######## gpio_safety_gate_flat ########
### Sequential cells grouped by signal name, gpio_safety_gate_flat

Drawn at 3 px/µm. Other sequential cells in the stronger gray, the rest of the logic in the fainter gray.
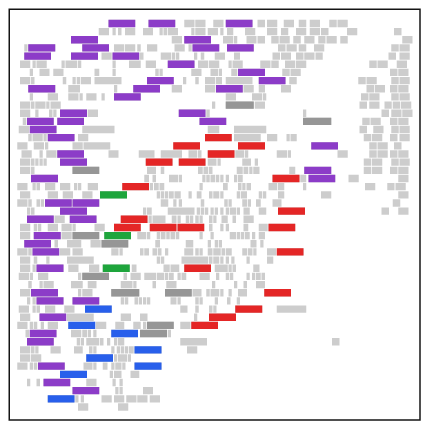
===== config.mk =====
export PLATFORM = sky130hd
export DESIGN_NAME = gpio_safety_gate_flat
export DESIGN_NICKNAME = d
export VERILOG_FILES = /design/src/rtl/gpio_safety_gate_if.sv /design/src/rtl/gpio_safety_gate.sv /design/src/flat_wrapper.sv
export SDC_FILE = /design/constraint.sdc
export NUM_CORES = 1
export LEC_CHECK = 0
export ABC_AREA = 1
export CAP_MARGIN = 15
export CORE_MARGIN = 2
export CORE_UTILIZATION = 25
export DETAILED_ROUTE_END_ITERATION = 10
export GPL_TIMING_DRIVEN = 0
export SLEW_MARGIN = 10
export SYNTH_ARGS = -nofsm -noshare
export SYNTH_HDL_FRONTEND = slang
export SYNTH_SLANG_ARGS = --single-unit

===== constraint.sdc =====
create_clock -name clk -period 3.27 [get_ports clk]
set_input_delay 0.4905 -clock clk [delete_from_list [all_inputs] [get_ports clk]]
set_output_delay 0.4905 -clock clk [all_outputs]
set_load 0.01 [all_outputs]

===== src/rtl/gpio_safety_gate_if.sv =====
// Signal bundle between the system and the GPIO safety gate.
// The gate itself uses the slave modport; the system side drives through master.
interface gpio_safety_gate_if #(
  parameter int unsigned NUM_IN  = 3,
  parameter int unsigned NUM_IOS = 51
) ();
  logic [NUM_IN-1:0]  shutdown;
  logic               clear;
  logic [NUM_IOS-1:0] gpio_in;
  logic [NUM_IOS-1:0] gpio_out;
  logic [NUM_IOS-1:0] gpio_oe;
  logic               gated;
  logic [NUM_IN-1:0]  trip_cause;
  logic [7:0]         trip_count;

  modport master (
    output shutdown, clear, gpio_in,
    input  gpio_out, gpio_oe, gated, trip_cause, trip_count
  );

  modport slave (
    input  shutdown, clear, gpio_in,
    output gpio_out, gpio_oe, gated, trip_cause, trip_count
  );
endinterface


===== src/rtl/gpio_safety_gate.sv =====
// Forces GPIO outputs to a safe value while any shutdown source is active, then releases
// them only after a programmable quiet period; latched sources need a software clear.
module gpio_safety_gate #(
  parameter int unsigned        NUM_IN         = 3,
  parameter int unsigned        NUM_IOS        = 51,
  parameter logic [NUM_IN-1:0]  LATCH_MASK     = '0,
  parameter logic [NUM_IOS-1:0] SAFE_VALUE     = '0,
  parameter int unsigned        RELEASE_CYCLES = 50000
) (
  input logic               clk,
  input logic               reset_n,
  gpio_safety_gate_if.slave bus
);

  typedef enum logic [1:0] {StRun, StSafe, StHoldoff} state_e;

  localparam int unsigned    CntW    = 20;
  localparam logic [CntW-1:0] RelLast = CntW'(RELEASE_CYCLES - 1);

  state_e             state_q, state_d;
  logic [NUM_IN-1:0]  sync1_q, src_q;
  logic [NUM_IN-1:0]  trip_cause_q, trip_cause_d;
  logic [NUM_IN-1:0]  latch_pend_q, latch_pend_d;
  logic [CntW-1:0]    cnt_q, cnt_d;
  logic [7:0]         trip_count_q, trip_count_d;
  logic [NUM_IOS-1:0] gpio_out_q, gpio_out_d;
  logic [NUM_IOS-1:0] gpio_oe_q, gpio_oe_d;
  logic               gated_q, gated_d;

  always_comb begin
    // Clear only drops bits whose source is quiet this cycle; an active source wins.
    trip_cause_d = bus.clear ? src_q : (trip_cause_q | src_q);
    latch_pend_d = bus.clear ? (src_q & LATCH_MASK)
                             : (latch_pend_q | (src_q & LATCH_MASK));
    state_d      = state_q;
    cnt_d        = cnt_q;
    trip_count_d = trip_count_q;

    unique case (state_q)
      StRun: begin
        if (|src_q) begin
          state_d = StSafe;
          if (trip_count_q != 8'hFF) trip_count_d = trip_count_q + 8'd1;
        end
      end
      StSafe: begin
        if (!(|src_q) && !(|latch_pend_q)) begin
          state_d = StHoldoff;
          cnt_d   = '0;
        end
      end
      StHoldoff: begin
        if (|src_q) begin
          state_d = StSafe;
        end else if (cnt_q == RelLast) begin
          state_d = StRun;
        end else begin
          cnt_d = cnt_q + CntW'(1);
        end
      end
      default: state_d = StSafe;
    endcase

    // Outputs follow the next state so they change on the same edge as the FSM.
    gated_d    = (state_d != StRun);
    gpio_out_d = gated_d ? SAFE_VALUE : bus.gpio_in;
    gpio_oe_d  = gated_d ? '0 : '1;
  end

  always_ff @(posedge clk or negedge reset_n) begin
    if (!reset_n) begin
      state_q      <= StSafe;
      sync1_q      <= '0;
      src_q        <= '0;
      trip_cause_q <= '0;
      latch_pend_q <= '0;
      cnt_q        <= '0;
      trip_count_q <= '0;
      gpio_out_q   <= SAFE_VALUE;
      gpio_oe_q    <= '0;
      gated_q      <= 1'b1;
    end else begin
      state_q      <= state_d;
      sync1_q      <= bus.shutdown;
      src_q        <= sync1_q;
      trip_cause_q <= trip_cause_d;
      latch_pend_q <= latch_pend_d;
      cnt_q        <= cnt_d;
      trip_count_q <= trip_count_d;
      gpio_out_q   <= gpio_out_d;
      gpio_oe_q    <= gpio_oe_d;
      gated_q      <= gated_d;
    end
  end

  assign bus.gpio_out   = gpio_out_q;
  assign bus.gpio_oe    = gpio_oe_q;
  assign bus.gated      = gated_q;
  assign bus.trip_cause = trip_cause_q;
  assign bus.trip_count = trip_count_q;

endmodule


===== src/flat_wrapper.sv =====
// flat-port wrapper written by rule: the top's interface ports become plain ports
module gpio_safety_gate_flat 
#(
  parameter int unsigned        NUM_IN         = 3,
  parameter int unsigned        NUM_IOS        = 51,
  parameter logic [NUM_IN-1:0]  LATCH_MASK     = '0,
  parameter logic [NUM_IOS-1:0] SAFE_VALUE     = '0,
  parameter int unsigned        RELEASE_CYCLES = 50000
)
  (clk, reset_n, bus_shutdown, bus_clear, bus_gpio_in, bus_gpio_out, bus_gpio_oe, bus_gated, bus_trip_cause, bus_trip_count);
  gpio_safety_gate_if #(.NUM_IN(NUM_IN), .NUM_IOS(NUM_IOS)) bus_i ();
  input logic clk;
  input logic reset_n;
  input wire logic [$bits(bus_i.shutdown)-1:0] bus_shutdown;
  input wire logic [$bits(bus_i.clear)-1:0] bus_clear;
  input wire logic [$bits(bus_i.gpio_in)-1:0] bus_gpio_in;
  output wire logic [$bits(bus_i.gpio_out)-1:0] bus_gpio_out;
  output wire logic [$bits(bus_i.gpio_oe)-1:0] bus_gpio_oe;
  output wire logic [$bits(bus_i.gated)-1:0] bus_gated;
  output wire logic [$bits(bus_i.trip_cause)-1:0] bus_trip_cause;
  output wire logic [$bits(bus_i.trip_count)-1:0] bus_trip_count;
  assign bus_i.shutdown = bus_shutdown;
  assign bus_i.clear = bus_clear;
  assign bus_i.gpio_in = bus_gpio_in;
  assign bus_gpio_out = bus_i.gpio_out;
  assign bus_gpio_oe = bus_i.gpio_oe;
  assign bus_gated = bus_i.gated;
  assign bus_trip_cause = bus_i.trip_cause;
  assign bus_trip_count = bus_i.trip_count;
  gpio_safety_gate #(.NUM_IN(NUM_IN), .NUM_IOS(NUM_IOS), .LATCH_MASK(LATCH_MASK), .SAFE_VALUE(SAFE_VALUE), .RELEASE_CYCLES(RELEASE_CYCLES)) u_core (.clk(clk), .reset_n(reset_n), .bus(bus_i));
endmodule

==> results.json <==
{
  "run_status": "completed",
  "grt_setup_unrepaired": "false",
  "vdd_drop_max_uv": 273,
  "syn_avg_cell_area_um2": 8.94,
  "slowest_stage": "dfrtp_2",
  "synth-adder-area-share": 0.00571,
  "type_of_the_worst_min_delay_path": "input port to async pin",
  "synth.cellmix.compoundShare": 0.0462,
  "timing.critical_path.max_delay_family": "flip-flops",
  "clock_cell_area_share": 0.0486,
  "met2WireLength_um": 4690,
  "multi_input_combinational_cell_area_mm2": 0.00128,
  "synthesis.nets": 549,
  "yosys-top-cells-area": "dfrtp_1 (51%), buf_4 (8.7%), inv_1 (7.0%)",
  "maxCapViolations": 0
}
Notes on 'Sequential cells grouped by signal name' of gpio_safety_gate_flat above:
[u_core.bus.gpio_out] purple | flops: 51
[u_core.bus.trip_count] blue | flops: 8 | where: south-west
[u_core.cnt_q] red | flops: 20 | where: center
[u_core.src_q] green | flops: 3
not colored: 10
core occupancy in the finished layout: 0.390
Flop+latch power: 1.21 mW
footprint of the flip-flops and latches: 0.00231 mm²

-- placed cells by master (no fill, tap or decap), types with 2 or more instances in the layout --
cell type        instances
clkdlybuf4s50_1        169
nand3_1                 25
nand2_2                  4
o21bai_1                 6
dfstp_2                  2
o21ai_0                  7
xnor2_1                  2
nand2_1                 78
nor2_1                  77
ha_1                     2
buf_4                   52
bufinv_16                2
nand4_1                 10
inv_1                   82
dfrtp_1                 89
nor3_2                   2
clkbuf_16                9
nor2_2                  10
o21ai_2                 14
clkinvlp_4               3
xor2_1                   7
buf_6                    6
nand3_2                  3
or2_2                    4

######## serial_byte_receiver_flat ########
### Signal wires by layer, serial_byte_receiver_flat

Drawn at 8 px/µm.
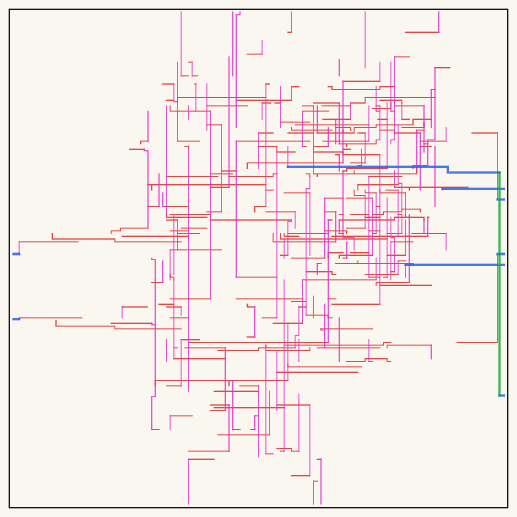
### Supply network, serial_byte_receiver_flat

Drawn at 6 px/µm. Pins as bars on the die edge. Tap cells in gray.
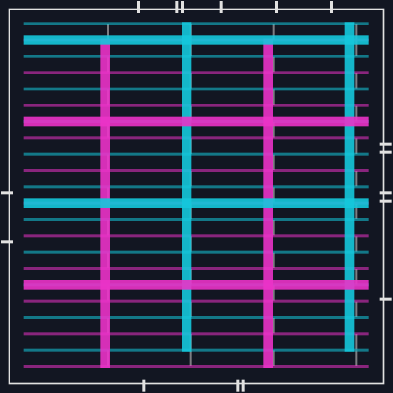
[config.mk]
export PLATFORM = sky130hd
export DESIGN_NAME = serial_byte_receiver_flat
export DESIGN_NICKNAME = d
export VERILOG_FILES = /design/src/rtl/serial_rx_pkg.sv /design/src/rtl/serial_byte_receiver_if.sv /design/src/rtl/rx_shift_reg.sv /design/src/rtl/serial_byte_receiver.sv /design/src/flat_wrapper.sv
export SDC_FILE = /design/constraint.sdc
export NUM_CORES = 1
export LEC_CHECK = 0
export CAP_MARGIN = 20
export CORE_MARGIN = 2
export CORE_UTILIZATION = 32
export CTS_CLUSTER_SIZE = 24
export DETAILED_ROUTE_END_ITERATION = 8
export MAX_ROUTING_LAYER = met4
export PLACE_DENSITY = 0.62
export SETUP_SLACK_MARGIN = 0.3
export SLEW_MARGIN = 20
export SYNTH_ARGS = -nofsm -noshare
export SYNTH_HDL_FRONTEND = slang
export SYNTH_SLANG_ARGS = --single-unit
[constraint.sdc]
create_clock -name clk -period 2.35 [get_ports clk]
set_input_delay 0.5875 -clock clk [delete_from_list [all_inputs] [get_ports clk]]
set_output_delay 0.5875 -clock clk [all_outputs]
set_load 0.01 [all_outputs]
[src/rtl/serial_rx_pkg.sv]
// Shared types and line levels for the serial frame receiver.
package serial_rx_pkg;

    typedef enum logic [2:0] {
        StIdle,
        StData,
        StParity,
        StStop,
        StBreak
    } state_e;

    localparam logic IdleLevel  = 1'b1;
    localparam logic StartLevel = 1'b0;

endpackage

[src/rtl/serial_byte_receiver_if.sv]
// Serial line in, parallel word and status out, for the frame receiver.
interface serial_byte_receiver_if #(
    parameter int unsigned WIDTH = 8
);
    logic             bit_en;
    logic             sdi;
    logic [WIDTH-1:0] dout;
    logic             dout_valid;
    logic             frame_err;
    logic             parity_err;
    logic             busy;

    modport master (
        output bit_en, sdi,
        input  dout, dout_valid, frame_err, parity_err, busy
    );

    modport slave (
        input  bit_en, sdi,
        output dout, dout_valid, frame_err, parity_err, busy
    );
endinterface

[src/rtl/rx_shift_reg.sv]
// Serial-in parallel-out shift register; direction chosen so the first bit lands at bit 0
// (LSB_FIRST=1) or at bit WIDTH-1 (LSB_FIRST=0).
module rx_shift_reg #(
    parameter int unsigned WIDTH     = 8,
    parameter bit          LSB_FIRST = 1'b1
) (
    input  logic             clk,
    input  logic             reset,
    input  logic             shift_en,
    input  logic             sdi,
    output logic [WIDTH-1:0] q
);

    always_ff @(posedge clk or posedge reset) begin
        if (reset) begin
            q <= '0;
        end else if (shift_en) begin
            if (LSB_FIRST) begin
                q <= {sdi, q[WIDTH-1:1]};
            end else begin
                q <= {q[WIDTH-2:0], sdi};
            end
        end
    end

endmodule

[src/rtl/serial_byte_receiver.sv]
// Strobe-sampled serial frame receiver: start bit, WIDTH data bits, optional even parity,
// stop bit. Delivers the word with a one-cycle valid pulse and flags framing/parity errors.
module serial_byte_receiver
    import serial_rx_pkg::*;
#(
    parameter int unsigned WIDTH     = 8,
    parameter bit          LSB_FIRST = 1'b1,
    parameter bit          PARITY_EN = 1'b0
) (
    input logic                   clk,
    input logic                   reset,
    serial_byte_receiver_if.slave rx
);

    localparam int unsigned CntW = $clog2(WIDTH + 1);

    state_e           state_q, state_d;
    logic [CntW-1:0]  cnt_q, cnt_d;
    logic             par_q, par_d;
    logic [WIDTH-1:0] dout_q, dout_d;
    logic             valid_q, valid_d;
    logic             ferr_q, ferr_d;
    logic             perr_q, perr_d;
    logic             busy_q, busy_d;
    logic             shift_en;
    logic [WIDTH-1:0] shift_word;

    rx_shift_reg #(
        .WIDTH    (WIDTH),
        .LSB_FIRST(LSB_FIRST)
    ) u_shift (
        .clk     (clk),
        .reset   (reset),
        .shift_en(shift_en),
        .sdi     (rx.sdi),
        .q       (shift_word)
    );

    always_comb begin
        state_d  = state_q;
        cnt_d    = cnt_q;
        par_d    = par_q;
        dout_d   = dout_q;
        valid_d  = 1'b0;
        ferr_d   = 1'b0;
        perr_d   = 1'b0;
        shift_en = 1'b0;

        if (rx.bit_en) begin
            unique case (state_q)
                StIdle: begin
                    if (rx.sdi == StartLevel) begin
                        state_d = StData;
                        cnt_d   = '0;
                        par_d   = 1'b0;
                    end
                end
                StData: begin
                    shift_en = 1'b1;
                    cnt_d    = cnt_q + CntW'(1);
                    par_d    = par_q ^ rx.sdi;
                    if (cnt_q == CntW'(WIDTH - 1)) begin
                        state_d = PARITY_EN ? StParity : StStop;
                    end
                end
                StParity: begin
                    par_d   = par_q ^ rx.sdi;
                    state_d = StStop;
                end
                StStop: begin
                    if (rx.sdi == IdleLevel) begin
                        dout_d  = shift_word;
                        valid_d = 1'b1;
                        perr_d  = PARITY_EN && par_q;
                        state_d = StIdle;
                    end else begin
                        ferr_d  = 1'b1;
                        state_d = StBreak;
                    end
                end
                StBreak: begin
                    // A held-low line after a framing error must not look like a start bit.
                    if (rx.sdi == IdleLevel) begin
                        state_d = StIdle;
                    end
                end
                default: state_d = StIdle;
            endcase
        end

        busy_d = (state_d == StData) || (state_d == StParity) || (state_d == StStop);
    end

    always_ff @(posedge clk or posedge reset) begin
        if (reset) begin
            state_q <= StIdle;
            cnt_q   <= '0;
            par_q   <= 1'b0;
            dout_q  <= '0;
            valid_q <= 1'b0;
            ferr_q  <= 1'b0;
            perr_q  <= 1'b0;
            busy_q  <= 1'b0;
        end else begin
            state_q <= state_d;
            cnt_q   <= cnt_d;
            par_q   <= par_d;
            dout_q  <= dout_d;
            valid_q <= valid_d;
            ferr_q  <= ferr_d;
            perr_q  <= perr_d;
            busy_q  <= busy_d;
        end
    end

    assign rx.dout       = dout_q;
    assign rx.dout_valid = valid_q;
    assign rx.frame_err  = ferr_q;
    assign rx.parity_err = perr_q;
    assign rx.busy       = busy_q;

endmodule
[src/flat_wrapper.sv]
// flat-port wrapper written by rule: the top's interface ports become plain ports
module serial_byte_receiver_flat import serial_rx_pkg::*;
#(
    parameter int unsigned WIDTH     = 8,
    parameter bit          LSB_FIRST = 1'b1,
    parameter bit          PARITY_EN = 1'b0
)
  (clk, reset, rx_bit_en, rx_sdi, rx_dout, rx_dout_valid, rx_frame_err, rx_parity_err, rx_busy);
  serial_byte_receiver_if #(.WIDTH(WIDTH)) rx_i ();
  input logic clk;
  input logic reset;
  input wire logic [$bits(rx_i.bit_en)-1:0] rx_bit_en;
  input wire logic [$bits(rx_i.sdi)-1:0] rx_sdi;
  output wire logic [$bits(rx_i.dout)-1:0] rx_dout;
  output wire logic [$bits(rx_i.dout_valid)-1:0] rx_dout_valid;
  output wire logic [$bits(rx_i.frame_err)-1:0] rx_frame_err;
  output wire logic [$bits(rx_i.parity_err)-1:0] rx_parity_err;
  output wire logic [$bits(rx_i.busy)-1:0] rx_busy;
  assign rx_i.bit_en = rx_bit_en;
  assign rx_i.sdi = rx_sdi;
  assign rx_dout = rx_i.dout;
  assign rx_dout_valid = rx_i.dout_valid;
  assign rx_frame_err = rx_i.frame_err;
  assign rx_parity_err = rx_i.parity_err;
  assign rx_busy = rx_i.busy;
  serial_byte_receiver #(.WIDTH(WIDTH), .LSB_FIRST(LSB_FIRST), .PARITY_EN(PARITY_EN)) u_core (.clk(clk), .reset(reset), .rx(rx_i));
endmodule
==> results.json <==
{
  "worst_clock_skew_ns": 0.00365,
  "fillers": 322,
  "grt_antenna_before_repair": 0,
  "synth_cell_types": 27,
  "grt_pass1_vias": 692,
  "postSynthCellCount": 79,
  "crit_required_ns": 2.55,
  "crit_path_max_incr_delay_ns": 0.47,
  "critical_path.endpoint": "u_core.u_shift.q[4]",
  "rr_endpoint": "u_core.u_shift.q[4]",
  "synth_chip_area_mm2": 0.00108,
  "viasPerCell": 4.46,
  "ys_top_cells_by_count": "dfrtp_1 (26), mux2_2 (16), a21oi_1 (4), inv_1 (4)",
  "hpwl_um": 1250,
  "yosys-top-cells-area": "dfrtp_1 (60%), mux2_2 (17%), a21oi_1 (1.9%)",
  "synthesis.nets": 84,
  "slowest_stage": "clkdlybuf4s50_1",
  "grt-ovfl-total": 0,
  "final-max-slew-violation-count": 0,
  "dpl_cell_area_mm2": 0.00130,
  "run_status": "completed",
  "reg2regPathDepth": 3,
  "clock.latency.late_pin_ns": 0.30
}
## Picture notes: 'Signal wires by layer' of serial_byte_receiver_flat
[M1] red | wire length: 819 µm
[M3] blue | wire length: 50.5 µm
[M4] green | wire length: 27.9 µm
[M2] magenta | wire length: 820 µm
detailed-route wire length: 1720 µm
wire length per cell after detailed routing: 11.9 µm
total track usage: 0.105

## Picture notes: 'Supply network' of serial_byte_receiver_flat
[VSS] magenta
[VDD] cyan
rows: 21
met1 rails: 22
tap cells: 46
width of the die: 62.1 µm
Vert. Die Dim: 62.1 µm

[stage by stage]
stage,util,hold slack (ns),std cells,setup WS (ns),power [mW]
floorplan,-,0.460,79,0.694,1.16
global placement,0.395,0.490,141,0.135,1.39
detailed placement,0.395,0.495,141,0.123,1.41
CTS,0.402,0.520,144,0.456,1.59
global route,0.402,0.545,144,0.387,1.68
finish,0.402,0.517,144,0.452,1.57
[cell type report]
class | instances | area share
repair buffers | 18 | 0.129
flip-flops and latches | 26 | 0.493
multi-input cells | 47 | 0.306
inverters | 4 | 0.0114
clock buffers | 3 | 0.0171
well taps | 46 | 0.0436

######## input_port_controller ########
### Sequential cells grouped by signal name, input_port_controller

Drawn at 3 px/µm. Other sequential cells in the stronger gray, the rest of the logic in the fainter gray.
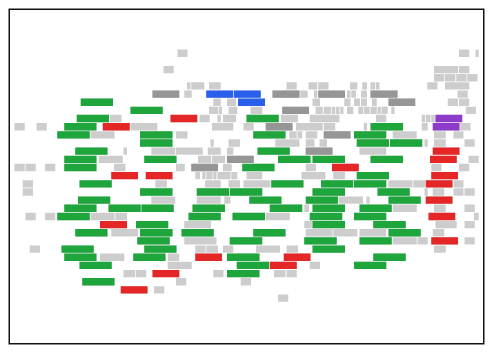
### Supply network, input_port_controller

Drawn at 2 px/µm. Pins as bars on the die edge. Tap cells in gray.
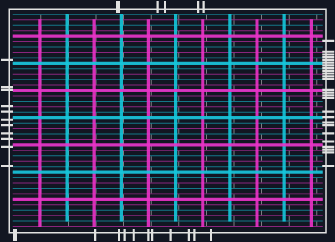
File: src/rtl/input_port_controller.sv
// rtl/input_port_controller.sv - NoC router input channel: 4-phase link RX, flit FIFO, XY route, switch TX.
// Optional IPC_ERR_CNT_EN adds err_cnt, a saturating count of orphan flits dropped in IDLE.
module input_port_controller #(
  parameter int ROUTER_X = 0,
  parameter int ROUTER_Y = 0,
  parameter int DEPTH    = 4
) (
  input  logic        clk,
  input  logic        rst,
  input  logic        req_in,
  input  logic [17:0] data_in,
  output logic        ack_in,
  output logic        req_port,
  output logic [2:0]  rout_port,
  input  logic [4:0]  grant_vec,
  output logic        req_out,
  output logic [17:0] data_out,
  input  logic [4:0]  ack_out_vec
`ifdef IPC_ERR_CNT_EN
  ,
  output logic [7:0]  err_cnt
`endif
);
  localparam int AW = $clog2(DEPTH);
  localparam logic [AW:0] FULL_CNT = (AW+1)'(DEPTH);
  localparam logic [1:0]  MY_X = 2'(ROUTER_X);
  localparam logic [1:0]  MY_Y = 2'(ROUTER_Y);
  localparam logic [2:0]  P_LOCAL = 3'd0, P_NORTH = 3'd1, P_SOUTH = 3'd2, P_EAST = 3'd3, P_WEST = 3'd4;

  typedef enum logic [2:0] {
    S_IDLE, S_WAIT_GRANT, S_SEND, S_WAIT_ACK, S_WAIT_ACK_LOW, S_HOLD, S_RELEASE
  } state_t;

  state_t        r_state;
  logic [17:0]   r_mem [DEPTH];
  logic [AW-1:0] r_wr_ptr, r_rd_ptr;
  logic [AW:0]   r_count;
  logic          r_ack_in, r_req_port, r_req_out, r_last_tail;
  logic [2:0]    r_rout_port;
  logic [17:0]   r_data_out;

  logic [17:0]   w_front;
  logic          w_full, w_empty, w_push, w_pop, w_orphan;
  logic          w_grant_sel, w_ack_sel;
  logic [7:0]    w_grant8, w_ack8;
  logic [2:0]    w_route;

  assign w_front  = r_mem[r_rd_ptr];
  assign w_full   = (r_count == FULL_CNT);
  assign w_empty  = (r_count == '0);
  assign w_push   = req_in && !r_ack_in && !w_full;
  // Bit 16 set marks HEAD (01) and single (11); anything else at the front in IDLE is an orphan.
  assign w_orphan = (r_state == S_IDLE) && !w_empty && !w_front[16];
  assign w_grant8 = {3'b000, grant_vec};
  assign w_ack8   = {3'b000, ack_out_vec};
  assign w_grant_sel = w_grant8[r_rout_port];
  assign w_ack_sel   = w_ack8[r_rout_port];
  assign w_pop    = w_orphan || ((r_state == S_WAIT_ACK) && w_ack_sel);

  always_comb begin
    w_route = P_LOCAL;
    if (w_front[3:2] > MY_X)      w_route = P_EAST;
    else if (w_front[3:2] < MY_X) w_route = P_WEST;
    else if (w_front[1:0] > MY_Y) w_route = P_SOUTH;
    else if (w_front[1:0] < MY_Y) w_route = P_NORTH;
  end

  always_ff @(posedge clk) begin
    if (w_push) r_mem[r_wr_ptr] <= data_in;
  end

  always_ff @(posedge clk or negedge rst) begin
    if (!rst) begin
      r_wr_ptr <= '0;
      r_rd_ptr <= '0;
      r_count  <= '0;
      r_ack_in <= 1'b0;
    end else begin
      if (w_push) r_wr_ptr <= r_wr_ptr + 1'b1;
      if (w_pop)  r_rd_ptr <= r_rd_ptr + 1'b1;
      if (w_push && !w_pop)      r_count <= r_count + 1'b1;
      else if (!w_push && w_pop) r_count <= r_count - 1'b1;
      if (w_push)                    r_ack_in <= 1'b1;
      else if (r_ack_in && !req_in)  r_ack_in <= 1'b0;
    end
  end

  always_ff @(posedge clk or negedge rst) begin
    if (!rst) begin
      r_state     <= S_IDLE;
      r_req_port  <= 1'b0;
      r_rout_port <= P_LOCAL;
      r_req_out   <= 1'b0;
      r_data_out  <= '0;
      r_last_tail <= 1'b0;
    end else begin
      case (r_state)
        S_IDLE: begin
          if (!w_empty && w_front[16]) begin
            r_rout_port <= w_route;
            r_req_port  <= 1'b1;
            r_state     <= S_WAIT_GRANT;
          end
        end
        S_WAIT_GRANT: if (w_grant_sel) r_state <= S_SEND;
        S_SEND: begin
          r_req_out  <= 1'b1;
          r_data_out <= w_front;
          r_state    <= S_WAIT_ACK;
        end
        S_WAIT_ACK: begin
          if (w_ack_sel) begin
            r_req_out   <= 1'b0;
            r_last_tail <= w_front[17];
            r_state     <= S_WAIT_ACK_LOW;
          end
        end
        S_WAIT_ACK_LOW: begin
          if (!w_ack_sel) begin
            if (r_last_tail) begin
              r_req_port <= 1'b0;
              r_state    <= S_RELEASE;
            end else if (!w_empty) r_state <= S_SEND;
            else                   r_state <= S_HOLD;
          end
        end
        S_HOLD:    if (!w_empty) r_state <= S_SEND;
        S_RELEASE: r_state <= S_IDLE;
        default:   r_state <= S_IDLE;
      endcase
    end
  end

`ifdef IPC_ERR_CNT_EN
  logic [7:0] r_err_cnt;
  always_ff @(posedge clk or negedge rst) begin
    if (!rst) r_err_cnt <= '0;
    else if (w_orphan && r_err_cnt != 8'hFF) r_err_cnt <= r_err_cnt + 8'd1;
  end
  assign err_cnt = r_err_cnt;
`endif

  assign ack_in    = r_ack_in;
  assign req_port  = r_req_port;
  assign rout_port = r_rout_port;
  assign req_out   = r_req_out;
  assign data_out  = r_data_out;
endmodule

File: config.mk
export PLATFORM = sky130hd
export DESIGN_NAME = input_port_controller
export DESIGN_NICKNAME = d
export VERILOG_FILES = /design/src/rtl/input_port_controller.sv
export SDC_FILE = /design/constraint.sdc
export NUM_CORES = 1
export LEC_CHECK = 0
export CAP_MARGIN = 30
export CORE_ASPECT_RATIO = 0.7
export CORE_UTILIZATION = 25
export CTS_CLUSTER_SIZE = 10
export DETAILED_ROUTE_END_ITERATION = 10
export SLEW_MARGIN = 20
export SYNTH_ARGS = -nofsm -noshare
export SYNTH_HDL_FRONTEND = slang
export SYNTH_SLANG_ARGS = --single-unit
File: constraint.sdc
create_clock -name clk -period 4.7 [get_ports clk]
set_input_delay 0.94 -clock clk [delete_from_list [all_inputs] [get_ports clk]]
set_output_delay 0.94 -clock clk [all_outputs]
set_load 0.05 [all_outputs]
==> results.json <==
{
  "clock_power_share": 0.206,
  "critical_path_depth": 10,
  "run_status": "completed",
  "pre_cts_ws_ns": 1.36,
  "regToRegSetupSlack_ns": 2.19,
  "final-max-slew-violation-count": 0,
  "grt_setup_unrepaired": "false",
  "route.final.wire_length_um": 7820,
  "chip_area_mm2": 0.0175,
  "holdWs_ns": 0.469,
  "grt_start_max_net_pins": 35,
  "cp-startpoint": "ack_out_vec[3]",
  "areaGrowthSynthToFinish_pct": 25.7,
  "gr_busiest_metal": "met2",
  "postSynthCellCount": 218,
  "hold_buffers": 0,
  "grt_pass1_vias": 2152,
  "post_synth_edffs": 72,
  "post-route-min-period_ns": 3.00,
  "switching_share": 0.351
}
## Picture notes: 'Sequential cells grouped by signal name' of input_port_controller
[r_mem] green | flops: 72
[data_out] red | flops: 18
[r_count] blue | flops: 3
[rout_port] purple | flops: 2
not colored: 11
Flop+latch power: 1.36 mW
core occupancy in the finished layout: 0.324
footprint of the flip-flops and latches: 0.00301 mm²
share of cell area taken by flip-flops and latches: 0.565

## Picture notes: 'Supply network' of input_port_controller
[VDD] cyan
[VSS] magenta
met5 straps: 7
met4 straps: 11
tap cells: 225
met1 rails: 40
Vert. Die Dim: 111 µm
width of the die: 158 µm

## synth_stat cells (all sizes together) (4+ instances only)
library cell	instances	area share
a31oi	4	0.0059
and2	5	0.0080
buf	4	0.0088
dfrtp	34	0.20
edfxtp	72	0.51
ha	5	0.015
inv	6	0.0053
mux2	20	0.053
mux4	20	0.11
nor2	10	0.0094
## power by group through the flow
stage / registers [mW] / logic (mW) / clock network [mW]
final: 1.36 / 1.41 / 0.722
after global routing: 1.39 / 1.53 / 0.782
after CTS: 1.37 / 1.43 / 0.749
after detailed placement: 1.38 / 1.42 / 0
after global placement: 1.37 / 1.40 / 0
after floorplan: 1.67 / 0.743 / 0

######## fft_radix2_stage ########
**src/rtl/fft_radix2_stage.sv**
```systemverilog
// fft_radix2_stage -- one in-place radix-2 DIT butterfly stage.
//
// A frame of N = 2^N_LOG2 complex samples is loaded into a single frame
// buffer. LANES butterflies are then applied per cycle for N/(2*LANES)
// cycles. After that the buffer is presented downstream until it is
// accepted. The butterfly and twiddle indexes come from the cycle counter.
// Products are rounded half-up and results are saturated. A sticky flag
// records any saturation in the frame.
//
// Optional feature: define FFT_STAGE_SCALE_EN to halve every butterfly
// output, rounded half-up, before saturation.
//
// Ports:
//   clk, reset              clock, synchronous active-high reset
//   in_valid / in_ready     input frame handshake
//   in_re / in_im           N packed signed samples, element i at [i*DATA_W +: DATA_W]
//   out_valid / out_ready   output frame handshake
//   out_re / out_im         frame buffer contents, meaningful while out_valid=1
//   out_ovf                 saturation happened in the presented frame
//   tw_addr                 twiddle index k per lane, N_LOG2-1 bits per lane
//   tw_re / tw_im           cos / -sin of 2*pi*k/N in Q(COEF_FRAC), returned in the same cycle
module fft_radix2_stage #(
  parameter int N_LOG2    = 3,
  parameter int STAGE     = 0,
  parameter int DATA_W    = 16,
  parameter int COEF_FRAC = 8,
  parameter int LANES     = 1
) (
  input  logic                                 clk,
  input  logic                                 reset,
  input  logic                                 in_valid,
  output logic                                 in_ready,
  input  logic [(1<<N_LOG2)*DATA_W-1:0]        in_re,
  input  logic [(1<<N_LOG2)*DATA_W-1:0]        in_im,
  output logic                                 out_valid,
  input  logic                                 out_ready,
  output logic [(1<<N_LOG2)*DATA_W-1:0]        out_re,
  output logic [(1<<N_LOG2)*DATA_W-1:0]        out_im,
  output logic                                 out_ovf,
  output logic [LANES*(N_LOG2-1)-1:0]          tw_addr,
  input  logic [LANES*(COEF_FRAC+2)-1:0]       tw_re,
  input  logic [LANES*(COEF_FRAC+2)-1:0]       tw_im
);

  localparam int N      = 1 << N_LOG2;
  localparam int COEF_W = COEF_FRAC + 2;
  localparam int TW_W   = N_LOG2 - 1;
  // Internal arithmetic width. It holds the sum of two full products plus
  // the rounding term without wrapping.
  localparam int PW     = DATA_W + COEF_W + 2;
  localparam logic [N_LOG2-1:0] CNT_LAST = N_LOG2'(N / (2 * LANES) - 1);

  localparam logic signed [PW-1:0] ONE  = PW'(1);
  localparam logic signed [PW-1:0] RND  = PW'(1) << (COEF_FRAC - 1);
  localparam logic signed [PW-1:0] SMAX = (PW'(1) << (DATA_W - 1)) - PW'(1);
  localparam logic signed [PW-1:0] SMIN = -(PW'(1) << (DATA_W - 1));

  typedef enum logic [1:0] {ST_IDLE, ST_COMPUTE, ST_HOLD} state_t;

  state_t              state_q, state_d;
  logic [N_LOG2-1:0]   counter_q, counter_d;
  logic                ovf_q, ovf_d;
  logic [DATA_W-1:0]   re_q [0:N-1];
  logic [DATA_W-1:0]   re_d [0:N-1];
  logic [DATA_W-1:0]   im_q [0:N-1];
  logic [DATA_W-1:0]   im_d [0:N-1];

  // Per-lane results, flattened so that each lane drives its own slice.
  logic [LANES*N_LOG2-1:0] lane_ia, lane_ib;
  logic [LANES*DATA_W-1:0] lane_a_re, lane_a_im, lane_b_re, lane_b_im;
  logic [LANES-1:0]        lane_ovf;

  function automatic logic [DATA_W-1:0] sat(input logic signed [PW-1:0] v);
    if (v > SMAX) return SMAX[DATA_W-1:0];
    if (v < SMIN) return SMIN[DATA_W-1:0];
    return v[DATA_W-1:0];
  endfunction

  function automatic logic is_sat(input logic signed [PW-1:0] v);
    return (v > SMAX) || (v < SMIN);
  endfunction

  genvar gi;
  generate
    for (gi = 0; gi < LANES; gi++) begin : g_lane
      logic [N_LOG2-1:0]        j, pos, grp, ia, ib;
      logic signed [DATA_W-1:0] ar, ai, br, bi;
      logic signed [COEF_W-1:0] wr, wi;
      logic signed [PW-1:0]     pr, pi, qr, qi;
      logic signed [PW-1:0]     sa_re, sa_im, sb_re, sb_im;
      logic signed [PW-1:0]     fa_re, fa_im, fb_re, fb_im;

      // Butterfly j splits into a position within its group and a group number.
      assign j   = N_LOG2'(counter_q * LANES + gi);
      assign pos = j & N_LOG2'((1 << STAGE) - 1);
      assign grp = j >> STAGE;
      assign ia  = (grp << (STAGE + 1)) | pos;
      assign ib  = ia | N_LOG2'(1 << STAGE);

      assign tw_addr[gi*TW_W +: TW_W] = TW_W'(pos << (N_LOG2 - 1 - STAGE));

      assign ar = re_q[ia];
      assign ai = im_q[ia];
      assign br = re_q[ib];
      assign bi = im_q[ib];
      assign wr = tw_re[gi*COEF_W +: COEF_W];
      assign wi = tw_im[gi*COEF_W +: COEF_W];

      assign pr = (PW'(br) * PW'(wr)) - (PW'(bi) * PW'(wi));
      assign pi = (PW'(br) * PW'(wi)) + (PW'(bi) * PW'(wr));
      assign qr = (pr + RND) >>> COEF_FRAC;
      assign qi = (pi + RND) >>> COEF_FRAC;

      assign sa_re = PW'(ar) + qr;
      assign sa_im = PW'(ai) + qi;
      assign sb_re = PW'(ar) - qr;
      assign sb_im = PW'(ai) - qi;

`ifdef FFT_STAGE_SCALE_EN
      assign fa_re = (sa_re + ONE) >>> 1;
      assign fa_im = (sa_im + ONE) >>> 1;
      assign fb_re = (sb_re + ONE) >>> 1;
      assign fb_im = (sb_im + ONE) >>> 1;
`else
      assign fa_re = sa_re;
      assign fa_im = sa_im;
      assign fb_re = sb_re;
      assign fb_im = sb_im;
`endif

      assign lane_ia[gi*N_LOG2 +: N_LOG2]   = ia;
      assign lane_ib[gi*N_LOG2 +: N_LOG2]   = ib;
      assign lane_a_re[gi*DATA_W +: DATA_W] = sat(fa_re);
      assign lane_a_im[gi*DATA_W +: DATA_W] = sat(fa_im);
      assign lane_b_re[gi*DATA_W +: DATA_W] = sat(fb_re);
      assign lane_b_im[gi*DATA_W +: DATA_W] = sat(fb_im);
      assign lane_ovf[gi] = is_sat(fa_re) | is_sat(fa_im) | is_sat(fb_re) | is_sat(fb_im);
    end

    for (gi = 0; gi < N; gi++) begin : g_out
      assign out_re[gi*DATA_W +: DATA_W] = re_q[gi];
      assign out_im[gi*DATA_W +: DATA_W] = im_q[gi];
    end
  endgenerate

  assign out_ovf = ovf_q;

  always_comb begin
    state_d   = state_q;
    counter_d = counter_q;
    ovf_d     = ovf_q;
    re_d      = re_q;
    im_d      = im_q;
    in_ready  = 1'b0;
    out_valid = 1'b0;
    case (state_q)
      ST_IDLE: begin
        in_ready = 1'b1;
      end
      ST_COMPUTE: begin
        // Lanes touch disjoint elements, so the write order does not matter.
        for (int l = 0; l < LANES; l++) begin
          re_d[lane_ia[l*N_LOG2 +: N_LOG2]] = lane_a_re[l*DATA_W +: DATA_W];
          im_d[lane_ia[l*N_LOG2 +: N_LOG2]] = lane_a_im[l*DATA_W +: DATA_W];
          re_d[lane_ib[l*N_LOG2 +: N_LOG2]] = lane_b_re[l*DATA_W +: DATA_W];
          im_d[lane_ib[l*N_LOG2 +: N_LOG2]] = lane_b_im[l*DATA_W +: DATA_W];
        end
        ovf_d = ovf_q | (|lane_ovf);
        if (counter_q == CNT_LAST) begin
          state_d = ST_HOLD;
        end else begin
          counter_d = counter_q + N_LOG2'(1);
        end
      end
      ST_HOLD: begin
        out_valid = 1'b1;
        in_ready  = out_ready;
        if (out_ready && !in_valid) state_d = ST_IDLE;
      end
      default: state_d = ST_IDLE;
    endcase

    // In IDLE, or when the held frame is handed off, a new frame loads in the same cycle.
    if (in_ready && in_valid) begin
      for (int i = 0; i < N; i++) begin
        re_d[i] = in_re[i*DATA_W +: DATA_W];
        im_d[i] = in_im[i*DATA_W +: DATA_W];
      end
      ovf_d     = 1'b0;
      counter_d = '0;
      state_d   = ST_COMPUTE;
    end
  end

  always_ff @(posedge clk) begin
    if (reset) begin
      state_q   <= ST_IDLE;
      counter_q <= '0;
      ovf_q     <= 1'b0;
      for (int i = 0; i < N; i++) begin
        re_q[i] <= '0;
        im_q[i] <= '0;
      end
    end else begin
      state_q   <= state_d;
      counter_q <= counter_d;
      ovf_q     <= ovf_d;
      re_q      <= re_d;
      im_q      <= im_d;
    end
  end

endmodule

```
**config.mk**
```make
export PLATFORM = sky130hd
export DESIGN_NAME = fft_radix2_stage
export DESIGN_NICKNAME = d
export VERILOG_FILES = /design/src/rtl/fft_radix2_stage.sv
export SDC_FILE = /design/constraint.sdc
export NUM_CORES = 2
export LEC_CHECK = 0
export CORE_ASPECT_RATIO = 1.2
export CORE_MARGIN = 2
export CORE_UTILIZATION = 31
export CTS_BUF_LIST = sky130_fd_sc_hd__clkbuf_4 sky130_fd_sc_hd__clkbuf_8
export DETAILED_ROUTE_END_ITERATION = 7
export HOLD_SLACK_MARGIN = 0.06
export SLEW_MARGIN = 5
export SYNTH_ARGS = -nofsm -noshare
export SYNTH_HDL_FRONTEND = slang
export SYNTH_SLANG_ARGS = --single-unit
```
**constraint.sdc**
```tcl
create_clock -name clk -period 34.3 [get_ports clk]
set_input_delay 10.29 -clock clk [delete_from_list [all_inputs] [get_ports clk]]
set_output_delay 10.29 -clock clk [all_outputs]
set_load 0.02 [all_outputs]
```
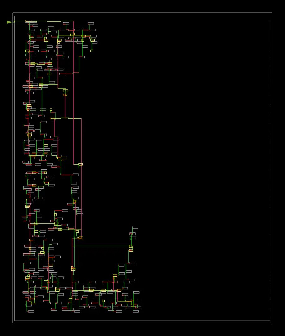
*Clock nets, fft_radix2_stage*
Post-Route Skew: 0.0830 ns
number of buffers created by CTS: 41
clock insertion delay at the later pin of the skew report: 0.64 ns
number of clock sinks seen by CTS: 262

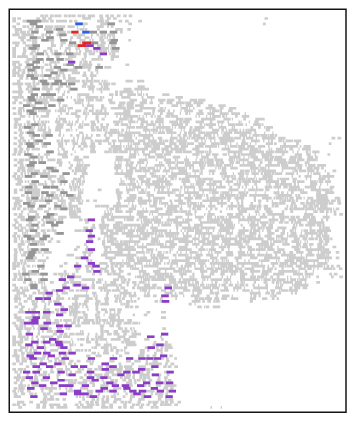
*Sequential cells grouped by signal name, fft_radix2_stage*
Drawn at 1 px/µm. Other sequential cells in the stronger gray, the rest of the logic in the fainter gray.
[counter_q] red | flops: 3
[state_q] blue | flops: 2
[out_re] purple | flops: 128 | where: south-west
not colored: 129
footprint of the flip-flops and latches: 0.00525 mm²
core occupancy in the finished layout: 0.372
share of cell area taken by flip-flops and latches: 0.108

==> results.json <==
{
  "critical_path.max_fanout": 3,
  "yosys-top-cells-area": "fa_1 (34%), dfxtp_1 (13%), ha_1 (8.3%)",
  "regToRegSetupSlack_ns": 21.79,
  "count_of_buffers_from_port_buffering": 538,
  "pre_cts_ws_ns": 11.61,
  "grt_antenna_before_repair": 17,
  "cts.repair.resized": 0,
  "crit_required_ns": 24.01,
  "clock.fmax_mhz": 44.0,
  "setup_viol_count_final": 0,
  "type_of_the_worst_min_delay_path": "flip-flop to flip-flop",
  "chip_area_mm2": 0.135,
  "ios": 541,
  "drt_iter0_markers": 2703,
  "clock_cell_area_share": 0.0187,
  "cts.htree.levels": 2,
  "yosysTopAreaCellShare": 0.336,
  "largestClassByArea": "multi-input combinational cells",
  "cp-startpoint": "out_ready",
  "grt-ovfl-total": 0,
  "route.final.wire_length_um": 154000,
  "fillers": 13300,
  "dominant_non_sequential_cell_family_after_synthesis": "adder cells",
  "run_status": "completed",
  "synth_cell_types": 94
}
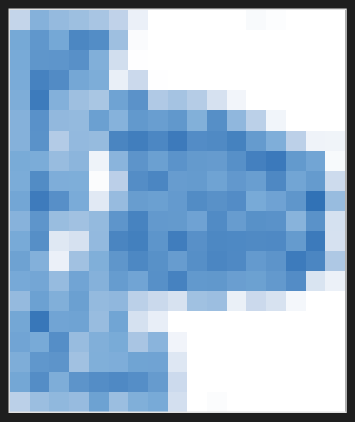
*Cell area per tile, fft_radix2_stage*
Drawn at 1 px/µm. 17 x 20 tiles, from white (low) to dark blue (high), 0 to 100% covered.
nearly empty tiles: 27%
densest ninth of the die: center
mean over tiles: 35%
fullest tile: 74%
initial cell density of the core: 0.313
Core Area: 0.130 mm²

per-layer routing:
| metal | vias up | share of wire | routed length (µm) | GRT usage |
|---|---|---|---|---|
| li1 | 15400 | - | - | - |
| met5 | - | 0.0010 | 160 | 0 |
| met3 | 260 | 0.063 | 9660 | 0.0346 |
| met1 | 17700 | 0.40 | 61800 | 0.287 |
| met4 | 26 | 0.049 | 7550 | 0.0966 |
| met2 | 1355 | 0.49 | 75100 | 0.392 |
tightest hold or removal path, cell delays in order, from the launching register on:
cell and delay, ns:
dfxtp_1 0.31, nor2_1 0.09, a2111oi_0 0.06

######## relu_seq_ctrl ########
==> src/rtl/relu_pkg.sv <==
// Shared types and constants for the ReLU pass sequencer.
package relu_pkg;

    localparam int PIX_W  = 16;
    localparam int LANES  = 4;
    localparam int DATA_W = PIX_W * LANES;

    typedef enum logic [1:0] {
        IDLE  = 2'd0,
        RUN   = 2'd1,
        DRAIN = 2'd2,
        FIN   = 2'd3
    } state_t;

endpackage

==> src/rtl/relu_dp.sv <==
// ReLU datapath: per-lane clamp of negative 16-bit pixels, or pass-through.
module relu_dp
    import relu_pkg::*;
(
    input  logic              en,
    input  logic [DATA_W-1:0] din,
    output logic [DATA_W-1:0] dout
);

    // Zero any lane whose sign bit is set, only when clamping is enabled
    always_comb begin
        dout = din;
        for (int l = 0; l < LANES; l++) begin
            if (en && din[l*PIX_W + PIX_W - 1]) begin
                dout[l*PIX_W +: PIX_W] = '0;
            end
        end
    end

endmodule

==> src/rtl/relu_fifo.sv <==
// Synchronous result FIFO; push while full is accepted only alongside a pop.
module relu_fifo #(
    parameter int DEPTH = 4,
    parameter int W     = 64
) (
    input  logic                       clk,
    input  logic                       rst,
    input  logic                       push,
    input  logic [W-1:0]               push_data,
    input  logic                       pop,
    output logic [W-1:0]               pop_data,
    output logic                       full,
    output logic                       empty,
    output logic [$clog2(DEPTH):0]     count
);

    localparam int PTR_W = $clog2(DEPTH);
    localparam int CNT_W = PTR_W + 1;

    logic [W-1:0]     mem [DEPTH];
    logic [PTR_W-1:0] wr_ptr;
    logic [PTR_W-1:0] rd_ptr;
    logic             do_push;
    logic             do_pop;

    assign full     = (count == CNT_W'(DEPTH));
    assign empty    = (count == '0);
    assign do_pop   = pop && !empty;
    assign do_push  = push && (!full || do_pop);
    assign pop_data = mem[rd_ptr];

    // Storage, pointers and occupancy; pointers wrap naturally at a power-of-2 depth
    always_ff @(posedge clk) begin
        if (rst) begin
            wr_ptr <= '0;
            rd_ptr <= '0;
            count  <= '0;
            for (int i = 0; i < DEPTH; i++) begin
                mem[i] <= '0;
            end
        end else begin
            if (do_push) begin
                mem[wr_ptr] <= push_data;
                wr_ptr      <= wr_ptr + PTR_W'(1);
            end
            if (do_pop) begin
                rd_ptr <= rd_ptr + PTR_W'(1);
            end
            case ({do_push, do_pop})
                2'b10:   count <= count + CNT_W'(1);
                2'b01:   count <= count - CNT_W'(1);
                default: count <= count;
            endcase
        end
    end

endmodule

==> src/rtl/relu_seq_ctrl.sv <==
// ReLU pass sequencer: in-order reads, ReLU into a result FIFO, writes out.
//
//  state | meaning
//  IDLE  | waiting for start; config latched on start
//  RUN   | issuing read requests under the FIFO credit limit
//  DRAIN | all reads issued; waiting for the last write to complete
//  FIN   | one-cycle done pulse, then back to IDLE
module relu_seq_ctrl
    import relu_pkg::*;
#(
    parameter int ADDR_W     = 16,
    parameter int LEN_W      = 16,
    parameter int FIFO_DEPTH = 4
) (
    input  logic              clk,
    input  logic              rst,
    input  logic              start,
    input  logic              cfg_relu_en,
    input  logic [ADDR_W-1:0] cfg_rd_base,
    input  logic [ADDR_W-1:0] cfg_wr_base,
    input  logic [LEN_W-1:0]  cfg_len,
    output logic              busy,
    output logic              done,
    output logic              rd_req_valid,
    input  logic              rd_req_ready,
    output logic [ADDR_W-1:0] rd_req_addr,
    input  logic              rd_data_valid,
    input  logic [DATA_W-1:0] rd_data,
    output logic              wr_valid,
    input  logic              wr_ready,
    output logic [ADDR_W-1:0] wr_addr,
    output logic [DATA_W-1:0] wr_data,
    output logic [LEN_W+1:0]  clamp_cnt
);

    localparam int CNT_W = $clog2(FIFO_DEPTH) + 1;

    state_t             state;
    state_t             state_nx;

    logic               relu_en_q;
    logic [ADDR_W-1:0]  rd_base_q;
    logic [ADDR_W-1:0]  wr_base_q;
    logic [LEN_W-1:0]   len_q;
    logic [LEN_W-1:0]   rd_idx;
    logic [LEN_W-1:0]   wr_idx;
    logic [CNT_W-1:0]   outst;

    logic [CNT_W-1:0]   fifo_cnt;
    logic               fifo_full;
    logic               fifo_empty;
    logic [DATA_W-1:0]  relu_word;
    logic [2:0]         sign_cnt;

    logic               accept_start;
    logic               active;
    logic               rd_hs;
    logic               push;
    logic               pop;
    logic               last_req;

    assign accept_start = (state == IDLE) && start;
    assign active       = (state == RUN) || (state == DRAIN);
    assign rd_req_valid = (state == RUN) && (rd_idx < len_q) &&
                          (({1'b0, outst} + {1'b0, fifo_cnt}) < (CNT_W+1)'(FIFO_DEPTH));
    assign rd_hs        = rd_req_valid && rd_req_ready;
    assign push         = rd_data_valid && active;
    assign wr_valid     = !fifo_empty;
    assign pop          = wr_valid && wr_ready;
    assign last_req     = ({1'b0, rd_idx} + (LEN_W+1)'(1)) == {1'b0, len_q};

    assign rd_req_addr  = rd_base_q + ADDR_W'(rd_idx);
    assign wr_addr      = wr_base_q + ADDR_W'(wr_idx);

    relu_dp u_relu_dp (
        .en   (relu_en_q),
        .din  (rd_data),
        .dout (relu_word)
    );

    relu_fifo #(
        .DEPTH (FIFO_DEPTH),
        .W     (DATA_W)
    ) u_fifo (
        .clk       (clk),
        .rst       (rst),
        .push      (push),
        .push_data (relu_word),
        .pop       (pop),
        .pop_data  (wr_data),
        .full      (fifo_full),
        .empty     (fifo_empty),
        .count     (fifo_cnt)
    );

    // Count the negative lanes of the incoming word for the clamp statistic
    always_comb begin
        sign_cnt = '0;
        for (int l = 0; l < LANES; l++) begin
            sign_cnt = sign_cnt + 3'(rd_data[l*PIX_W + PIX_W - 1]);
        end
    end

    // State register
    always_ff @(posedge clk) begin
        if (rst) begin
            state <= IDLE;
        end else begin
            state <= state_nx;
        end
    end

    // Next-state and status outputs
    always_comb begin
        state_nx = state;
        busy     = 1'b0;
        done     = 1'b0;
        case (state)
            IDLE: begin
                if (start) begin
                    state_nx = (cfg_len == '0) ? FIN : RUN;
                end
            end
            RUN: begin
                busy = 1'b1;
                if (rd_hs && last_req) begin
                    state_nx = DRAIN;
                end
            end
            DRAIN: begin
                busy = 1'b1;
                if (wr_idx == len_q) begin
                    state_nx = FIN;
                end
            end
            FIN: begin
                done     = 1'b1;
                state_nx = IDLE;
            end
            default: state_nx = IDLE;
        endcase
    end

    // Config latch, progress indices, outstanding-read credits and clamp statistic
    always_ff @(posedge clk) begin
        if (rst) begin
            relu_en_q <= 1'b0;
            rd_base_q <= '0;
            wr_base_q <= '0;
            len_q     <= '0;
            rd_idx    <= '0;
            wr_idx    <= '0;
            outst     <= '0;
            clamp_cnt <= '0;
        end else if (accept_start) begin
            relu_en_q <= cfg_relu_en;
            rd_base_q <= cfg_rd_base;
            wr_base_q <= cfg_wr_base;
            len_q     <= cfg_len;
            rd_idx    <= '0;
            wr_idx    <= '0;
            outst     <= '0;
            clamp_cnt <= '0;
        end else begin
            if (rd_hs) begin
                rd_idx <= rd_idx + LEN_W'(1);
            end
            if (pop) begin
                wr_idx <= wr_idx + LEN_W'(1);
            end
            case ({rd_hs, push})
                2'b10:   outst <= outst + CNT_W'(1);
                2'b01:   outst <= outst - CNT_W'(1);
                default: outst <= outst;
            endcase
            if (push && relu_en_q) begin
                clamp_cnt <= clamp_cnt + (LEN_W+2)'(sign_cnt);
            end
        end
    end

endmodule

==> config.mk <==
export PLATFORM = sky130hd
export DESIGN_NAME = relu_seq_ctrl
export DESIGN_NICKNAME = d
export VERILOG_FILES = /design/src/rtl/relu_pkg.sv /design/src/rtl/relu_dp.sv /design/src/rtl/relu_fifo.sv /design/src/rtl/relu_seq_ctrl.sv
export SDC_FILE = /design/constraint.sdc
export NUM_CORES = 1
export LEC_CHECK = 0
export CAP_MARGIN = 30
export CORE_ASPECT_RATIO = 1.1
export CORE_MARGIN = 3
export CORE_UTILIZATION = 50
export DETAILED_ROUTE_END_ITERATION = 8
export HOLD_SLACK_MARGIN = 0.02
export PLACE_DENSITY = 0.74
export SLEW_MARGIN = 20
export SYNTH_ARGS = -nofsm -noshare
export SYNTH_HDL_FRONTEND = slang
export SYNTH_SLANG_ARGS = --single-unit
==> constraint.sdc <==
create_clock -name clk -period 4.65 [get_ports clk]
set_input_delay 0.93 -clock clk [delete_from_list [all_inputs] [get_ports clk]]
set_output_delay 0.93 -clock clk [all_outputs]
set_load 0.02 [all_outputs]
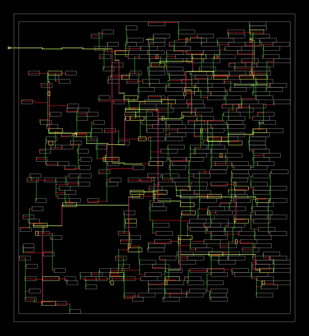
*Clock nets, relu_seq_ctrl*
power dissipated in the clock network: 2.87 mW
clock buf count: 51
number of buffers created by CTS: 38
Post-Route Skew: 0.0133 ns

==> results.json <==
{
  "run_status": "completed",
  "cts.repair.resized": 6,
  "hold_buffers": 0,
  "grt_setup_unrepaired": "false",
  "seq_area_mm2": 0.00996,
  "route.final.wire_length_um": 43600,
  "critical_path_depth": 9,
  "vdd_drop_max_uv": 259,
  "synth-adder-area-share": 0.0480,
  "critPathCaptureType": "output pin",
  "yosys_warnings": 0,
  "areaGrowthSynthToFinish_pct": 22.7,
  "cp.arrival_ns": 3.54,
  "sequentialPowerShare": 0.409,
  "largestClassByArea": "sequential cells",
  "stage_log_warnings": 30,
  "hold_path_depth": 2,
  "comb.multi_input.count": 1113,
  "powerSeq_mw": 4.12,
  "critical_path.endpoint": "rd_req_addr[13]",
  "ios": 237,
  "postCtsSetupRepairBufs": 0,
  "numSynthFlops": 369,
  "detailroute.via_count": 12800,
  "report.power.total_mw": 10.1,
  "final_common_cell": "nor2_1",
  "slowest_stage": "clkdlybuf4s50_1",
  "critical_path.cell_chain": "ha_1 -> a211oi_1 -> nor2_1 -> o311a_1 -> a2111oi_2 -> nor3_1 -> a211oi_2 -> xnor2_1 -> clkdlybuf4s50_1",
  "crit_required_ns": 3.72,
  "grt-ovfl-total": 0
}
registers in the layout, indices dropped and copies added (netlist names), named ones only:
name	cells
clamp_cnt	18
wr_base_q	16
u_fifo.wr_ptr	2
u_fifo.mem	256
outst	3
rd_idx	16
rd_base_q	16
u_fifo.count	3
len_q	16
state	2
u_fifo.rd_ptr	2
relu_en_q	1
wr_idx	16
per-stage QoR:
step / instances / area [µm²]
CTS: 2288 / 21700
global placement: 2219 / 20500
detailed placement: 2220 / 20600
global route: 2292 / 21800
finish: 2292 / 21800
floorplan: 1615 / 17800

######## stg1if ########
[config.mk]
export PLATFORM = sky130hd
export DESIGN_NAME = stg1if
export DESIGN_NICKNAME = d
export VERILOG_FILES = /design/src/rtl/stg1if.sv
export SDC_FILE = /design/constraint.sdc
export NUM_CORES = 1
export LEC_CHECK = 0
export ABC_CLOCK_PERIOD_IN_PS = 7000
export CORE_UTILIZATION = 45
export CTS_BUF_LIST = sky130_fd_sc_hd__clkbuf_8
export CTS_CLUSTER_DIAMETER = 200
export DETAILED_ROUTE_END_ITERATION = 7
export PLACE_DENSITY_LB_ADDON = 0.05
export SYNTH_ARGS = -nofsm -noshare
export SYNTH_HDL_FRONTEND = slang
export SYNTH_SLANG_ARGS = --single-unit
[constraint.sdc]
create_clock -name iw_clk -period 7 [get_ports iw_clk]
set_input_delay 1.4 -clock iw_clk [delete_from_list [all_inputs] [get_ports iw_clk]]
set_output_delay 1.4 -clock iw_clk [all_outputs]
set_load 0.005 [all_outputs]
[src/rtl/stg1if.sv]
// stg1if: instruction-fetch stage.
// Issues in-order word fetches from the fetch PC, buffers returned words in a
// small prefetch FIFO and hands one instruction per cycle to decode. Decode
// latches every cycle, so the output register is held on a stall and loaded
// with an all-zero bubble whenever no instruction is available. Responses that
// belong to fetches issued before a redirect are counted and discarded.
module stg1if #(
  parameter int                    SIZE_ADDR = 16,
  parameter int                    SIZE_DATA = 32,
  parameter int                    DEPTH     = 2,
  parameter logic [SIZE_ADDR-1:0]  RESET_PC  = '0
) (
  input  logic                  iw_clk,
  input  logic                  iw_rst_n,
  output logic                  ow_imem_req,
  output logic [SIZE_ADDR-1:0]  ow_imem_addr,
  input  logic                  iw_imem_rdy,
  input  logic                  iw_imem_rvalid,
  input  logic [SIZE_DATA-1:0]  iw_imem_rdata,
  input  logic                  iw_stall,
  input  logic                  iw_redirect,
  input  logic [SIZE_ADDR-1:0]  iw_redirect_pc,
  output logic [SIZE_ADDR-1:0]  ow_pc,
  output logic [SIZE_DATA-1:0]  ow_instr,
  output logic                  ow_valid
);

  // FIFO pointer width and counter width (counters must hold 2*DEPTH).
  localparam int PW = (DEPTH > 1) ? $clog2(DEPTH) : 1;
  localparam int CW = $clog2(2 * DEPTH) + 1;

  localparam logic [CW-1:0]        ZERO_C  = '0;
  localparam logic [CW-1:0]        ONE_C   = CW'(1);
  localparam logic [CW-1:0]        DEPTH_C = CW'(DEPTH);
  localparam logic [CW-1:0]        CRED_C  = CW'(2 * DEPTH);
  localparam logic [PW-1:0]        PONE_C  = PW'(1);
  localparam logic [SIZE_ADDR-1:0] AONE_C  = SIZE_ADDR'(1);

  // Architectural state.
  logic                  r_run;
  logic [SIZE_ADDR-1:0]  r_fpc;
  logic [SIZE_ADDR-1:0]  r_rpc;
  logic [CW-1:0]         r_cnt;
  logic [CW-1:0]         r_live;
  logic [CW-1:0]         r_drop;
  logic [PW-1:0]         r_wptr;
  logic [PW-1:0]         r_rptr;
  logic [SIZE_ADDR-1:0]  r_fifo_pc    [DEPTH];
  logic [SIZE_DATA-1:0]  r_fifo_instr [DEPTH];
  logic [SIZE_ADDR-1:0]  r_out_pc;
  logic [SIZE_DATA-1:0]  r_out_instr;
  logic                  r_out_valid;

  // Combinational control.
  logic                  w_req;
  logic                  w_fire;
  logic                  w_rsp_live;
  logic                  w_rsp_drop;
  logic                  w_adv;
  logic                  w_pop;
  logic                  w_bypass;
  logic                  w_push;
  logic [CW-1:0]         w_live_nxt;
  logic [CW-1:0]         w_drop_nxt;

  // Issue credit, response classification and FIFO/output handshakes.
  always_comb begin
    w_req      = 1'b0;
    w_fire     = 1'b0;
    w_rsp_live = 1'b0;
    w_rsp_drop = 1'b0;
    w_adv      = 1'b0;
    w_pop      = 1'b0;
    w_bypass   = 1'b0;
    w_push     = 1'b0;
    // A request needs room in the FIFO for everything live and a bounded
    // number of outstanding (live plus to-be-dropped) responses.
    if (r_run && !iw_redirect &&
        ((r_cnt + r_live) < DEPTH_C) &&
        ((r_live + r_drop) < CRED_C)) begin
      w_req = 1'b1;
    end else begin
      w_req = 1'b0;
    end
    w_fire = w_req && iw_imem_rdy;
    if (iw_imem_rvalid && !iw_redirect) begin
      w_rsp_live = (r_drop == ZERO_C);
      w_rsp_drop = (r_drop != ZERO_C);
    end else begin
      w_rsp_live = 1'b0;
      w_rsp_drop = 1'b0;
    end
    w_adv    = !iw_redirect && !iw_stall;
    w_pop    = w_adv && (r_cnt != ZERO_C);
    // Empty FIFO: a live word goes straight to decode without buffering.
    w_bypass = w_adv && (r_cnt == ZERO_C) && w_rsp_live;
    w_push   = w_rsp_live && !w_bypass;
  end

  // Next values of the live-outstanding and drop counters.
  always_comb begin
    w_live_nxt = r_live;
    w_drop_nxt = r_drop;
    if (iw_redirect) begin
      // Everything still live becomes stale; a response arriving right now
      // retires one of those stale fetches immediately.
      w_live_nxt = ZERO_C;
      w_drop_nxt = r_drop + r_live - (iw_imem_rvalid ? ONE_C : ZERO_C);
    end else begin
      w_live_nxt = r_live + (w_fire ? ONE_C : ZERO_C)
                          - (w_rsp_live ? ONE_C : ZERO_C);
      w_drop_nxt = r_drop - (w_rsp_drop ? ONE_C : ZERO_C);
    end
  end

  assign ow_imem_req  = w_req;
  assign ow_imem_addr = r_fpc;
  assign ow_pc        = r_out_pc;
  assign ow_instr     = r_out_instr;
  assign ow_valid     = r_out_valid;

  // Run flag: fetching starts on the first edge after reset release.
  always_ff @(posedge iw_clk or negedge iw_rst_n) begin
    if (!iw_rst_n) begin
      r_run <= 1'b0;
    end else begin
      r_run <= 1'b1;
    end
  end

  // Fetch PC and outstanding-response bookkeeping.
  always_ff @(posedge iw_clk or negedge iw_rst_n) begin
    if (!iw_rst_n) begin
      r_fpc  <= RESET_PC;
      r_live <= ZERO_C;
      r_drop <= ZERO_C;
    end else begin
      r_live <= w_live_nxt;
      r_drop <= w_drop_nxt;
      if (iw_redirect) begin
        r_fpc <= iw_redirect_pc;
      end else if (w_fire) begin
        r_fpc <= r_fpc + AONE_C;
      end else begin
        r_fpc <= r_fpc;
      end
    end
  end

  // Response PC: address of the next live word to come back.
  always_ff @(posedge iw_clk or negedge iw_rst_n) begin
    if (!iw_rst_n) begin
      r_rpc <= RESET_PC;
    end else if (iw_redirect) begin
      r_rpc <= iw_redirect_pc;
    end else if (w_rsp_live) begin
      r_rpc <= r_rpc + AONE_C;
    end else begin
      r_rpc <= r_rpc;
    end
  end

  // Prefetch FIFO pointers and occupancy; a redirect empties it.
  always_ff @(posedge iw_clk or negedge iw_rst_n) begin
    if (!iw_rst_n) begin
      r_wptr <= '0;
      r_rptr <= '0;
      r_cnt  <= ZERO_C;
    end else if (iw_redirect) begin
      r_wptr <= '0;
      r_rptr <= '0;
      r_cnt  <= ZERO_C;
    end else begin
      r_wptr <= w_push ? (r_wptr + PONE_C) : r_wptr;
      r_rptr <= w_pop  ? (r_rptr + PONE_C) : r_rptr;
      if (w_push && !w_pop) begin
        r_cnt <= r_cnt + ONE_C;
      end else if (w_pop && !w_push) begin
        r_cnt <= r_cnt - ONE_C;
      end else begin
        r_cnt <= r_cnt;
      end
    end
  end

  // Prefetch FIFO storage of {pc, instr}.
  always_ff @(posedge iw_clk or negedge iw_rst_n) begin
    if (!iw_rst_n) begin
      for (int i = 0; i < DEPTH; i++) begin
        r_fifo_pc[i]    <= '0;
        r_fifo_instr[i] <= '0;
      end
    end else if (w_push) begin
      r_fifo_pc[r_wptr]    <= r_rpc;
      r_fifo_instr[r_wptr] <= iw_imem_rdata;
    end else begin
      r_fifo_pc[r_wptr]    <= r_fifo_pc[r_wptr];
      r_fifo_instr[r_wptr] <= r_fifo_instr[r_wptr];
    end
  end

  // Output register toward decode: redirect bubble, stall hold, FIFO head,
  // bypassed response, or bubble, in that priority.
  always_ff @(posedge iw_clk or negedge iw_rst_n) begin
    if (!iw_rst_n) begin
      r_out_pc    <= '0;
      r_out_instr <= '0;
      r_out_valid <= 1'b0;
    end else if (iw_redirect) begin
      r_out_pc    <= '0;
      r_out_instr <= '0;
      r_out_valid <= 1'b0;
    end else if (iw_stall) begin
      r_out_pc    <= r_out_pc;
      r_out_instr <= r_out_instr;
      r_out_valid <= r_out_valid;
    end else if (w_pop) begin
      r_out_pc    <= r_fifo_pc[r_rptr];
      r_out_instr <= r_fifo_instr[r_rptr];
      r_out_valid <= 1'b1;
    end else if (w_bypass) begin
      r_out_pc    <= r_rpc;
      r_out_instr <= iw_imem_rdata;
      r_out_valid <= 1'b1;
    end else begin
      r_out_pc    <= '0;
      r_out_instr <= '0;
      r_out_valid <= 1'b0;
    end
  end

endmodule

==> results.json <==
{
  "holdWs_ns": 0.496,
  "multi_input_combinational_cell_area_mm2": 0.00382,
  "synth-adder-area-share": 0.0219,
  "met2WireLength_um": 10100,
  "critical_path.endpoint": "r_fifo_pc[3]",
  "synth.cellmix.compoundShare": 0.102,
  "run_status": "completed",
  "syn_avg_cell_area_um2": 12.5,
  "first_pass_grt_wire_length_um": 33600,
  "route.final.wire_length_um": 20500,
  "powerSeq_mw": 1.55,
  "dr_wl_met3_um": 691,
  "critPathCaptureType": "flip-flop",
  "registers": 189,
  "rr_endpoint": "r_live[2]",
  "grt_start_max_net_pins": 81,
  "globalRouteMet3Util": 0.0442,
  "clock.fmax_mhz": 215,
  "routability_driven_placement_congestion_ratio": 0.881
}
-- critical path, cell delays in order --
cell and delay [ns]:
clkdlybuf4s50_1 0.45, buf_4 0.42, clkinv_1 0.77, nand3_1 0.57, nor2_1 0.11, nand2_2 0.27
buf_4 0.56, mux2_2 0.41
-- state kept, by name, summed over array words and instances, names as in the netlist --
register and flops:
r_rptr 1, r_rpc 16, r_fifo_pc 32, r_fifo_instr 64
ow_valid 1, ow_pc 16, r_drop 3, r_cnt 3
ow_instr 32, r_live 3, ow_imem_addr 16, r_wptr 1
r_run 1
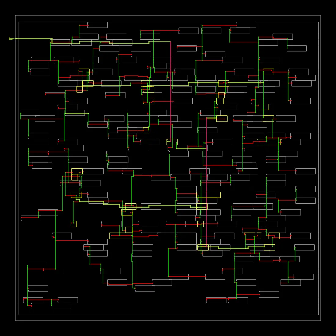
*Clock nets, stg1if*
number of clock sinks seen by CTS: 189
clock insertion delay at the later pin of the skew report: 0.46 ns

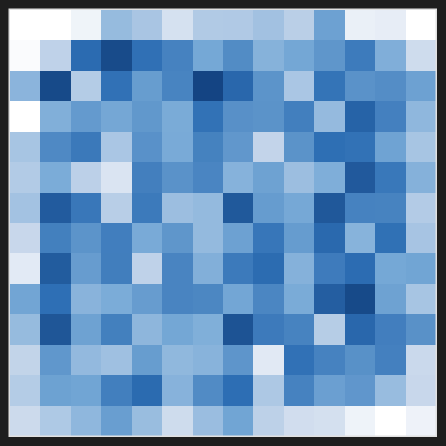
*Cell area per tile, stg1if*
Drawn at 3 px/µm. 14 x 14 tiles, from white (low) to dark blue (high), 0 to 100% covered.
fullest tile: 92%
mean over tiles: 51%
tiles over 75% full: 10%
initial cell density of the core: 0.464
Core Area: 0.0190 mm²
core occupancy in the finished layout: 0.560


######## button_conditioner ########
### M4 wires, button_conditioner

Drawn at 4 px/µm. Supply wires on this layer in gray. Cells faint in the background.
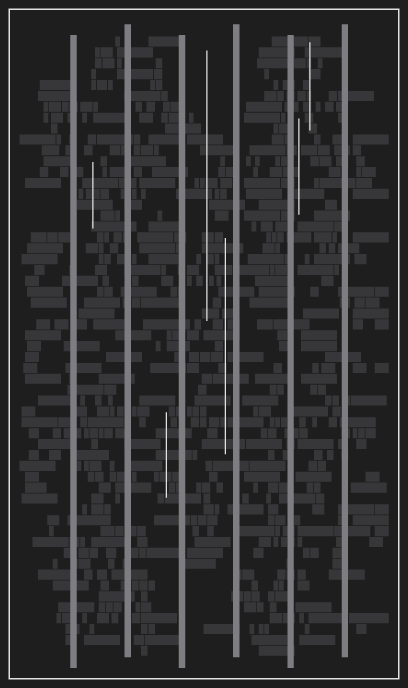
### Signal wires by layer, button_conditioner

Drawn at 4 px/µm.
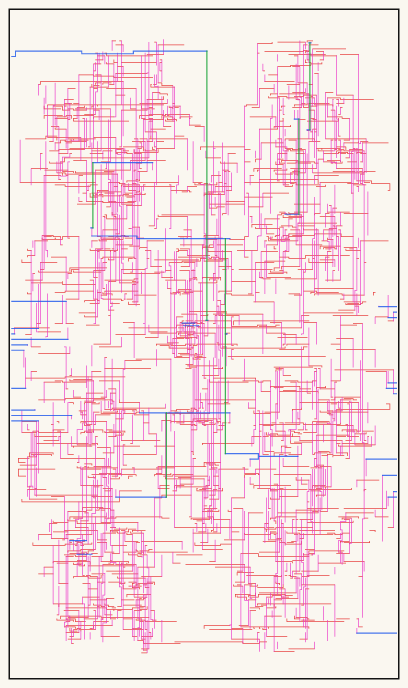
### Cell area per tile, button_conditioner

Drawn at 3 px/µm. 10 x 17 tiles, from white (low) to dark blue (high), 0 to 100% covered.
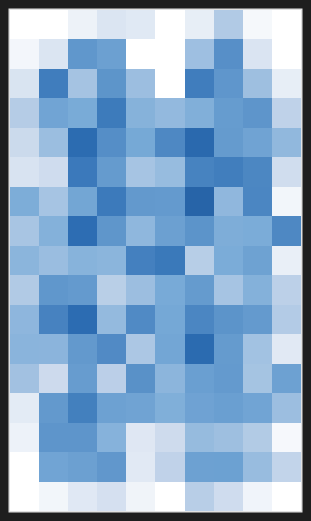
File: config.mk
export PLATFORM = sky130hd
export DESIGN_NAME = button_conditioner
export DESIGN_NICKNAME = d
export VERILOG_FILES = /design/src/rtl/button_conditioner.sv
export SDC_FILE = /design/constraint.sdc
export NUM_CORES = 1
export LEC_CHECK = 0
export CAP_MARGIN = 40
export CORE_AREA = 2 2 95 165
export DETAILED_ROUTE_END_ITERATION = 12
export DIE_AREA = 0 0 97 167
export GPL_ROUTABILITY_DRIVEN = 0
export PLACE_DENSITY_LB_ADDON = 0.08
export SYNTH_ARGS = -nofsm -noshare
export SYNTH_HDL_FRONTEND = slang
export SYNTH_SLANG_ARGS = --single-unit
File: constraint.sdc
create_clock -name clk -period 5.8 [get_ports clk]
set_clock_uncertainty 0.1 [all_clocks]
set_input_delay 0.87 -clock clk [delete_from_list [all_inputs] [get_ports clk]]
set_output_delay 0.87 -clock clk [all_outputs]
set_load 0.01 [all_outputs]
File: src/rtl/button_conditioner.sv
// rtl/button_conditioner.sv - synchronise, debounce and edge-detect five push buttons
//
// Purpose: front end for set_time. Each raw button bit is synchronised by a
// two-flop chain, debounced by a per-bit stable-cycle counter, and turned into
// a clean level plus one-cycle press and release pulses.
//
// Ports:
//   clk          system clock
//   rst_n        asynchronous active-low reset
//   btn_raw[4:0] raw buttons, [0]=mid [1]=l [2]=r [3]=up [4]=down, active-high
//   btn_level    debounced level per button
//   btn_pulse    one-cycle pulse when a level rises (plus repeats, see below)
//   btn_release  one-cycle pulse when a level falls
//
// Optional feature: define BTN_AUTOREPEAT_EN to give up/down (bits 3 and 4)
// auto-repeat press pulses while held.
module button_conditioner #(
    parameter int DEBOUNCE_CYCLES = 1000000,
    parameter int CNT_W           = 20,
    parameter int REPEAT_DELAY    = 50000000,
    parameter int REPEAT_PERIOD   = 10000000
) (
    input  logic       clk,
    input  logic       rst_n,
    input  logic [4:0] btn_raw,
    output logic [4:0] btn_level,
    output logic [4:0] btn_pulse,
    output logic [4:0] btn_release
);

    // Reject illegal parameter sets at elaboration time.
    if (DEBOUNCE_CYCLES < 2 || (2 ** CNT_W) <= DEBOUNCE_CYCLES ||
        REPEAT_PERIOD < 1 || REPEAT_PERIOD >= REPEAT_DELAY) begin : g_param_check
        $error("button_conditioner: illegal parameter combination");
    end

    localparam logic [CNT_W-1:0] DB_MAX = CNT_W'(DEBOUNCE_CYCLES - 1);

    logic [4:0]       sync1_q, sync2_q;
    logic [4:0]       level_q, level_d;
    logic [4:0]       pulse_q, pulse_d;
    logic [4:0]       release_q, release_d;
    logic [4:0]       rise, fall;
    logic [CNT_W-1:0] cnt_q [5];
    logic [CNT_W-1:0] cnt_d [5];
    logic [4:0]       repeat_fire;

    // Debounce: the counter only runs while the synchronised input disagrees
    // with the accepted level; any agreement restarts it from zero.
    always_comb begin
        level_d = level_q;
        for (int i = 0; i < 5; i++) begin
            cnt_d[i] = '0;
            if (sync2_q[i] != level_q[i]) begin
                if (cnt_q[i] == DB_MAX) begin
                    level_d[i] = ~level_q[i];
                end else begin
                    cnt_d[i] = cnt_q[i] + 1'b1;
                end
            end
        end
    end

    assign rise = level_d & ~level_q;
    assign fall = ~level_d & level_q;

`ifdef BTN_AUTOREPEAT_EN
    localparam int RW = $clog2(REPEAT_DELAY);
    localparam logic [RW-1:0] REP_FIRE_AT = RW'(REPEAT_DELAY - 2);
    localparam logic [RW-1:0] REP_RELOAD  = RW'(REPEAT_DELAY - 1 - REPEAT_PERIOD);

    logic [RW-1:0] rep_q [2];
    logic [RW-1:0] rep_d [2];

    // The counter value after this edge equals the number of cycles held
    // since the press pulse; a repeat fires as that value reaches
    // REPEAT_DELAY-1 and the counter reloads so the next fires one period on.
    always_comb begin
        repeat_fire = '0;
        for (int j = 0; j < 2; j++) begin
            rep_d[j] = '0;
            if (level_d[3+j] && !rise[3+j]) begin
                if (rep_q[j] == REP_FIRE_AT) begin
                    rep_d[j]         = REP_RELOAD;
                    repeat_fire[3+j] = 1'b1;
                end else begin
                    rep_d[j] = rep_q[j] + 1'b1;
                end
            end
        end
    end

    always_ff @(posedge clk or negedge rst_n) begin
        if (!rst_n) begin
            rep_q[0] <= '0;
            rep_q[1] <= '0;
        end else begin
            rep_q[0] <= rep_d[0];
            rep_q[1] <= rep_d[1];
        end
    end
`else
    assign repeat_fire = '0;
`endif

    assign pulse_d   = rise | repeat_fire;
    assign release_d = fall;

    always_ff @(posedge clk or negedge rst_n) begin
        if (!rst_n) begin
            sync1_q   <= '0;
            sync2_q   <= '0;
            level_q   <= '0;
            pulse_q   <= '0;
            release_q <= '0;
            for (int i = 0; i < 5; i++) begin
                cnt_q[i] <= '0;
            end
        end else begin
            sync1_q   <= btn_raw;
            sync2_q   <= sync1_q;
            level_q   <= level_d;
            pulse_q   <= pulse_d;
            release_q <= release_d;
            for (int i = 0; i < 5; i++) begin
                cnt_q[i] <= cnt_d[i];
            end
        end
    end

    assign btn_level   = level_q;
    assign btn_pulse   = pulse_q;
    assign btn_release = release_q;

endmodule

==> results.json <==
{
  "top_reg_cell_synth": "dfrtp_1",
  "drc_viols": 0,
  "report.power.total_mw": 2.00,
  "total_leakage_power_nw": 2.68,
  "grt-ovfl-total": 0,
  "run_status": "completed",
  "final-instance-count-excl-fill": 795,
  "finalNetCount": 612,
  "count_of_buffers_from_port_buffering": 21,
  "syn_avg_cell_area_um2": 10.2,
  "hold_buffers": 0,
  "worstHoldStart": "sync1_q[3]",
  "hold_path_depth": 0,
  "hold_path_end": "sync2_q[3]",
  "final_hold_viol_count": 0,
  "stage_log_warnings": 26,
  "clk_pin_slew_ns": 0.06,
  "share_comb_of_total_power": 0.027,
  "synth_cell_types": 44,
  "final-max-slew-violation-count": 0,
  "buffers": 25,
  "sequentialPowerShare": 0.448,
  "cp-startpoint": "cnt_q[35]",
  "grt_setup_unrepaired": "false",
  "muxShareOfSynthArea": 0.0127,
  "crit_type": "flip-flop to flip-flop",
  "ios": 22,
  "clk-power_mw": 1.05,
  "chip_area_mm2": 0.0162
}
Notes on 'M4 wires' of button_conditioner above:
wire length on this layer: 204 µm
nets with wire on the layer: 4
longest straight run: 67.3 µm
detailed-route wire length: 11800 µm
routed via count: 4250

Notes on 'Signal wires by layer' of button_conditioner above:
[M3] blue | wire length: 288 µm
[M4] green | wire length: 204 µm
[M1] red | wire length: 5030 µm
[M2] magenta | wire length: 6230 µm
total track usage: 0.155
wire length per cell after detailed routing: 14.8 µm

Notes on 'Cell area per tile' of button_conditioner above:
nearly empty tiles: 7.1%
mean over tiles: 41%
tiles over 75% full: 3.5%
fullest tile: 79%
densest ninth of the die: center
Core Area: 0.0148 mm²
initial cell density of the core: 0.391
core occupancy in the finished layout: 0.460

-- metal layers --
layer,up-vias,global-route usage
li1,2086,-
met1,2103,0.174
met2,47,0.279
met3,14,0.0415
met4,0,0.0618
met5,-,0
-- registers in the layout, summed over array words and instances, names as in the netlist --
| signal | cells |
|---|---|
| cnt_q | 100 |
| btn_level | 5 |
| btn_pulse | 5 |
| btn_release | 5 |
| sync1_q | 5 |
| sync2_q | 5 |
-- critical path, stage by stage, from the launching register on --
cell     delay [ns]
dfrtp_1        0.42
or4b_1         0.52
or4_1          0.57
o21ai_2        0.66
nor2_1         0.12

######## vga_fb_scanout ########
File: config.mk
export PLATFORM = sky130hd
export DESIGN_NAME = vga_fb_scanout
export DESIGN_NICKNAME = d
export VERILOG_FILES = /design/src/rtl/vga_fb_scanout.sv
export SDC_FILE = /design/constraint.sdc
export NUM_CORES = 1
export LEC_CHECK = 0
export CAP_MARGIN = 30
export CORE_MARGIN = 5
export CORE_UTILIZATION = 53
export DETAILED_ROUTE_END_ITERATION = 10
export GPL_TIMING_DRIVEN = 0
export PLACE_DENSITY = 0.88
export SYNTH_ARGS = -nofsm -noshare
export SYNTH_HDL_FRONTEND = slang
export SYNTH_SLANG_ARGS = --single-unit
export TNS_END_PERCENT = 50
File: constraint.sdc
create_clock -name clk -period 9.6 [get_ports clk]
set_input_delay 1.92 -clock clk [delete_from_list [all_inputs] [get_ports clk]]
set_output_delay 1.92 -clock clk [all_outputs]
set_load 0.05 [all_outputs]
File: src/rtl/vga_fb_scanout.sv
// Read side of the VGA framebuffer: 640x480@60 timing, one-pixel-ahead fetch, aligned sync/colour outputs.
// Fetch for pixel (x,y) is issued when the counters reach (x,y); the pins show it one pixel period later.
module vga_fb_scanout #(
    parameter int CLK_DIV    = 4,
    parameter int H_ACTIVE   = 640,
    parameter int H_FP       = 16,
    parameter int H_SYNC     = 96,
    parameter int H_BP       = 48,
    parameter int V_ACTIVE   = 480,
    parameter int V_FP       = 10,
    parameter int V_SYNC     = 2,
    parameter int V_BP       = 33,
    parameter int RD_LATENCY = 1
) (
    input  logic        clk,
    input  logic        rstn,
    output logic [18:0] rd_addr_o,
    output logic        rd_en_o,
    input  logic [15:0] rd_data_i,
    output logic        vga_hs_o,
    output logic        vga_vs_o,
    output logic [11:0] vga_rgb_o,
    output logic        frame_start_o,
    output logic        vblank_o
);

    localparam int H_TOTAL = H_ACTIVE + H_FP + H_SYNC + H_BP;
    localparam int V_TOTAL = V_ACTIVE + V_FP + V_SYNC + V_BP;
    localparam int DW      = (CLK_DIV > 1) ? $clog2(CLK_DIV) : 1;
    localparam int CW      = 10;

    localparam logic [DW-1:0] DIV_LAST = DW'(CLK_DIV - 1);
    localparam logic [CW-1:0] H_LAST   = CW'(H_TOTAL - 1);
    localparam logic [CW-1:0] V_LAST   = CW'(V_TOTAL - 1);
    localparam logic [CW-1:0] H_ACT    = CW'(H_ACTIVE);
    localparam logic [CW-1:0] V_ACT    = CW'(V_ACTIVE);
    localparam logic [CW-1:0] HS_BEG   = CW'(H_ACTIVE + H_FP);
    localparam logic [CW-1:0] HS_END   = CW'(H_ACTIVE + H_FP + H_SYNC - 1);
    localparam logic [CW-1:0] VS_BEG   = CW'(V_ACTIVE + V_FP);
    localparam logic [CW-1:0] VS_END   = CW'(V_ACTIVE + V_FP + V_SYNC - 1);

    logic [DW-1:0]         div_cnt_q;
    logic [CW-1:0]         hcnt_q;
    logic [CW-1:0]         vcnt_q;
    logic                  run_q;
    logic [18:0]           addr_q;
    logic                  rd_en_q;
    logic [18:0]           rd_addr_q;
    logic [RD_LATENCY-1:0] lat_sr_q;
    logic [11:0]           pix_q;
    logic                  hs_q;
    logic                  vs_q;
    logic [11:0]           rgb_q;
    logic                  frame_start_q;
    logic                  vblank_q;

    logic                  tick;
    logic [CW-1:0]         hcnt_d;
    logic [CW-1:0]         vcnt_d;
    logic                  nxt_active;
    logic [18:0]           fetch_addr;
    logic                  cur_active;
    logic                  cur_origin;
    logic                  cur_hs_low;
    logic                  cur_vs_low;
    logic                  cur_vblank;
    logic                  unused_hi;

    assign unused_hi = ^rd_data_i[15:12];

    always_comb begin
        tick   = (div_cnt_q == DIV_LAST);
        hcnt_d = hcnt_q;
        vcnt_d = vcnt_q;
        // The first tick after reset enters (0,0) instead of stepping past it.
        if (!run_q) begin
            hcnt_d = '0;
            vcnt_d = '0;
        end else if (hcnt_q == H_LAST) begin
            hcnt_d = '0;
            vcnt_d = (vcnt_q == V_LAST) ? '0 : vcnt_q + CW'(1);
        end else begin
            hcnt_d = hcnt_q + CW'(1);
        end

        nxt_active = (hcnt_d < H_ACT) && (vcnt_d < V_ACT);
        fetch_addr = ((hcnt_d == '0) && (vcnt_d == '0)) ? '0 : addr_q;

        cur_active = (hcnt_q < H_ACT) && (vcnt_q < V_ACT);
        cur_origin = (hcnt_q == '0) && (vcnt_q == '0);
        cur_hs_low = (hcnt_q >= HS_BEG) && (hcnt_q <= HS_END);
        cur_vs_low = (vcnt_q >= VS_BEG) && (vcnt_q <= VS_END);
        cur_vblank = (vcnt_q >= V_ACT);
    end

    always_ff @(posedge clk or negedge rstn) begin
        if (!rstn) begin
            div_cnt_q     <= '0;
            hcnt_q        <= '0;
            vcnt_q        <= '0;
            run_q         <= 1'b0;
            addr_q        <= '0;
            rd_en_q       <= 1'b0;
            rd_addr_q     <= '0;
            lat_sr_q      <= '0;
            pix_q         <= '0;
            hs_q          <= 1'b1;
            vs_q          <= 1'b1;
            rgb_q         <= '0;
            frame_start_q <= 1'b0;
            vblank_q      <= 1'b0;
        end else begin
            div_cnt_q     <= tick ? '0 : div_cnt_q + DW'(1);
            rd_en_q       <= 1'b0;
            frame_start_q <= 1'b0;
            lat_sr_q      <= (lat_sr_q << 1) | RD_LATENCY'(rd_en_q);

            // Data is valid from RD_LATENCY clks after the strobe; it is sampled on the edge after that.
            if (lat_sr_q[RD_LATENCY-1]) begin
                pix_q <= rd_data_i[11:0];
            end

            if (tick) begin
                run_q  <= 1'b1;
                hcnt_q <= hcnt_d;
                vcnt_q <= vcnt_d;
                if (nxt_active) begin
                    rd_en_q   <= 1'b1;
                    rd_addr_q <= fetch_addr;
                    addr_q    <= fetch_addr + 19'd1;
                end
                // Pin outputs describe the position fetched one tick ago.
                if (run_q) begin
                    hs_q          <= !cur_hs_low;
                    vs_q          <= !cur_vs_low;
                    vblank_q      <= cur_vblank;
                    rgb_q         <= cur_active ? pix_q : 12'h000;
                    frame_start_q <= cur_origin;
                end
            end
        end
    end

    assign rd_addr_o     = rd_addr_q;
    assign rd_en_o       = rd_en_q;
    assign vga_hs_o      = hs_q;
    assign vga_vs_o      = vs_q;
    assign vga_rgb_o     = rgb_q;
    assign frame_start_o = frame_start_q;
    assign vblank_o      = vblank_q;

endmodule
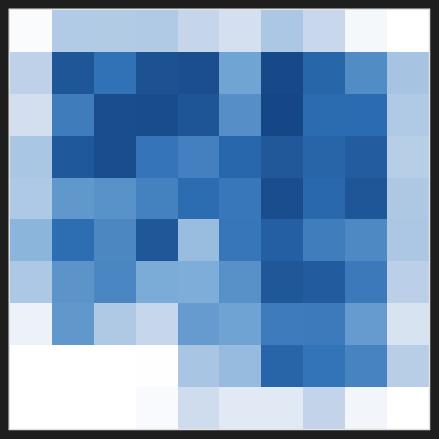
*Cell area per tile, vga_fb_scanout*
Drawn at 4 px/µm. 10 x 10 tiles, from white (low) to dark blue (high), 0 to 100% covered.
emptiest ninth of the die: south-west
densest ninth of the die: center
fullest tile: 91%
nearly empty tiles: 9.0%
tiles over 75% full: 27%
mean over tiles: 50%
initial cell density of the core: 0.545
core occupancy in the finished layout: 0.643
Core Area: 0.00872 mm²

==> results.json <==
{
  "crit_type": "flip-flop to flip-flop",
  "muxShareOfSynthArea": 0.0350,
  "final-max-slew-violation-count": 0,
  "hold_path_depth": 0,
  "ys_sh_xor": 0.0129,
  "yosys_warnings": 0,
  "chip_area_mm2": 0.0110,
  "viasPerCell": 6.12,
  "yosysTopAreaCellShare": 0.469,
  "layout.cells.most_common_list": "dfrtp_1 (89), nand2_1 (82), clkdlybuf4s50_1 (48)",
  "count_of_buffers_from_port_buffering": 49,
  "grt_util_met2": 0.352,
  "mappedNetlistArea_mm2": 0.00475,
  "ys_seq_share": 0.480,
  "grt_pass1_vias": 3999,
  "synth_chip_area_mm2": 0.00475,
  "number_of_clock_sinks_seen_by_cts": 91,
  "ys_cells": 502,
  "timing.rr.start": "vcnt_q[0]",
  "run_status": "completed",
  "worst_clock_skew_ns": 0.0124,
  "grt_setup_unrepaired": "false",
  "synth.cellmix.compoundShare": 0.198,
  "max-slew-margin-rel": 0.457,
  "numSynthFlops": 91
}
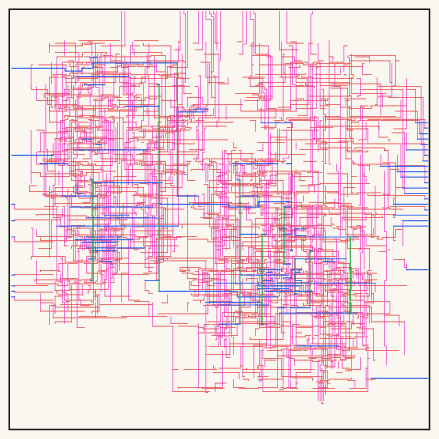
*Signal wires by layer, vga_fb_scanout*
Drawn at 4 px/µm.
[M4] green | wire length: 259 µm
[M3] blue | wire length: 715 µm
[M1] red | wire length: 5120 µm
[M2] magenta | wire length: 5640 µm
total track usage: 0.216
routed via count: 4146

## final cells by class
| class | instances | area, µm² |
|---|---|---|
| repair buffers | 51 | 528 |
| clock buffers | 9 | 124 |
| fillers | 696 | 3120 |
| inverters | 15 | 56.3 |
| plain buffers | 35 | 163 |
| well taps | 108 | 135 |
| clock inverters | 7 | 66.3 |
| multi-input cells | 361 | 2250 |
| flip-flops and latches | 91 | 2280 |
## power by group
| part | total (mW) | internal (mW) | switching, mW |
|---|---|---|---|
| sequential | 0.391 | 0.388 | 0.00291 |
| combinational | 0.0336 | 0.0136 | 0.0200 |
| clock | 0.255 | 0.101 | 0.154 |

######## arith_mod_reduct_64bgoldilocks ########
### M4 wires, arith_mod_reduct_64bgoldilocks

Drawn at 2 px/µm. Supply wires on this layer in gray. Cells faint in the background.
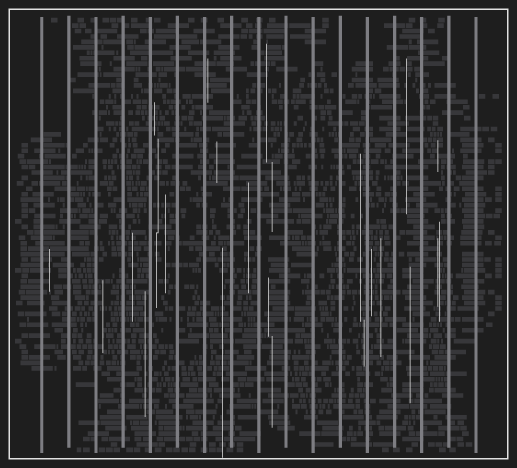
### Signal wires by layer, arith_mod_reduct_64bgoldilocks

Drawn at 2 px/µm.
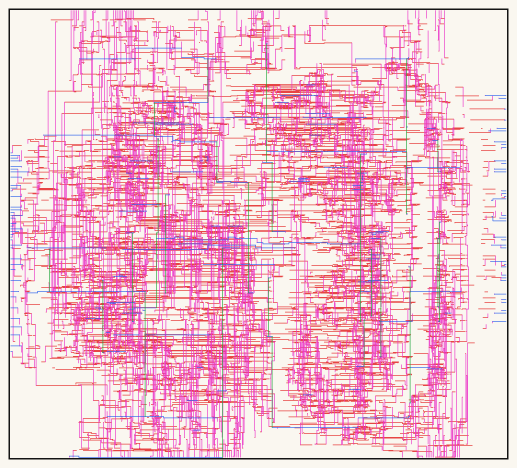
==> src/rtl/arith_mod_reduct_64bgoldilocks_pkg.sv <==
// Shared constants, types and helpers for the Goldilocks (p = 2^64 - 2^32 + 1)
// modular reduction pipeline.
package arith_mod_reduct_64bgoldilocks_pkg;

    localparam int MOD_W = 64;
    localparam int IN_W  = 98;

    localparam logic [MOD_W-1:0] GOLDILOCKS_P = 64'hFFFF_FFFF_0000_0001;

    typedef logic [MOD_W-1:0] residue_t;

    typedef enum logic [1:0] {
        SIDE_RST_NONE = 2'b00,
        SIDE_RST_ZERO = 2'b01,
        SIDE_RST_ONE  = 2'b10
    } side_rst_e;

    function automatic int get_latency(input int in_pipe);
        return in_pipe + 3;
    endfunction

    function automatic bit side_has_reset(input logic [1:0] rst_side);
        bit res;
        case (rst_side)
            SIDE_RST_ZERO: res = 1'b1;
            SIDE_RST_ONE:  res = 1'b1;
            default:       res = 1'b0;
        endcase
        return res;
    endfunction

endpackage

==> src/rtl/arith_mod_reduct_64bgoldilocks_fold.sv <==
// One registered Goldilocks fold: x[63:0] + (x[IW-1:64] << 32) - x[IW-1:64],
// using 2^64 == 2^32 - 1 (mod p), with avail/side carried alongside.
module arith_mod_reduct_64bgoldilocks_fold
    import arith_mod_reduct_64bgoldilocks_pkg::*;
#(
    parameter int         IW       = 98,
    parameter int         OW       = 67,
    parameter int         SW       = 8,
    parameter logic [1:0] RST_SIDE = 2'b00
) (
    input  logic          clk,
    input  logic          s_rst_n,
    input  logic [IW-1:0] x,
    input  logic          in_avail,
    input  logic [SW-1:0] in_side,
    output logic [OW-1:0] y,
    output logic          out_avail,
    output logic [SW-1:0] out_side
);

    localparam int          HW           = IW - MOD_W;
    localparam bit          SIDE_RESET   = side_has_reset(RST_SIDE);
    localparam logic [SW-1:0] SIDE_RST_VAL = (RST_SIDE == SIDE_RST_ONE) ? {SW{1'b1}} : {SW{1'b0}};

    logic [HW-1:0] hi_s;
    logic [OW-1:0] sum_s;
    logic [OW-1:0] y_r;
    logic          avail_r;
    logic [SW-1:0] side_r;

    // (h << 32) >= h, so the subtraction never wraps within OW bits
    always_comb begin
        hi_s  = x[IW-1:MOD_W];
        sum_s = OW'(x[MOD_W-1:0]) + (OW'(hi_s) << 6'd32) - OW'(hi_s);
    end

    // stage valid bit, cleared by reset
    always_ff @(posedge clk) begin
        if (!s_rst_n) begin
            avail_r <= 1'b0;
        end else begin
            avail_r <= in_avail;
        end
    end

    // data register: loads only on a valid item, never reset
    always_ff @(posedge clk) begin
        if (in_avail) begin
            y_r <= sum_s;
        end
    end

    // side register: loads with the data, optional reset value
    always_ff @(posedge clk) begin
        if (!s_rst_n && SIDE_RESET) begin
            side_r <= SIDE_RST_VAL;
        end else if (in_avail) begin
            side_r <= in_side;
        end
    end

    assign y         = y_r;
    assign out_avail = avail_r;
    assign out_side  = side_r;

endmodule

==> src/rtl/arith_mod_reduct_64bgoldilocks.sv <==
// Pipelined reduction of a 98-bit product to a canonical residue mod the
// Goldilocks prime: optional input register, two folds, final conditional subtract.
module arith_mod_reduct_64bgoldilocks
    import arith_mod_reduct_64bgoldilocks_pkg::*;
#(
    parameter int         SIDE_W   = 8,
    parameter logic [1:0] RST_SIDE = 2'b00,
    parameter int         IN_PIPE  = 1
) (
    input  logic                                      clk,
    input  logic                                      s_rst_n,
    input  logic [IN_W-1:0]                           a,
    input  logic                                      in_avail,
    input  logic [((SIDE_W > 0) ? SIDE_W : 1)-1:0]    in_side,
    output logic [MOD_W-1:0]                          z,
    output logic                                      out_avail,
    output logic [((SIDE_W > 0) ? SIDE_W : 1)-1:0]    out_side
);

    localparam int            SW           = (SIDE_W > 0) ? SIDE_W : 1;
    localparam int            F1_W         = 67;
    localparam int            F2_W         = 65;
    localparam bit            SIDE_RESET   = side_has_reset(RST_SIDE);
    localparam logic [SW-1:0] SIDE_RST_VAL = (RST_SIDE == SIDE_RST_ONE) ? {SW{1'b1}} : {SW{1'b0}};
    localparam logic [F2_W-1:0] P_EXT      = {1'b0, GOLDILOCKS_P};

    logic [IN_W-1:0]  f1_x_s;
    logic             f1_avail_s;
    logic [SW-1:0]    f1_side_s;

    logic [F1_W-1:0]  s1_s;
    logic             s1_avail_s;
    logic [SW-1:0]    s1_side_s;

    logic [F2_W-1:0]  s2_s;
    logic             s2_avail_s;
    logic [SW-1:0]    s2_side_s;

    logic [MOD_W-1:0] z_next_s;
    logic [MOD_W-1:0] z_r;
    logic             avail_r;
    logic [SW-1:0]    side_r;

    if (IN_PIPE != 0) begin : g_in_reg
        logic [IN_W-1:0] a_r;
        logic            in_avail_r;
        logic [SW-1:0]   in_side_r;

        // input valid bit, cleared by reset
        always_ff @(posedge clk) begin
            if (!s_rst_n) begin
                in_avail_r <= 1'b0;
            end else begin
                in_avail_r <= in_avail;
            end
        end

        // input data register, loads only on a valid item
        always_ff @(posedge clk) begin
            if (in_avail) begin
                a_r <= a;
            end
        end

        // input side register with optional reset value
        always_ff @(posedge clk) begin
            if (!s_rst_n && SIDE_RESET) begin
                in_side_r <= SIDE_RST_VAL;
            end else if (in_avail) begin
                in_side_r <= in_side;
            end
        end

        assign f1_x_s     = a_r;
        assign f1_avail_s = in_avail_r;
        assign f1_side_s  = in_side_r;
    end else begin : g_in_comb
        assign f1_x_s     = a;
        assign f1_avail_s = in_avail;
        assign f1_side_s  = in_side;
    end

    arith_mod_reduct_64bgoldilocks_fold #(
        .IW       (IN_W),
        .OW       (F1_W),
        .SW       (SW),
        .RST_SIDE (RST_SIDE)
    ) u_fold1 (
        .clk       (clk),
        .s_rst_n   (s_rst_n),
        .x         (f1_x_s),
        .in_avail  (f1_avail_s),
        .in_side   (f1_side_s),
        .y         (s1_s),
        .out_avail (s1_avail_s),
        .out_side  (s1_side_s)
    );

    // s1 < 2^67 leaves a 3-bit high part, so the second fold lands below 2p
    arith_mod_reduct_64bgoldilocks_fold #(
        .IW       (F1_W),
        .OW       (F2_W),
        .SW       (SW),
        .RST_SIDE (RST_SIDE)
    ) u_fold2 (
        .clk       (clk),
        .s_rst_n   (s_rst_n),
        .x         (s1_s),
        .in_avail  (s1_avail_s),
        .in_side   (s1_side_s),
        .y         (s2_s),
        .out_avail (s2_avail_s),
        .out_side  (s2_side_s)
    );

    // single conditional subtract suffices because s2 < 2p
    always_comb begin
        if (s2_s >= P_EXT) begin
            z_next_s = MOD_W'(s2_s - P_EXT);
        end else begin
            z_next_s = MOD_W'(s2_s);
        end
    end

    // output valid bit, cleared by reset
    always_ff @(posedge clk) begin
        if (!s_rst_n) begin
            avail_r <= 1'b0;
        end else begin
            avail_r <= s2_avail_s;
        end
    end

    // output residue, loads only on a valid item
    always_ff @(posedge clk) begin
        if (s2_avail_s) begin
            z_r <= z_next_s;
        end
    end

    // output side register with optional reset value
    always_ff @(posedge clk) begin
        if (!s_rst_n && SIDE_RESET) begin
            side_r <= SIDE_RST_VAL;
        end else if (s2_avail_s) begin
            side_r <= s2_side_s;
        end
    end

    assign z         = z_r;
    assign out_avail = avail_r;
    assign out_side  = side_r;

endmodule
==> config.mk <==
export PLATFORM = sky130hd
export DESIGN_NAME = arith_mod_reduct_64bgoldilocks
export DESIGN_NICKNAME = d
export VERILOG_FILES = /design/src/rtl/arith_mod_reduct_64bgoldilocks_pkg.sv /design/src/rtl/arith_mod_reduct_64bgoldilocks_fold.sv /design/src/rtl/arith_mod_reduct_64bgoldilocks.sv
export SDC_FILE = /design/constraint.sdc
export NUM_CORES = 1
export LEC_CHECK = 0
export ABC_CLOCK_PERIOD_IN_PS = 3510
export CAP_MARGIN = 20
export CORE_ASPECT_RATIO = 0.9
export CORE_MARGIN = 2
export CORE_UTILIZATION = 38
export DETAILED_ROUTE_END_ITERATION = 8
export PLACE_DENSITY = 0.6
export SLEW_MARGIN = 20
export SYNTH_ARGS = -nofsm -noshare
export SYNTH_HDL_FRONTEND = slang
export SYNTH_SLANG_ARGS = --single-unit
==> constraint.sdc <==
create_clock -name clk -period 3.51 [get_ports clk]
set_input_delay 0.702 -clock clk [delete_from_list [all_inputs] [get_ports clk]]
set_output_delay 0.702 -clock clk [all_outputs]
set_load 0.005 [all_outputs]
==> results.json <==
{
  "setup_slack_ns": -0.257,
  "critical_path.endpoint": "u_fold2.y[59]",
  "postCtsSetupRepairBufs": 19,
  "ys_cells": 1923,
  "clock.fmax_mhz": 265,
  "total_leakage_power_nw": 11.2,
  "viasPerCell": 5.00,
  "failed_checks": "setup timing",
  "setup_viol_count_final": 22,
  "drive_above_1_share": 0.198,
  "final_common_cell": "edfxtp_1",
  "share_comb_of_total_power": 0.432,
  "fp-row-count": 80,
  "die_width_um": 248,
  "top_reg_cell_synth": "edfxtp_1",
  "globalRouteMet3Util": 0.0228,
  "switching_share": 0.349,
  "run_status": "finished, violations left",
  "tritoncts_clock_tree": "done"
}
Notes on 'M4 wires' of arith_mod_reduct_64bgoldilocks above:
nets with wire on the layer: 15
main direction: vertical
share of all routed wire: 2.2%
detailed-route wire length: 52300 µm
routed via count: 15300

Notes on 'Signal wires by layer' of arith_mod_reduct_64bgoldilocks above:
[M4] green | wire length: 1130 µm
[M1] red | wire length: 25.3 mm
[M2] magenta | wire length: 24.1 mm
[M3] blue | wire length: 1790 µm
total track usage: 0.184
wire length per cell after detailed routing: 17.0 µm

-- power by group through the flow --
stage,clock (mW),combinational [mW],sequential (mW)
global route,3.79,7.33,5.27
floorplan,0,3.71,5.25
CTS,3.66,6.15,5.23
detailed placement,0,5.87,5.30
global placement,0,5.86,5.29
finish,3.54,6.66,5.23
-- kinds of logic after synthesis --
kind of cell             after synthesis  share of synthesized area
AND/OR/NAND/NOR                      442                      0.109
AND-OR/OR-AND                        464                      0.148
flip-flops                           330                      0.483
multiplexers                           3                    0.00147
adder cells (fa/ha/maj)              202                      0.125
XOR/XNOR                             182                     0.0780
buffers and inverters                300                     0.0551

######## irrigation_scheduler_flat ########
### Cell area per tile, irrigation_scheduler_flat

Drawn at 4 px/µm. 7 x 7 tiles, from white (low) to dark blue (high), 0 to 100% covered.
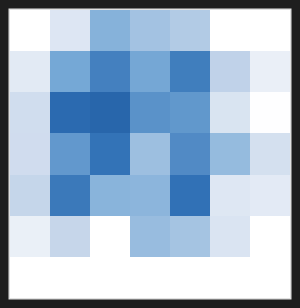
### Supply network, irrigation_scheduler_flat

Drawn at 4 px/µm. Pins as bars on the die edge. Tap cells in gray.
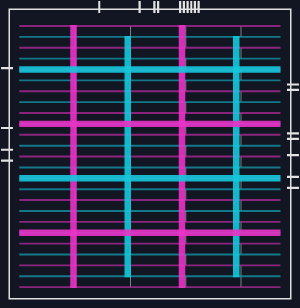
`src/rtl/irrigation_pkg.sv`:
```
// Shared types and constants for the irrigation pump scheduler.
//   state_t   : FSM state encoding (also exported on state_dbg)
//   SEG_*     : 7-segment codes shown per state
//   max3      : constant helper used to size the phase counter
//   seg_code  : display code for a given state / granted zone / fault status
package irrigation_pkg;

   typedef enum logic [1:0] {
      IDLE   = 2'd0,
      PRIME  = 2'd1,
      WATER  = 2'd2,
      SETTLE = 2'd3
   } state_t;

   localparam logic [7:0] SEG_IDLE   = 8'h00;
   localparam logic [7:0] SEG_Z0     = 8'h3F;
   localparam logic [7:0] SEG_Z1     = 8'h06;
   localparam logic [7:0] SEG_SETTLE = 8'h40;
   localparam logic [7:0] SEG_FAULT  = 8'h79;

   function automatic int unsigned max3(input int unsigned a, input int unsigned b,
                                        input int unsigned c);
      int unsigned m;
      m = (a > b) ? a : b;
      return (m > c) ? m : c;
   endfunction

   function automatic logic [7:0] seg_code(input state_t st, input logic zone,
                                           input logic any_fault);
      logic [7:0] code;
      code = SEG_IDLE;
      case (st)
         IDLE:         code = any_fault ? SEG_FAULT : SEG_IDLE;
         PRIME, WATER: code = zone ? SEG_Z1 : SEG_Z0;
         SETTLE:       code = SEG_SETTLE;
         default:      code = SEG_IDLE;
      endcase
      return code;
   endfunction

endpackage

```
`src/rtl/irrigation_scheduler_if.sv`:
```
// Board-side signal bundle of the irrigation scheduler.
//   enable, dry                      : controls / zone switches (master drives)
//   valve, pump, busy, zone_fault,
//   seg, state_dbg                   : actuator and status outputs (slave drives)
interface irrigation_scheduler_if;
   logic       enable;
   logic [1:0] dry;
   logic [1:0] valve;
   logic       pump;
   logic       busy;
   logic [1:0] zone_fault;
   logic [7:0] seg;
   logic [1:0] state_dbg;

   modport master (
      output enable, dry,
      input  valve, pump, busy, zone_fault, seg, state_dbg
   );

   modport slave (
      input  enable, dry,
      output valve, pump, busy, zone_fault, seg, state_dbg
   );
endinterface

```
`src/rtl/irrigation_scheduler_rr_arbiter2.sv`:
```
// Two-way round-robin arbiter, purely combinational.
//   req[1:0] : requesting zones
//   last     : zone granted most recently; loses a tie
//   gnt      : any request present
//   gnt_zone : winning zone index
module rr_arbiter2 (
   input  logic [1:0] req,
   input  logic       last,
   output logic       gnt,
   output logic       gnt_zone
);
   always_comb begin
      gnt      = |req;
      gnt_zone = 1'b0;
      case (req)
         2'b01:   gnt_zone = 1'b0;
         2'b10:   gnt_zone = 1'b1;
         2'b11:   gnt_zone = ~last;
         default: gnt_zone = 1'b0;
      endcase
   end
endmodule

```
`src/rtl/irrigation_scheduler.sv`:
```
// Shared-pump scheduler for two irrigation zones: arbitrates dry zones,
// sequences prime / water / settle, and latches per-zone timeout faults.
//   clk_2 : clock, all logic on posedge
//   reset : synchronous active-high reset
//   bus   : enable/dry in; valve, pump, busy, zone_fault, seg, state_dbg out
module irrigation_scheduler
   import irrigation_pkg::*;
#(
   parameter int unsigned PRIME_TICKS     = 2,
   parameter int unsigned MAX_WATER_TICKS = 8,
   parameter int unsigned SETTLE_TICKS    = 3,
   parameter int unsigned FAULT_LIMIT     = 3
) (
   input  logic                 clk_2,
   input  logic                 reset,
   irrigation_scheduler_if.slave bus
);

   localparam int unsigned CNT_W  = $clog2(max3(PRIME_TICKS, MAX_WATER_TICKS, SETTLE_TICKS) + 1);
   localparam int unsigned FAIL_W = $clog2(FAULT_LIMIT + 1);

   state_t              state_q, state_d;
   logic                gz_q, gz_d;
   logic                last_q, last_d;
   logic [CNT_W-1:0]    cnt_q, cnt_d;
   logic [FAIL_W-1:0]   fail_q [2];
   logic [FAIL_W-1:0]   fail_d [2];
   logic [1:0]          fault_q, fault_d;
   logic [1:0]          dry_q;

   logic [1:0]          valve_q, valve_d;
   logic                pump_q, pump_d;
   logic                busy_q, busy_d;
   logic [7:0]          seg_q, seg_d;

   logic [1:0]          eligible;
   logic                gnt;
   logic                gnt_zone;

   assign eligible = dry_q & ~fault_q & {2{bus.enable}};

   rr_arbiter2 u_arb (
      .req      (eligible),
      .last     (last_q),
      .gnt      (gnt),
      .gnt_zone (gnt_zone)
   );

   // Next-state, counters and fault accounting
   always_comb begin
      state_d = state_q;
      gz_d    = gz_q;
      last_d  = last_q;
      cnt_d   = cnt_q;
      fail_d  = fail_q;
      fault_d = fault_q;
      case (state_q)
         IDLE: begin
            if (gnt) begin
               gz_d    = gnt_zone;
               last_d  = gnt_zone;
               cnt_d   = '0;
               state_d = PRIME;
            end
         end
         PRIME: begin
            if (!bus.enable) begin
               state_d = SETTLE;
               cnt_d   = '0;
            end else if (cnt_q == CNT_W'(PRIME_TICKS - 1)) begin
               state_d = WATER;
               cnt_d   = '0;
            end else begin
               cnt_d = cnt_q + CNT_W'(1);
            end
         end
         WATER: begin
            if (!bus.enable) begin
               state_d = SETTLE;
               cnt_d   = '0;
            end else if (!dry_q[gz_q]) begin
               state_d      = SETTLE;
               cnt_d        = '0;
               fail_d[gz_q] = '0;
            end else if (cnt_q == CNT_W'(MAX_WATER_TICKS - 1)) begin
               state_d = SETTLE;
               cnt_d   = '0;
               // Saturating count; the fault latches on the step that reaches the limit
               if (fail_q[gz_q] != FAIL_W'(FAULT_LIMIT)) begin
                  fail_d[gz_q] = fail_q[gz_q] + FAIL_W'(1);
                  if (fail_q[gz_q] + FAIL_W'(1) == FAIL_W'(FAULT_LIMIT)) begin
                     fault_d[gz_q] = 1'b1;
                  end
               end
            end else begin
               cnt_d = cnt_q + CNT_W'(1);
            end
         end
         SETTLE: begin
            if (cnt_q == CNT_W'(SETTLE_TICKS - 1)) begin
               state_d = IDLE;
               cnt_d   = '0;
            end else begin
               cnt_d = cnt_q + CNT_W'(1);
            end
         end
         default: state_d = IDLE;
      endcase
   end

   // Outputs are decoded from next state so the registered pins line up with state_q
   always_comb begin
      valve_d = 2'b00;
      if ((state_d == PRIME) || (state_d == WATER)) begin
         valve_d = 2'(2'b01 << gz_d);
      end
      pump_d = (state_d == WATER);
      busy_d = (state_d != IDLE);
      seg_d  = seg_code(state_d, gz_d, |fault_d);
   end

   always_ff @(posedge clk_2) begin
      if (reset) begin
         state_q   <= IDLE;
         gz_q      <= 1'b0;
         last_q    <= 1'b1;
         cnt_q     <= '0;
         fail_q[0] <= '0;
         fail_q[1] <= '0;
         fault_q   <= 2'b00;
         dry_q     <= 2'b00;
         valve_q   <= 2'b00;
         pump_q    <= 1'b0;
         busy_q    <= 1'b0;
         seg_q     <= SEG_IDLE;
      end else begin
         state_q   <= state_d;
         gz_q      <= gz_d;
         last_q    <= last_d;
         cnt_q     <= cnt_d;
         fail_q[0] <= fail_d[0];
         fail_q[1] <= fail_d[1];
         fault_q   <= fault_d;
         dry_q     <= bus.dry;
         valve_q   <= valve_d;
         pump_q    <= pump_d;
         busy_q    <= busy_d;
         seg_q     <= seg_d;
      end
   end

   assign bus.valve      = valve_q;
   assign bus.pump       = pump_q;
   assign bus.busy       = busy_q;
   assign bus.zone_fault = fault_q;
   assign bus.seg        = seg_q;
   assign bus.state_dbg  = state_q;

endmodule

```
`src/flat_wrapper.sv`:
```
// flat-port wrapper written by rule: the top's interface ports become plain ports
module irrigation_scheduler_flat import irrigation_pkg::*;
#(
   parameter int unsigned PRIME_TICKS     = 2,
   parameter int unsigned MAX_WATER_TICKS = 8,
   parameter int unsigned SETTLE_TICKS    = 3,
   parameter int unsigned FAULT_LIMIT     = 3
)
  (clk_2, reset, bus_enable, bus_dry, bus_valve, bus_pump, bus_busy, bus_zone_fault, bus_seg, bus_state_dbg);
  irrigation_scheduler_if bus_i ();
  input  logic clk_2;
  input  logic reset;
  input wire logic [$bits(bus_i.enable)-1:0] bus_enable;
  input wire logic [$bits(bus_i.dry)-1:0] bus_dry;
  output wire logic [$bits(bus_i.valve)-1:0] bus_valve;
  output wire logic [$bits(bus_i.pump)-1:0] bus_pump;
  output wire logic [$bits(bus_i.busy)-1:0] bus_busy;
  output wire logic [$bits(bus_i.zone_fault)-1:0] bus_zone_fault;
  output wire logic [$bits(bus_i.seg)-1:0] bus_seg;
  output wire logic [$bits(bus_i.state_dbg)-1:0] bus_state_dbg;
  assign bus_i.enable = bus_enable;
  assign bus_i.dry = bus_dry;
  assign bus_valve = bus_i.valve;
  assign bus_pump = bus_i.pump;
  assign bus_busy = bus_i.busy;
  assign bus_zone_fault = bus_i.zone_fault;
  assign bus_seg = bus_i.seg;
  assign bus_state_dbg = bus_i.state_dbg;
  irrigation_scheduler #(.PRIME_TICKS(PRIME_TICKS), .MAX_WATER_TICKS(MAX_WATER_TICKS), .SETTLE_TICKS(SETTLE_TICKS), .FAULT_LIMIT(FAULT_LIMIT)) u_core (.clk_2(clk_2), .reset(reset), .bus(bus_i));
endmodule
```
`config.mk`:
```
export PLATFORM = sky130hd
export DESIGN_NAME = irrigation_scheduler_flat
export DESIGN_NICKNAME = d
export VERILOG_FILES = /design/src/rtl/irrigation_pkg.sv /design/src/rtl/irrigation_scheduler_if.sv /design/src/rtl/irrigation_scheduler_rr_arbiter2.sv /design/src/rtl/irrigation_scheduler.sv /design/src/flat_wrapper.sv
export SDC_FILE = /design/constraint.sdc
export NUM_CORES = 1
export LEC_CHECK = 0
export CAP_MARGIN = 40
export CORE_AREA = 2 2 68 70
export CTS_CLUSTER_SIZE = 10
export DETAILED_ROUTE_END_ITERATION = 6
export DIE_AREA = 0 0 70 72
export GPL_TIMING_DRIVEN = 1
export SLEW_MARGIN = 20
export SYNTH_ARGS = -nofsm -noshare
export SYNTH_HDL_FRONTEND = slang
export SYNTH_HIERARCHICAL = 1
export SYNTH_SLANG_ARGS = --single-unit
```
`constraint.sdc`:
```
create_clock -name clk_2 -period 2.9 [get_ports clk_2]
set_clock_uncertainty 0.1 [all_clocks]
set_input_delay 0.87 -clock clk_2 [delete_from_list [all_inputs] [get_ports clk_2]]
set_output_delay 0.87 -clock clk_2 [all_outputs]
set_load 0.02 [all_outputs]
```
==> results.json <==
{
  "run_status": "completed",
  "first_pass_grt_wire_length_um": 4640,
  "layout.cells.most_common_list": "dfxtp_1 (23), clkdlybuf4s50_1 (18), nor2_1 (17)",
  "cts.htree.levels": 1,
  "cp.arrival_ns": 1.50,
  "ys_sh_xor": 0,
  "ios": 21,
  "critical_path.cell_chain": "clkdlybuf4s50_1",
  "critPathCaptureType": "output pin",
  "syn_avg_cell_area_um2": 8.87,
  "grt_start_max_net_pins": 15,
  "grt_setup_unrepaired": "false",
  "final_hold_viol_count": 0,
  "setup_slack_ns": 0.427,
  "timing.critical_path.max_delay_family": "buffers and inverters",
  "final_common_cell": "dfxtp_1",
  "holdWs_ns": 0.371,
  "clock.fmax_mhz": 404,
  "chip_area_mm2": 0.00504,
  "drt_iter0_markers": 40,
  "clk_root_buffer_cell": "clkbuf_8",
  "count_of_buffers_from_port_buffering": 19,
  "crit_path_max_incr_delay_ns": 0.68,
  "setup_viol_count_final": 0,
  "placed_cells": 209,
  "critical_path_depth": 1,
  "areaGrowthSynthToFinish_pct": 25.9,
  "cp.buffers_inverters": 1
}
Notes on 'Cell area per tile' of irrigation_scheduler_flat above:
nearly empty tiles: 27%
tiles over 75% full: 4.1%
densest ninth of the die: center
emptiest ninth of the die: south-east
initial cell density of the core: 0.291
core occupancy in the finished layout: 0.367
Core Area: 0.00426 mm²

Notes on 'Supply network' of irrigation_scheduler_flat above:
[VDD] cyan
[VSS] magenta
met1 rails: 25
met5 straps: 4
tap cells: 52
met4 straps: 4
signal pins: 21
VDD IR max: 290 µV
width of the die: 70 µm
Vert. Die Dim: 72 µm

[synthesized netlist by cell type, types with 3 or more instances]
cell type	n	share of area
nand2_1	6	0.018
a21oi_1	3	0.012
nand4_1	3	0.015
o21ai_0	4	0.016
inv_1	8	0.024
nor3_1	6	0.024
dfxtp_1	23	0.37
mux2_2	3	0.027
and3_1	3	0.015
ha_1	9	0.091
buf_2	3	0.012
nor2_1	17	0.051
nor2b_1	4	0.020
nand3_1	3	0.012
buf_4	5	0.030

######## pipe_stage_buf ########
### Clock nets, pipe_stage_buf

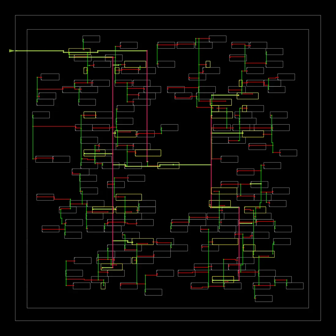
===== src/rtl/pipe_stage_buf.sv =====
// Pipeline stage register with valid/ready handshake, two-entry skid buffer,
// flush-to-bubble, sticky halt capture and a saturating stall counter.
module pipe_stage_buf #(
  parameter int                   PAYLOAD_W  = 64,
  parameter logic [PAYLOAD_W-1:0] BUBBLE_VAL = {PAYLOAD_W{1'b0}},
  parameter int                   CNT_W      = 16
) (
  input  logic                 clk,
  input  logic                 rst,
  input  logic                 flush,
  input  logic                 in_valid,
  output logic                 in_ready,
  input  logic [PAYLOAD_W-1:0] in_data,
  input  logic                 in_halt,
  output logic                 out_valid,
  input  logic                 out_ready,
  output logic [PAYLOAD_W-1:0] out_data,
  output logic                 out_halt,
  output logic                 halted,
  output logic [CNT_W-1:0]     stall_cnt
);

  typedef enum logic [1:0] {S_EMPTY, S_ONE, S_TWO} state_e;

  typedef struct packed {
    logic [PAYLOAD_W-1:0] data;
    logic                 halt;
  } entry_t;

  state_e            state_q, state_d;
  entry_t            main_q, main_d;
  entry_t            skid_q, skid_d;
  logic              halted_q, halted_d;
  logic [CNT_W-1:0]  stall_cnt_q, stall_cnt_d;
  logic              accept, drain;
  entry_t            in_ent;

  // in_ready must never look at out_ready so upstream timing stays registered
  assign in_ready  = ~flush & ~halted_q & (state_q != S_TWO);
  assign out_valid = (state_q != S_EMPTY);
  assign accept    = in_valid & in_ready;
  assign drain     = out_valid & out_ready;
  assign in_ent    = '{data: in_data, halt: in_halt};

  assign out_data  = out_valid ? main_q.data : BUBBLE_VAL;
  assign out_halt  = out_valid & main_q.halt;
  assign halted    = halted_q;
  assign stall_cnt = stall_cnt_q;

  always_comb begin
    state_d  = state_q;
    main_d   = main_q;
    skid_d   = skid_q;
    halted_d = halted_q | (accept & in_halt);
    if (flush) begin
      state_d  = S_EMPTY;
      halted_d = 1'b0;
    end else begin
      unique case (state_q)
        S_EMPTY: if (accept) begin
          main_d  = in_ent;
          state_d = S_ONE;
        end
        S_ONE: begin
          if (accept && drain) begin
            main_d = in_ent;
          end else if (accept) begin
            skid_d  = in_ent;
            state_d = S_TWO;
          end else if (drain) begin
            state_d = S_EMPTY;
          end
        end
        S_TWO: if (drain) begin
          main_d  = skid_q;
          state_d = S_ONE;
        end
        default: state_d = S_EMPTY;
      endcase
    end
  end

  // Counts regardless of flush; only reset clears it
  always_comb begin
    stall_cnt_d = stall_cnt_q;
    if (out_valid && !out_ready && stall_cnt_q != {CNT_W{1'b1}})
      stall_cnt_d = stall_cnt_q + 1'b1;
  end

  always_ff @(posedge clk) begin
    if (rst) begin
      state_q     <= S_EMPTY;
      main_q      <= '0;
      skid_q      <= '0;
      halted_q    <= 1'b0;
      stall_cnt_q <= '0;
    end else begin
      state_q     <= state_d;
      main_q      <= main_d;
      skid_q      <= skid_d;
      halted_q    <= halted_d;
      stall_cnt_q <= stall_cnt_d;
    end
  end

endmodule


===== config.mk =====
export PLATFORM = sky130hd
export DESIGN_NAME = pipe_stage_buf
export DESIGN_NICKNAME = d
export VERILOG_FILES = /design/src/rtl/pipe_stage_buf.sv
export SDC_FILE = /design/constraint.sdc
export NUM_CORES = 1
export LEC_CHECK = 0
export ABC_CLOCK_PERIOD_IN_PS = 2000
export CAP_MARGIN = 20
export CORE_MARGIN = 5
export CORE_UTILIZATION = 52
export DETAILED_ROUTE_END_ITERATION = 10
export GPL_ROUTABILITY_DRIVEN = 0
export PLACE_DENSITY = 0.86
export SYNTH_ARGS = -nofsm -noshare
export SYNTH_HDL_FRONTEND = slang
export SYNTH_SLANG_ARGS = --single-unit

===== constraint.sdc =====
create_clock -name clk -period 2 [get_ports clk]
set_clock_uncertainty 0.15 [all_clocks]
set_input_delay 0.2 -clock clk [delete_from_list [all_inputs] [get_ports clk]]
set_output_delay 0.2 -clock clk [all_outputs]
set_load 0.005 [all_outputs]

==> results.json <==
{
  "run_status": "completed",
  "mappedNetlistArea_mm2": 0.00764,
  "numSynthFlops": 149,
  "largest_area_cell": "dfxtp_1",
  "synth-adder-area-share": 0.00164,
  "postCtsSetupRepairBufs": 0,
  "share_comb_of_total_power": 0.099,
  "clock.fmax_mhz": 504,
  "crit_required_ns": 1.65,
  "gr_busiest_metal": "met2",
  "reg2regPathDepth": 6,
  "clk_pin_slew_ns": 0.06,
  "final_min_period_over_clock_period": 0.992,
  "total_leakage_power_nw": 4.22,
  "grt_setup_unrepaired": "true",
  "grtUsageTotal": 0.218,
  "detailedRoute.firstPassIterationCount": 5,
  "tritoncts_clock_tree": "done",
  "sequentialPowerShare": 0.433,
  "hpwl_um": 12300,
  "dr_wl_met3_um": 999,
  "areaGrowthSynthToFinish_pct": 31.2,
  "timing.rr.start": "stall_cnt[1]",
  "grt_antenna_before_repair": 0,
  "cts.repair.resized": 85,
  "cp-startpoint": "state_q[0]"
}
Notes on 'Clock nets' of pipe_stage_buf above:
number of clock sinks seen by CTS: 149
registers: 149

[critical path: cells and delay by family, from the launching register on]
family	cells	cell delay (ns)
buf+inv	2	0.44
simple gates	2	0.47
flops	1	0.30
[cell type report]
type,count,area share
clock buffers,21,0.0459
clock inverters,10,0.0154
inverters,2,0.000749
multi-input cells,616,0.424
flip-flops and latches,149,0.298
well taps,184,0.0230
repair buffers,191,0.193
[sequential cells by signal, indices dropped and copies added, names as in the netlist]
name and flops:
state_q 2, main_q 65, skid_q 65, stall_cnt 16, halted 1

######## shift_deser8 ########
**src/rtl/shift_pkg.sv**
```systemverilog
// Shared word width and shift-mode encoding for the serial deserialiser.
package shift_pkg;

    localparam int unsigned WORD_W = 8;
    localparam int unsigned CNT_W  = 3;

    typedef enum logic [1:0] {
        MODE_MSB    = 2'b00,
        MODE_HOLD   = 2'b01,
        MODE_LSB    = 2'b10,
        MODE_RESYNC = 2'b11
    } shift_mode_e;

endpackage

```
**src/rtl/shift_out_buf.sv**
```systemverilog
// Single-entry output buffer: holds a completed word until consumed and flags dropped words.
module shift_out_buf
    import shift_pkg::*;
(
    input  logic              clk,
    input  logic              reset,
    input  logic              load,
    input  logic [WORD_W-1:0] word_in,
    input  logic              resync,
    input  logic              data_ready,
    output logic [WORD_W-1:0] data_out,
    output logic              data_valid,
    output logic              overrun
);

    logic              take_word;
    logic              drop_word;

    // A pop in the same cycle as a completion frees the slot for the new word.
    assign take_word = load && (!data_valid || data_ready);
    assign drop_word = load && data_valid && !data_ready;

    always_ff @(posedge clk) begin
        if (reset) begin
            data_out   <= '0;
            data_valid <= 1'b0;
            overrun    <= 1'b0;
        end else begin
            if (take_word) begin
                data_out   <= word_in;
                data_valid <= 1'b1;
            end else if (data_valid && data_ready) begin
                data_valid <= 1'b0;
            end

            if (resync) begin
                overrun <= 1'b0;
            end else if (drop_word) begin
                overrun <= 1'b1;
            end
        end
    end

endmodule

```
**src/rtl/shift_deser8.sv**
```systemverilog
// Serial-to-parallel deserialiser with per-bit direction control and a one-word output buffer.
module shift_deser8
    import shift_pkg::*;
(
    input  logic              clk,
    input  logic              reset,
    input  logic              enable,
    input  logic              serial_in,
    input  logic [1:0]        shift_direction,
    input  logic              data_ready,
    output logic [WORD_W-1:0] data_out,
    output logic              data_valid,
    output logic              overrun,
    output logic [CNT_W-1:0]  bit_count
);

    shift_mode_e       mode;
    logic [WORD_W-1:0] asm_q;
    logic [WORD_W-1:0] asm_d;
    logic [CNT_W-1:0]  cnt_q;
    logic [CNT_W-1:0]  cnt_d;
    logic              shift_en;
    logic              resync;
    logic              complete;

    assign mode = shift_mode_e'(shift_direction);

    always_comb begin
        asm_d    = asm_q;
        cnt_d    = cnt_q;
        shift_en = 1'b0;
        resync   = 1'b0;
        if (enable) begin
            unique case (mode)
                MODE_MSB: begin
                    asm_d    = {asm_q[WORD_W-2:0], serial_in};
                    cnt_d    = cnt_q + CNT_W'(1);
                    shift_en = 1'b1;
                end
                MODE_LSB: begin
                    asm_d    = {serial_in, asm_q[WORD_W-1:1]};
                    cnt_d    = cnt_q + CNT_W'(1);
                    shift_en = 1'b1;
                end
                MODE_RESYNC: begin
                    asm_d  = '0;
                    cnt_d  = '0;
                    resync = 1'b1;
                end
                MODE_HOLD: begin
                end
            endcase
        end
    end

    // The counter wraps naturally from 7 to 0 on the completing shift.
    assign complete  = shift_en && (cnt_q == '1);
    assign bit_count = cnt_q;

    always_ff @(posedge clk) begin
        if (reset) begin
            asm_q <= '0;
            cnt_q <= '0;
        end else begin
            asm_q <= asm_d;
            cnt_q <= cnt_d;
        end
    end

    shift_out_buf u_out_buf (
        .clk        (clk),
        .reset      (reset),
        .load       (complete),
        .word_in    (asm_d),
        .resync     (resync),
        .data_ready (data_ready),
        .data_out   (data_out),
        .data_valid (data_valid),
        .overrun    (overrun)
    );

endmodule

```
**config.mk**
```make
export PLATFORM = sky130hd
export DESIGN_NAME = shift_deser8
export DESIGN_NICKNAME = d
export VERILOG_FILES = /design/src/rtl/shift_pkg.sv /design/src/rtl/shift_out_buf.sv /design/src/rtl/shift_deser8.sv
export SDC_FILE = /design/constraint.sdc
export NUM_CORES = 1
export LEC_CHECK = 0
export CAP_MARGIN = 20
export CORE_AREA = 2 2 55 57
export DETAILED_ROUTE_END_ITERATION = 8
export DIE_AREA = 0 0 57 59
export GPL_TIMING_DRIVEN = 0
export MAX_ROUTING_LAYER = met4
export PLACE_DENSITY = 0.8
export SETUP_SLACK_MARGIN = 0.15
export SLEW_MARGIN = 20
export SYNTH_ARGS = -nofsm -noshare
export SYNTH_HDL_FRONTEND = slang
export SYNTH_SLANG_ARGS = --single-unit
```
**constraint.sdc**
```tcl
create_clock -name clk -period 1.6 [get_ports clk]
set_input_delay 0.16 -clock clk [delete_from_list [all_inputs] [get_ports clk]]
set_output_delay 0.16 -clock clk [all_outputs]
set_load 0.005 [all_outputs]
```
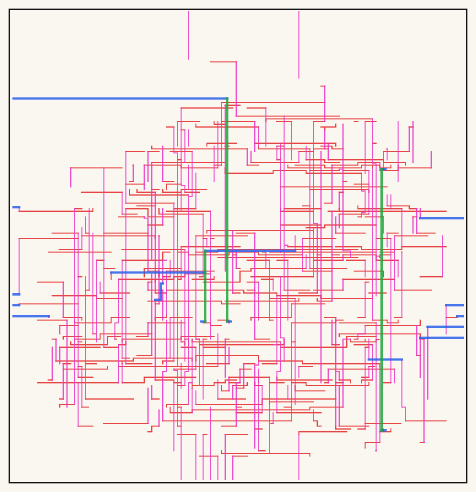
*Signal wires by layer, shift_deser8*
Drawn at 8 px/µm.
[M4] green | wire length: 69.4 µm
[M2] magenta | wire length: 1300 µm
[M1] red | wire length: 1300 µm
[M3] blue | wire length: 81.8 µm
total track usage: 0.188
wire length per cell after detailed routing: 15.9 µm

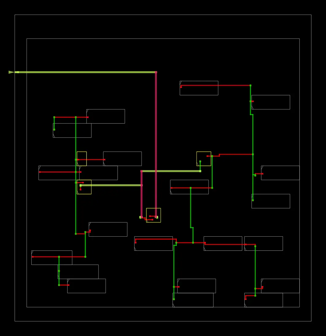
*Clock nets, shift_deser8*
registers: 21
power dissipated in the clock network: 0.265 mW
number of buffers created by CTS: 3
clock insertion delay at the later pin of the skew report: 0.32 ns

==> tightest hold or removal path, cell delays in order <==
cell	delay, ns
buf_6	0.10
buf_2	0.20
a311oi_1	0.11
==> cell type report <==
cell class	instances	area, µm²
Sequential cell	21	425
Timing Repair Buffer	19	189
Buffer	12	85.1
Multi-Input combinational cell	84	754
Tap cell	31	38.8
Fill cell	233	1180
Clock buffer	3	22.5
Inverter	2	7.51
Clock inverter	1	5.00
==> metal layers <==
metal  vias up  part of all wire  global-route usage
li1        489                 -                   -
met1       461              0.47               0.234
met2        19              0.47               0.287
met3         7             0.029              0.0459
met4         0             0.025              0.0897
met5         -                 0                   -
==> results.json <==
{
  "run_status": "completed",
  "max-slew-margin-rel": 0.567,
  "final_hold_viol_count": 0,
  "hpwl_um": 1990,
  "synth_chip_area_mm2": 0.00123,
  "postSynthCellCount": 119,
  "largest_area_cell": "dfxtp_1",
  "critical_path.endpoint": "u_out_buf.data_out[7]",
  "dominant_non_sequential_cell_family_after_synthesis": "simple AND/OR/NAND/NOR gates",
  "hold_path_end": "u_out_buf.overrun",
  "count_of_buffers_from_port_buffering": 18,
  "cp.arrival_ns": 1.65,
  "grt-ovfl-total": 0,
  "regToRegSetupSlack_ns": 0.16,
  "top_cell": "dfxtp_1",
  "chipHeight_um": 59,
  "yosysTopAreaCellShare": 0.340,
  "totalNegativeSetupSlack_ns": 0
}


## Gallery

Cell area per tile.
image #1
Drawn at 2 px/µm. 19 x 20 tiles, from white (low) to dark blue (high), 0 to 100% covered.
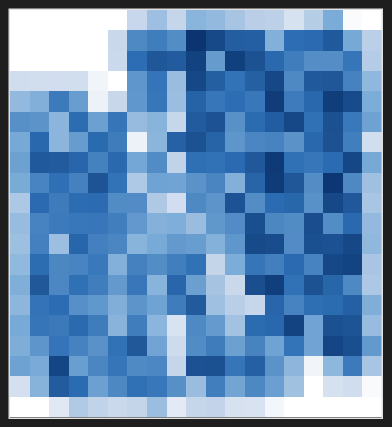
image #2
Drawn at 3 px/µm. 14 x 14 tiles, from white (low) to dark blue (high), 0 to 100% covered.
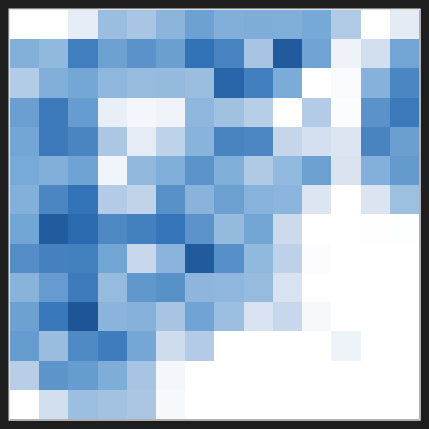
image #3
Drawn at 6 px/µm. 11 x 12 tiles, from white (low) to dark blue (high), 0 to 100% covered.
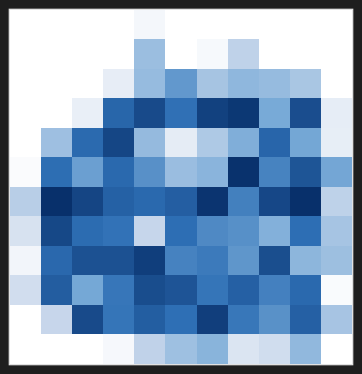
image #4
Drawn at 1.5 px/µm. 25 x 22 tiles, from white (low) to dark blue (high), 0 to 100% covered.
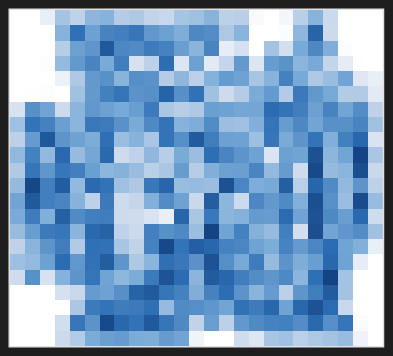
image #5
Drawn at 2 px/µm. 16 x 11 tiles, from white (low) to dark blue (high), 0 to 100% covered.
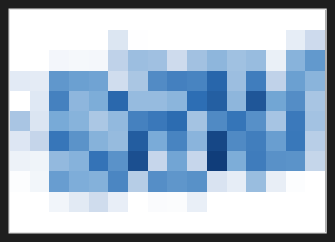
image #6
Drawn at 3 px/µm. 13 x 13 tiles, from white (low) to dark blue (high), 0 to 100% covered.
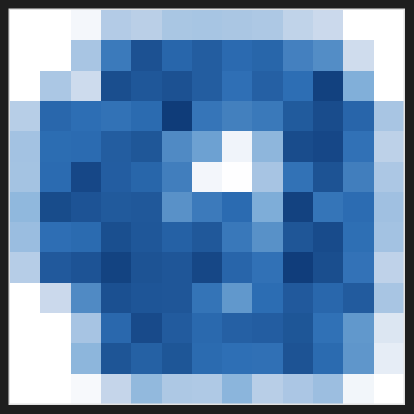
| picture | from |
|---|---|
| image #1 | relu_seq_ctrl |
| image #4 | arith_mod_reduct_64bgoldilocks |
| image #6 | pipe_stage_buf |
| image #2 | gpio_safety_gate_flat |
| image #5 | input_port_controller |
| image #3 | shift_deser8 |
- largest die: image #4
- lowest utilization: image #5

Key to image #4:
nearly empty tiles: 10%
mean over tiles: 47%
fullest tile: 92%
tiles over 75% full: 11%


==> layout pictures side by side <==
Signal wires by layer.
panel A
Drawn at 3 px/µm.
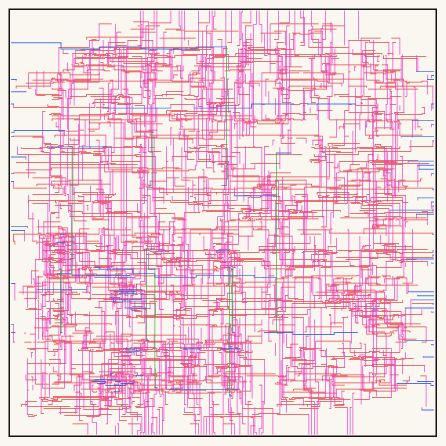
panel B
Drawn at 3 px/µm.
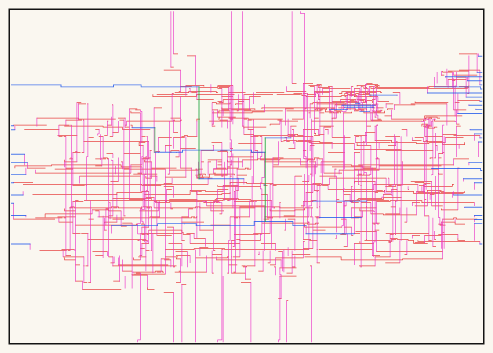
panel C
Drawn at 4 px/µm.
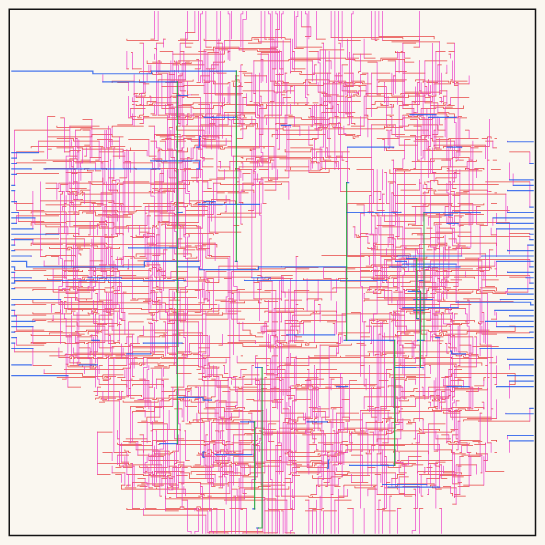
panel D
Drawn at 1 px/µm.
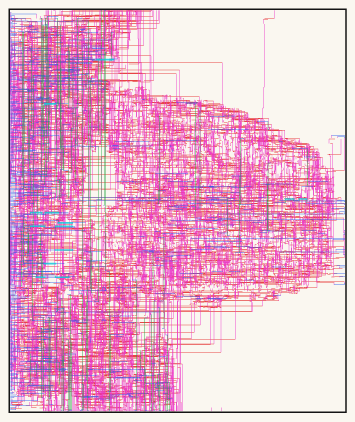
panel E
Drawn at 6 px/µm.
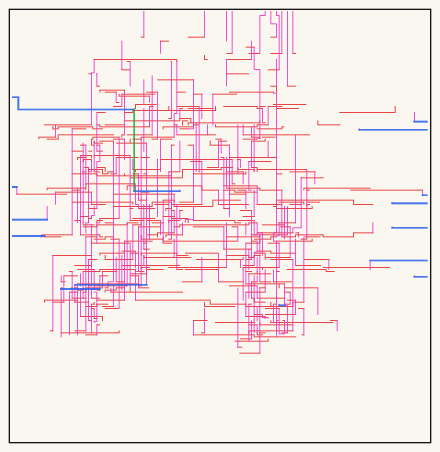
panel F
Drawn at 2 px/µm.
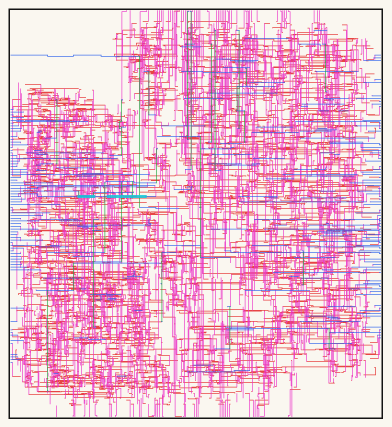
The one with the least wire is panel E.
The one with the smallest die is panel E.
For irrigation_scheduler_flat, see panel E.
For relu_seq_ctrl, see panel F.
For stg1if, see panel A.
For pipe_stage_buf, see panel C.
For input_port_controller, see panel B.
For fft_radix2_stage, see panel D.

Key to panel C:
[M4] green | wire length: 338 µm
[M2] magenta | wire length: 9200 µm
[M1] red | wire length: 8690 µm
[M3] blue | wire length: 999 µm

Power and IR drop assume default switching activity.
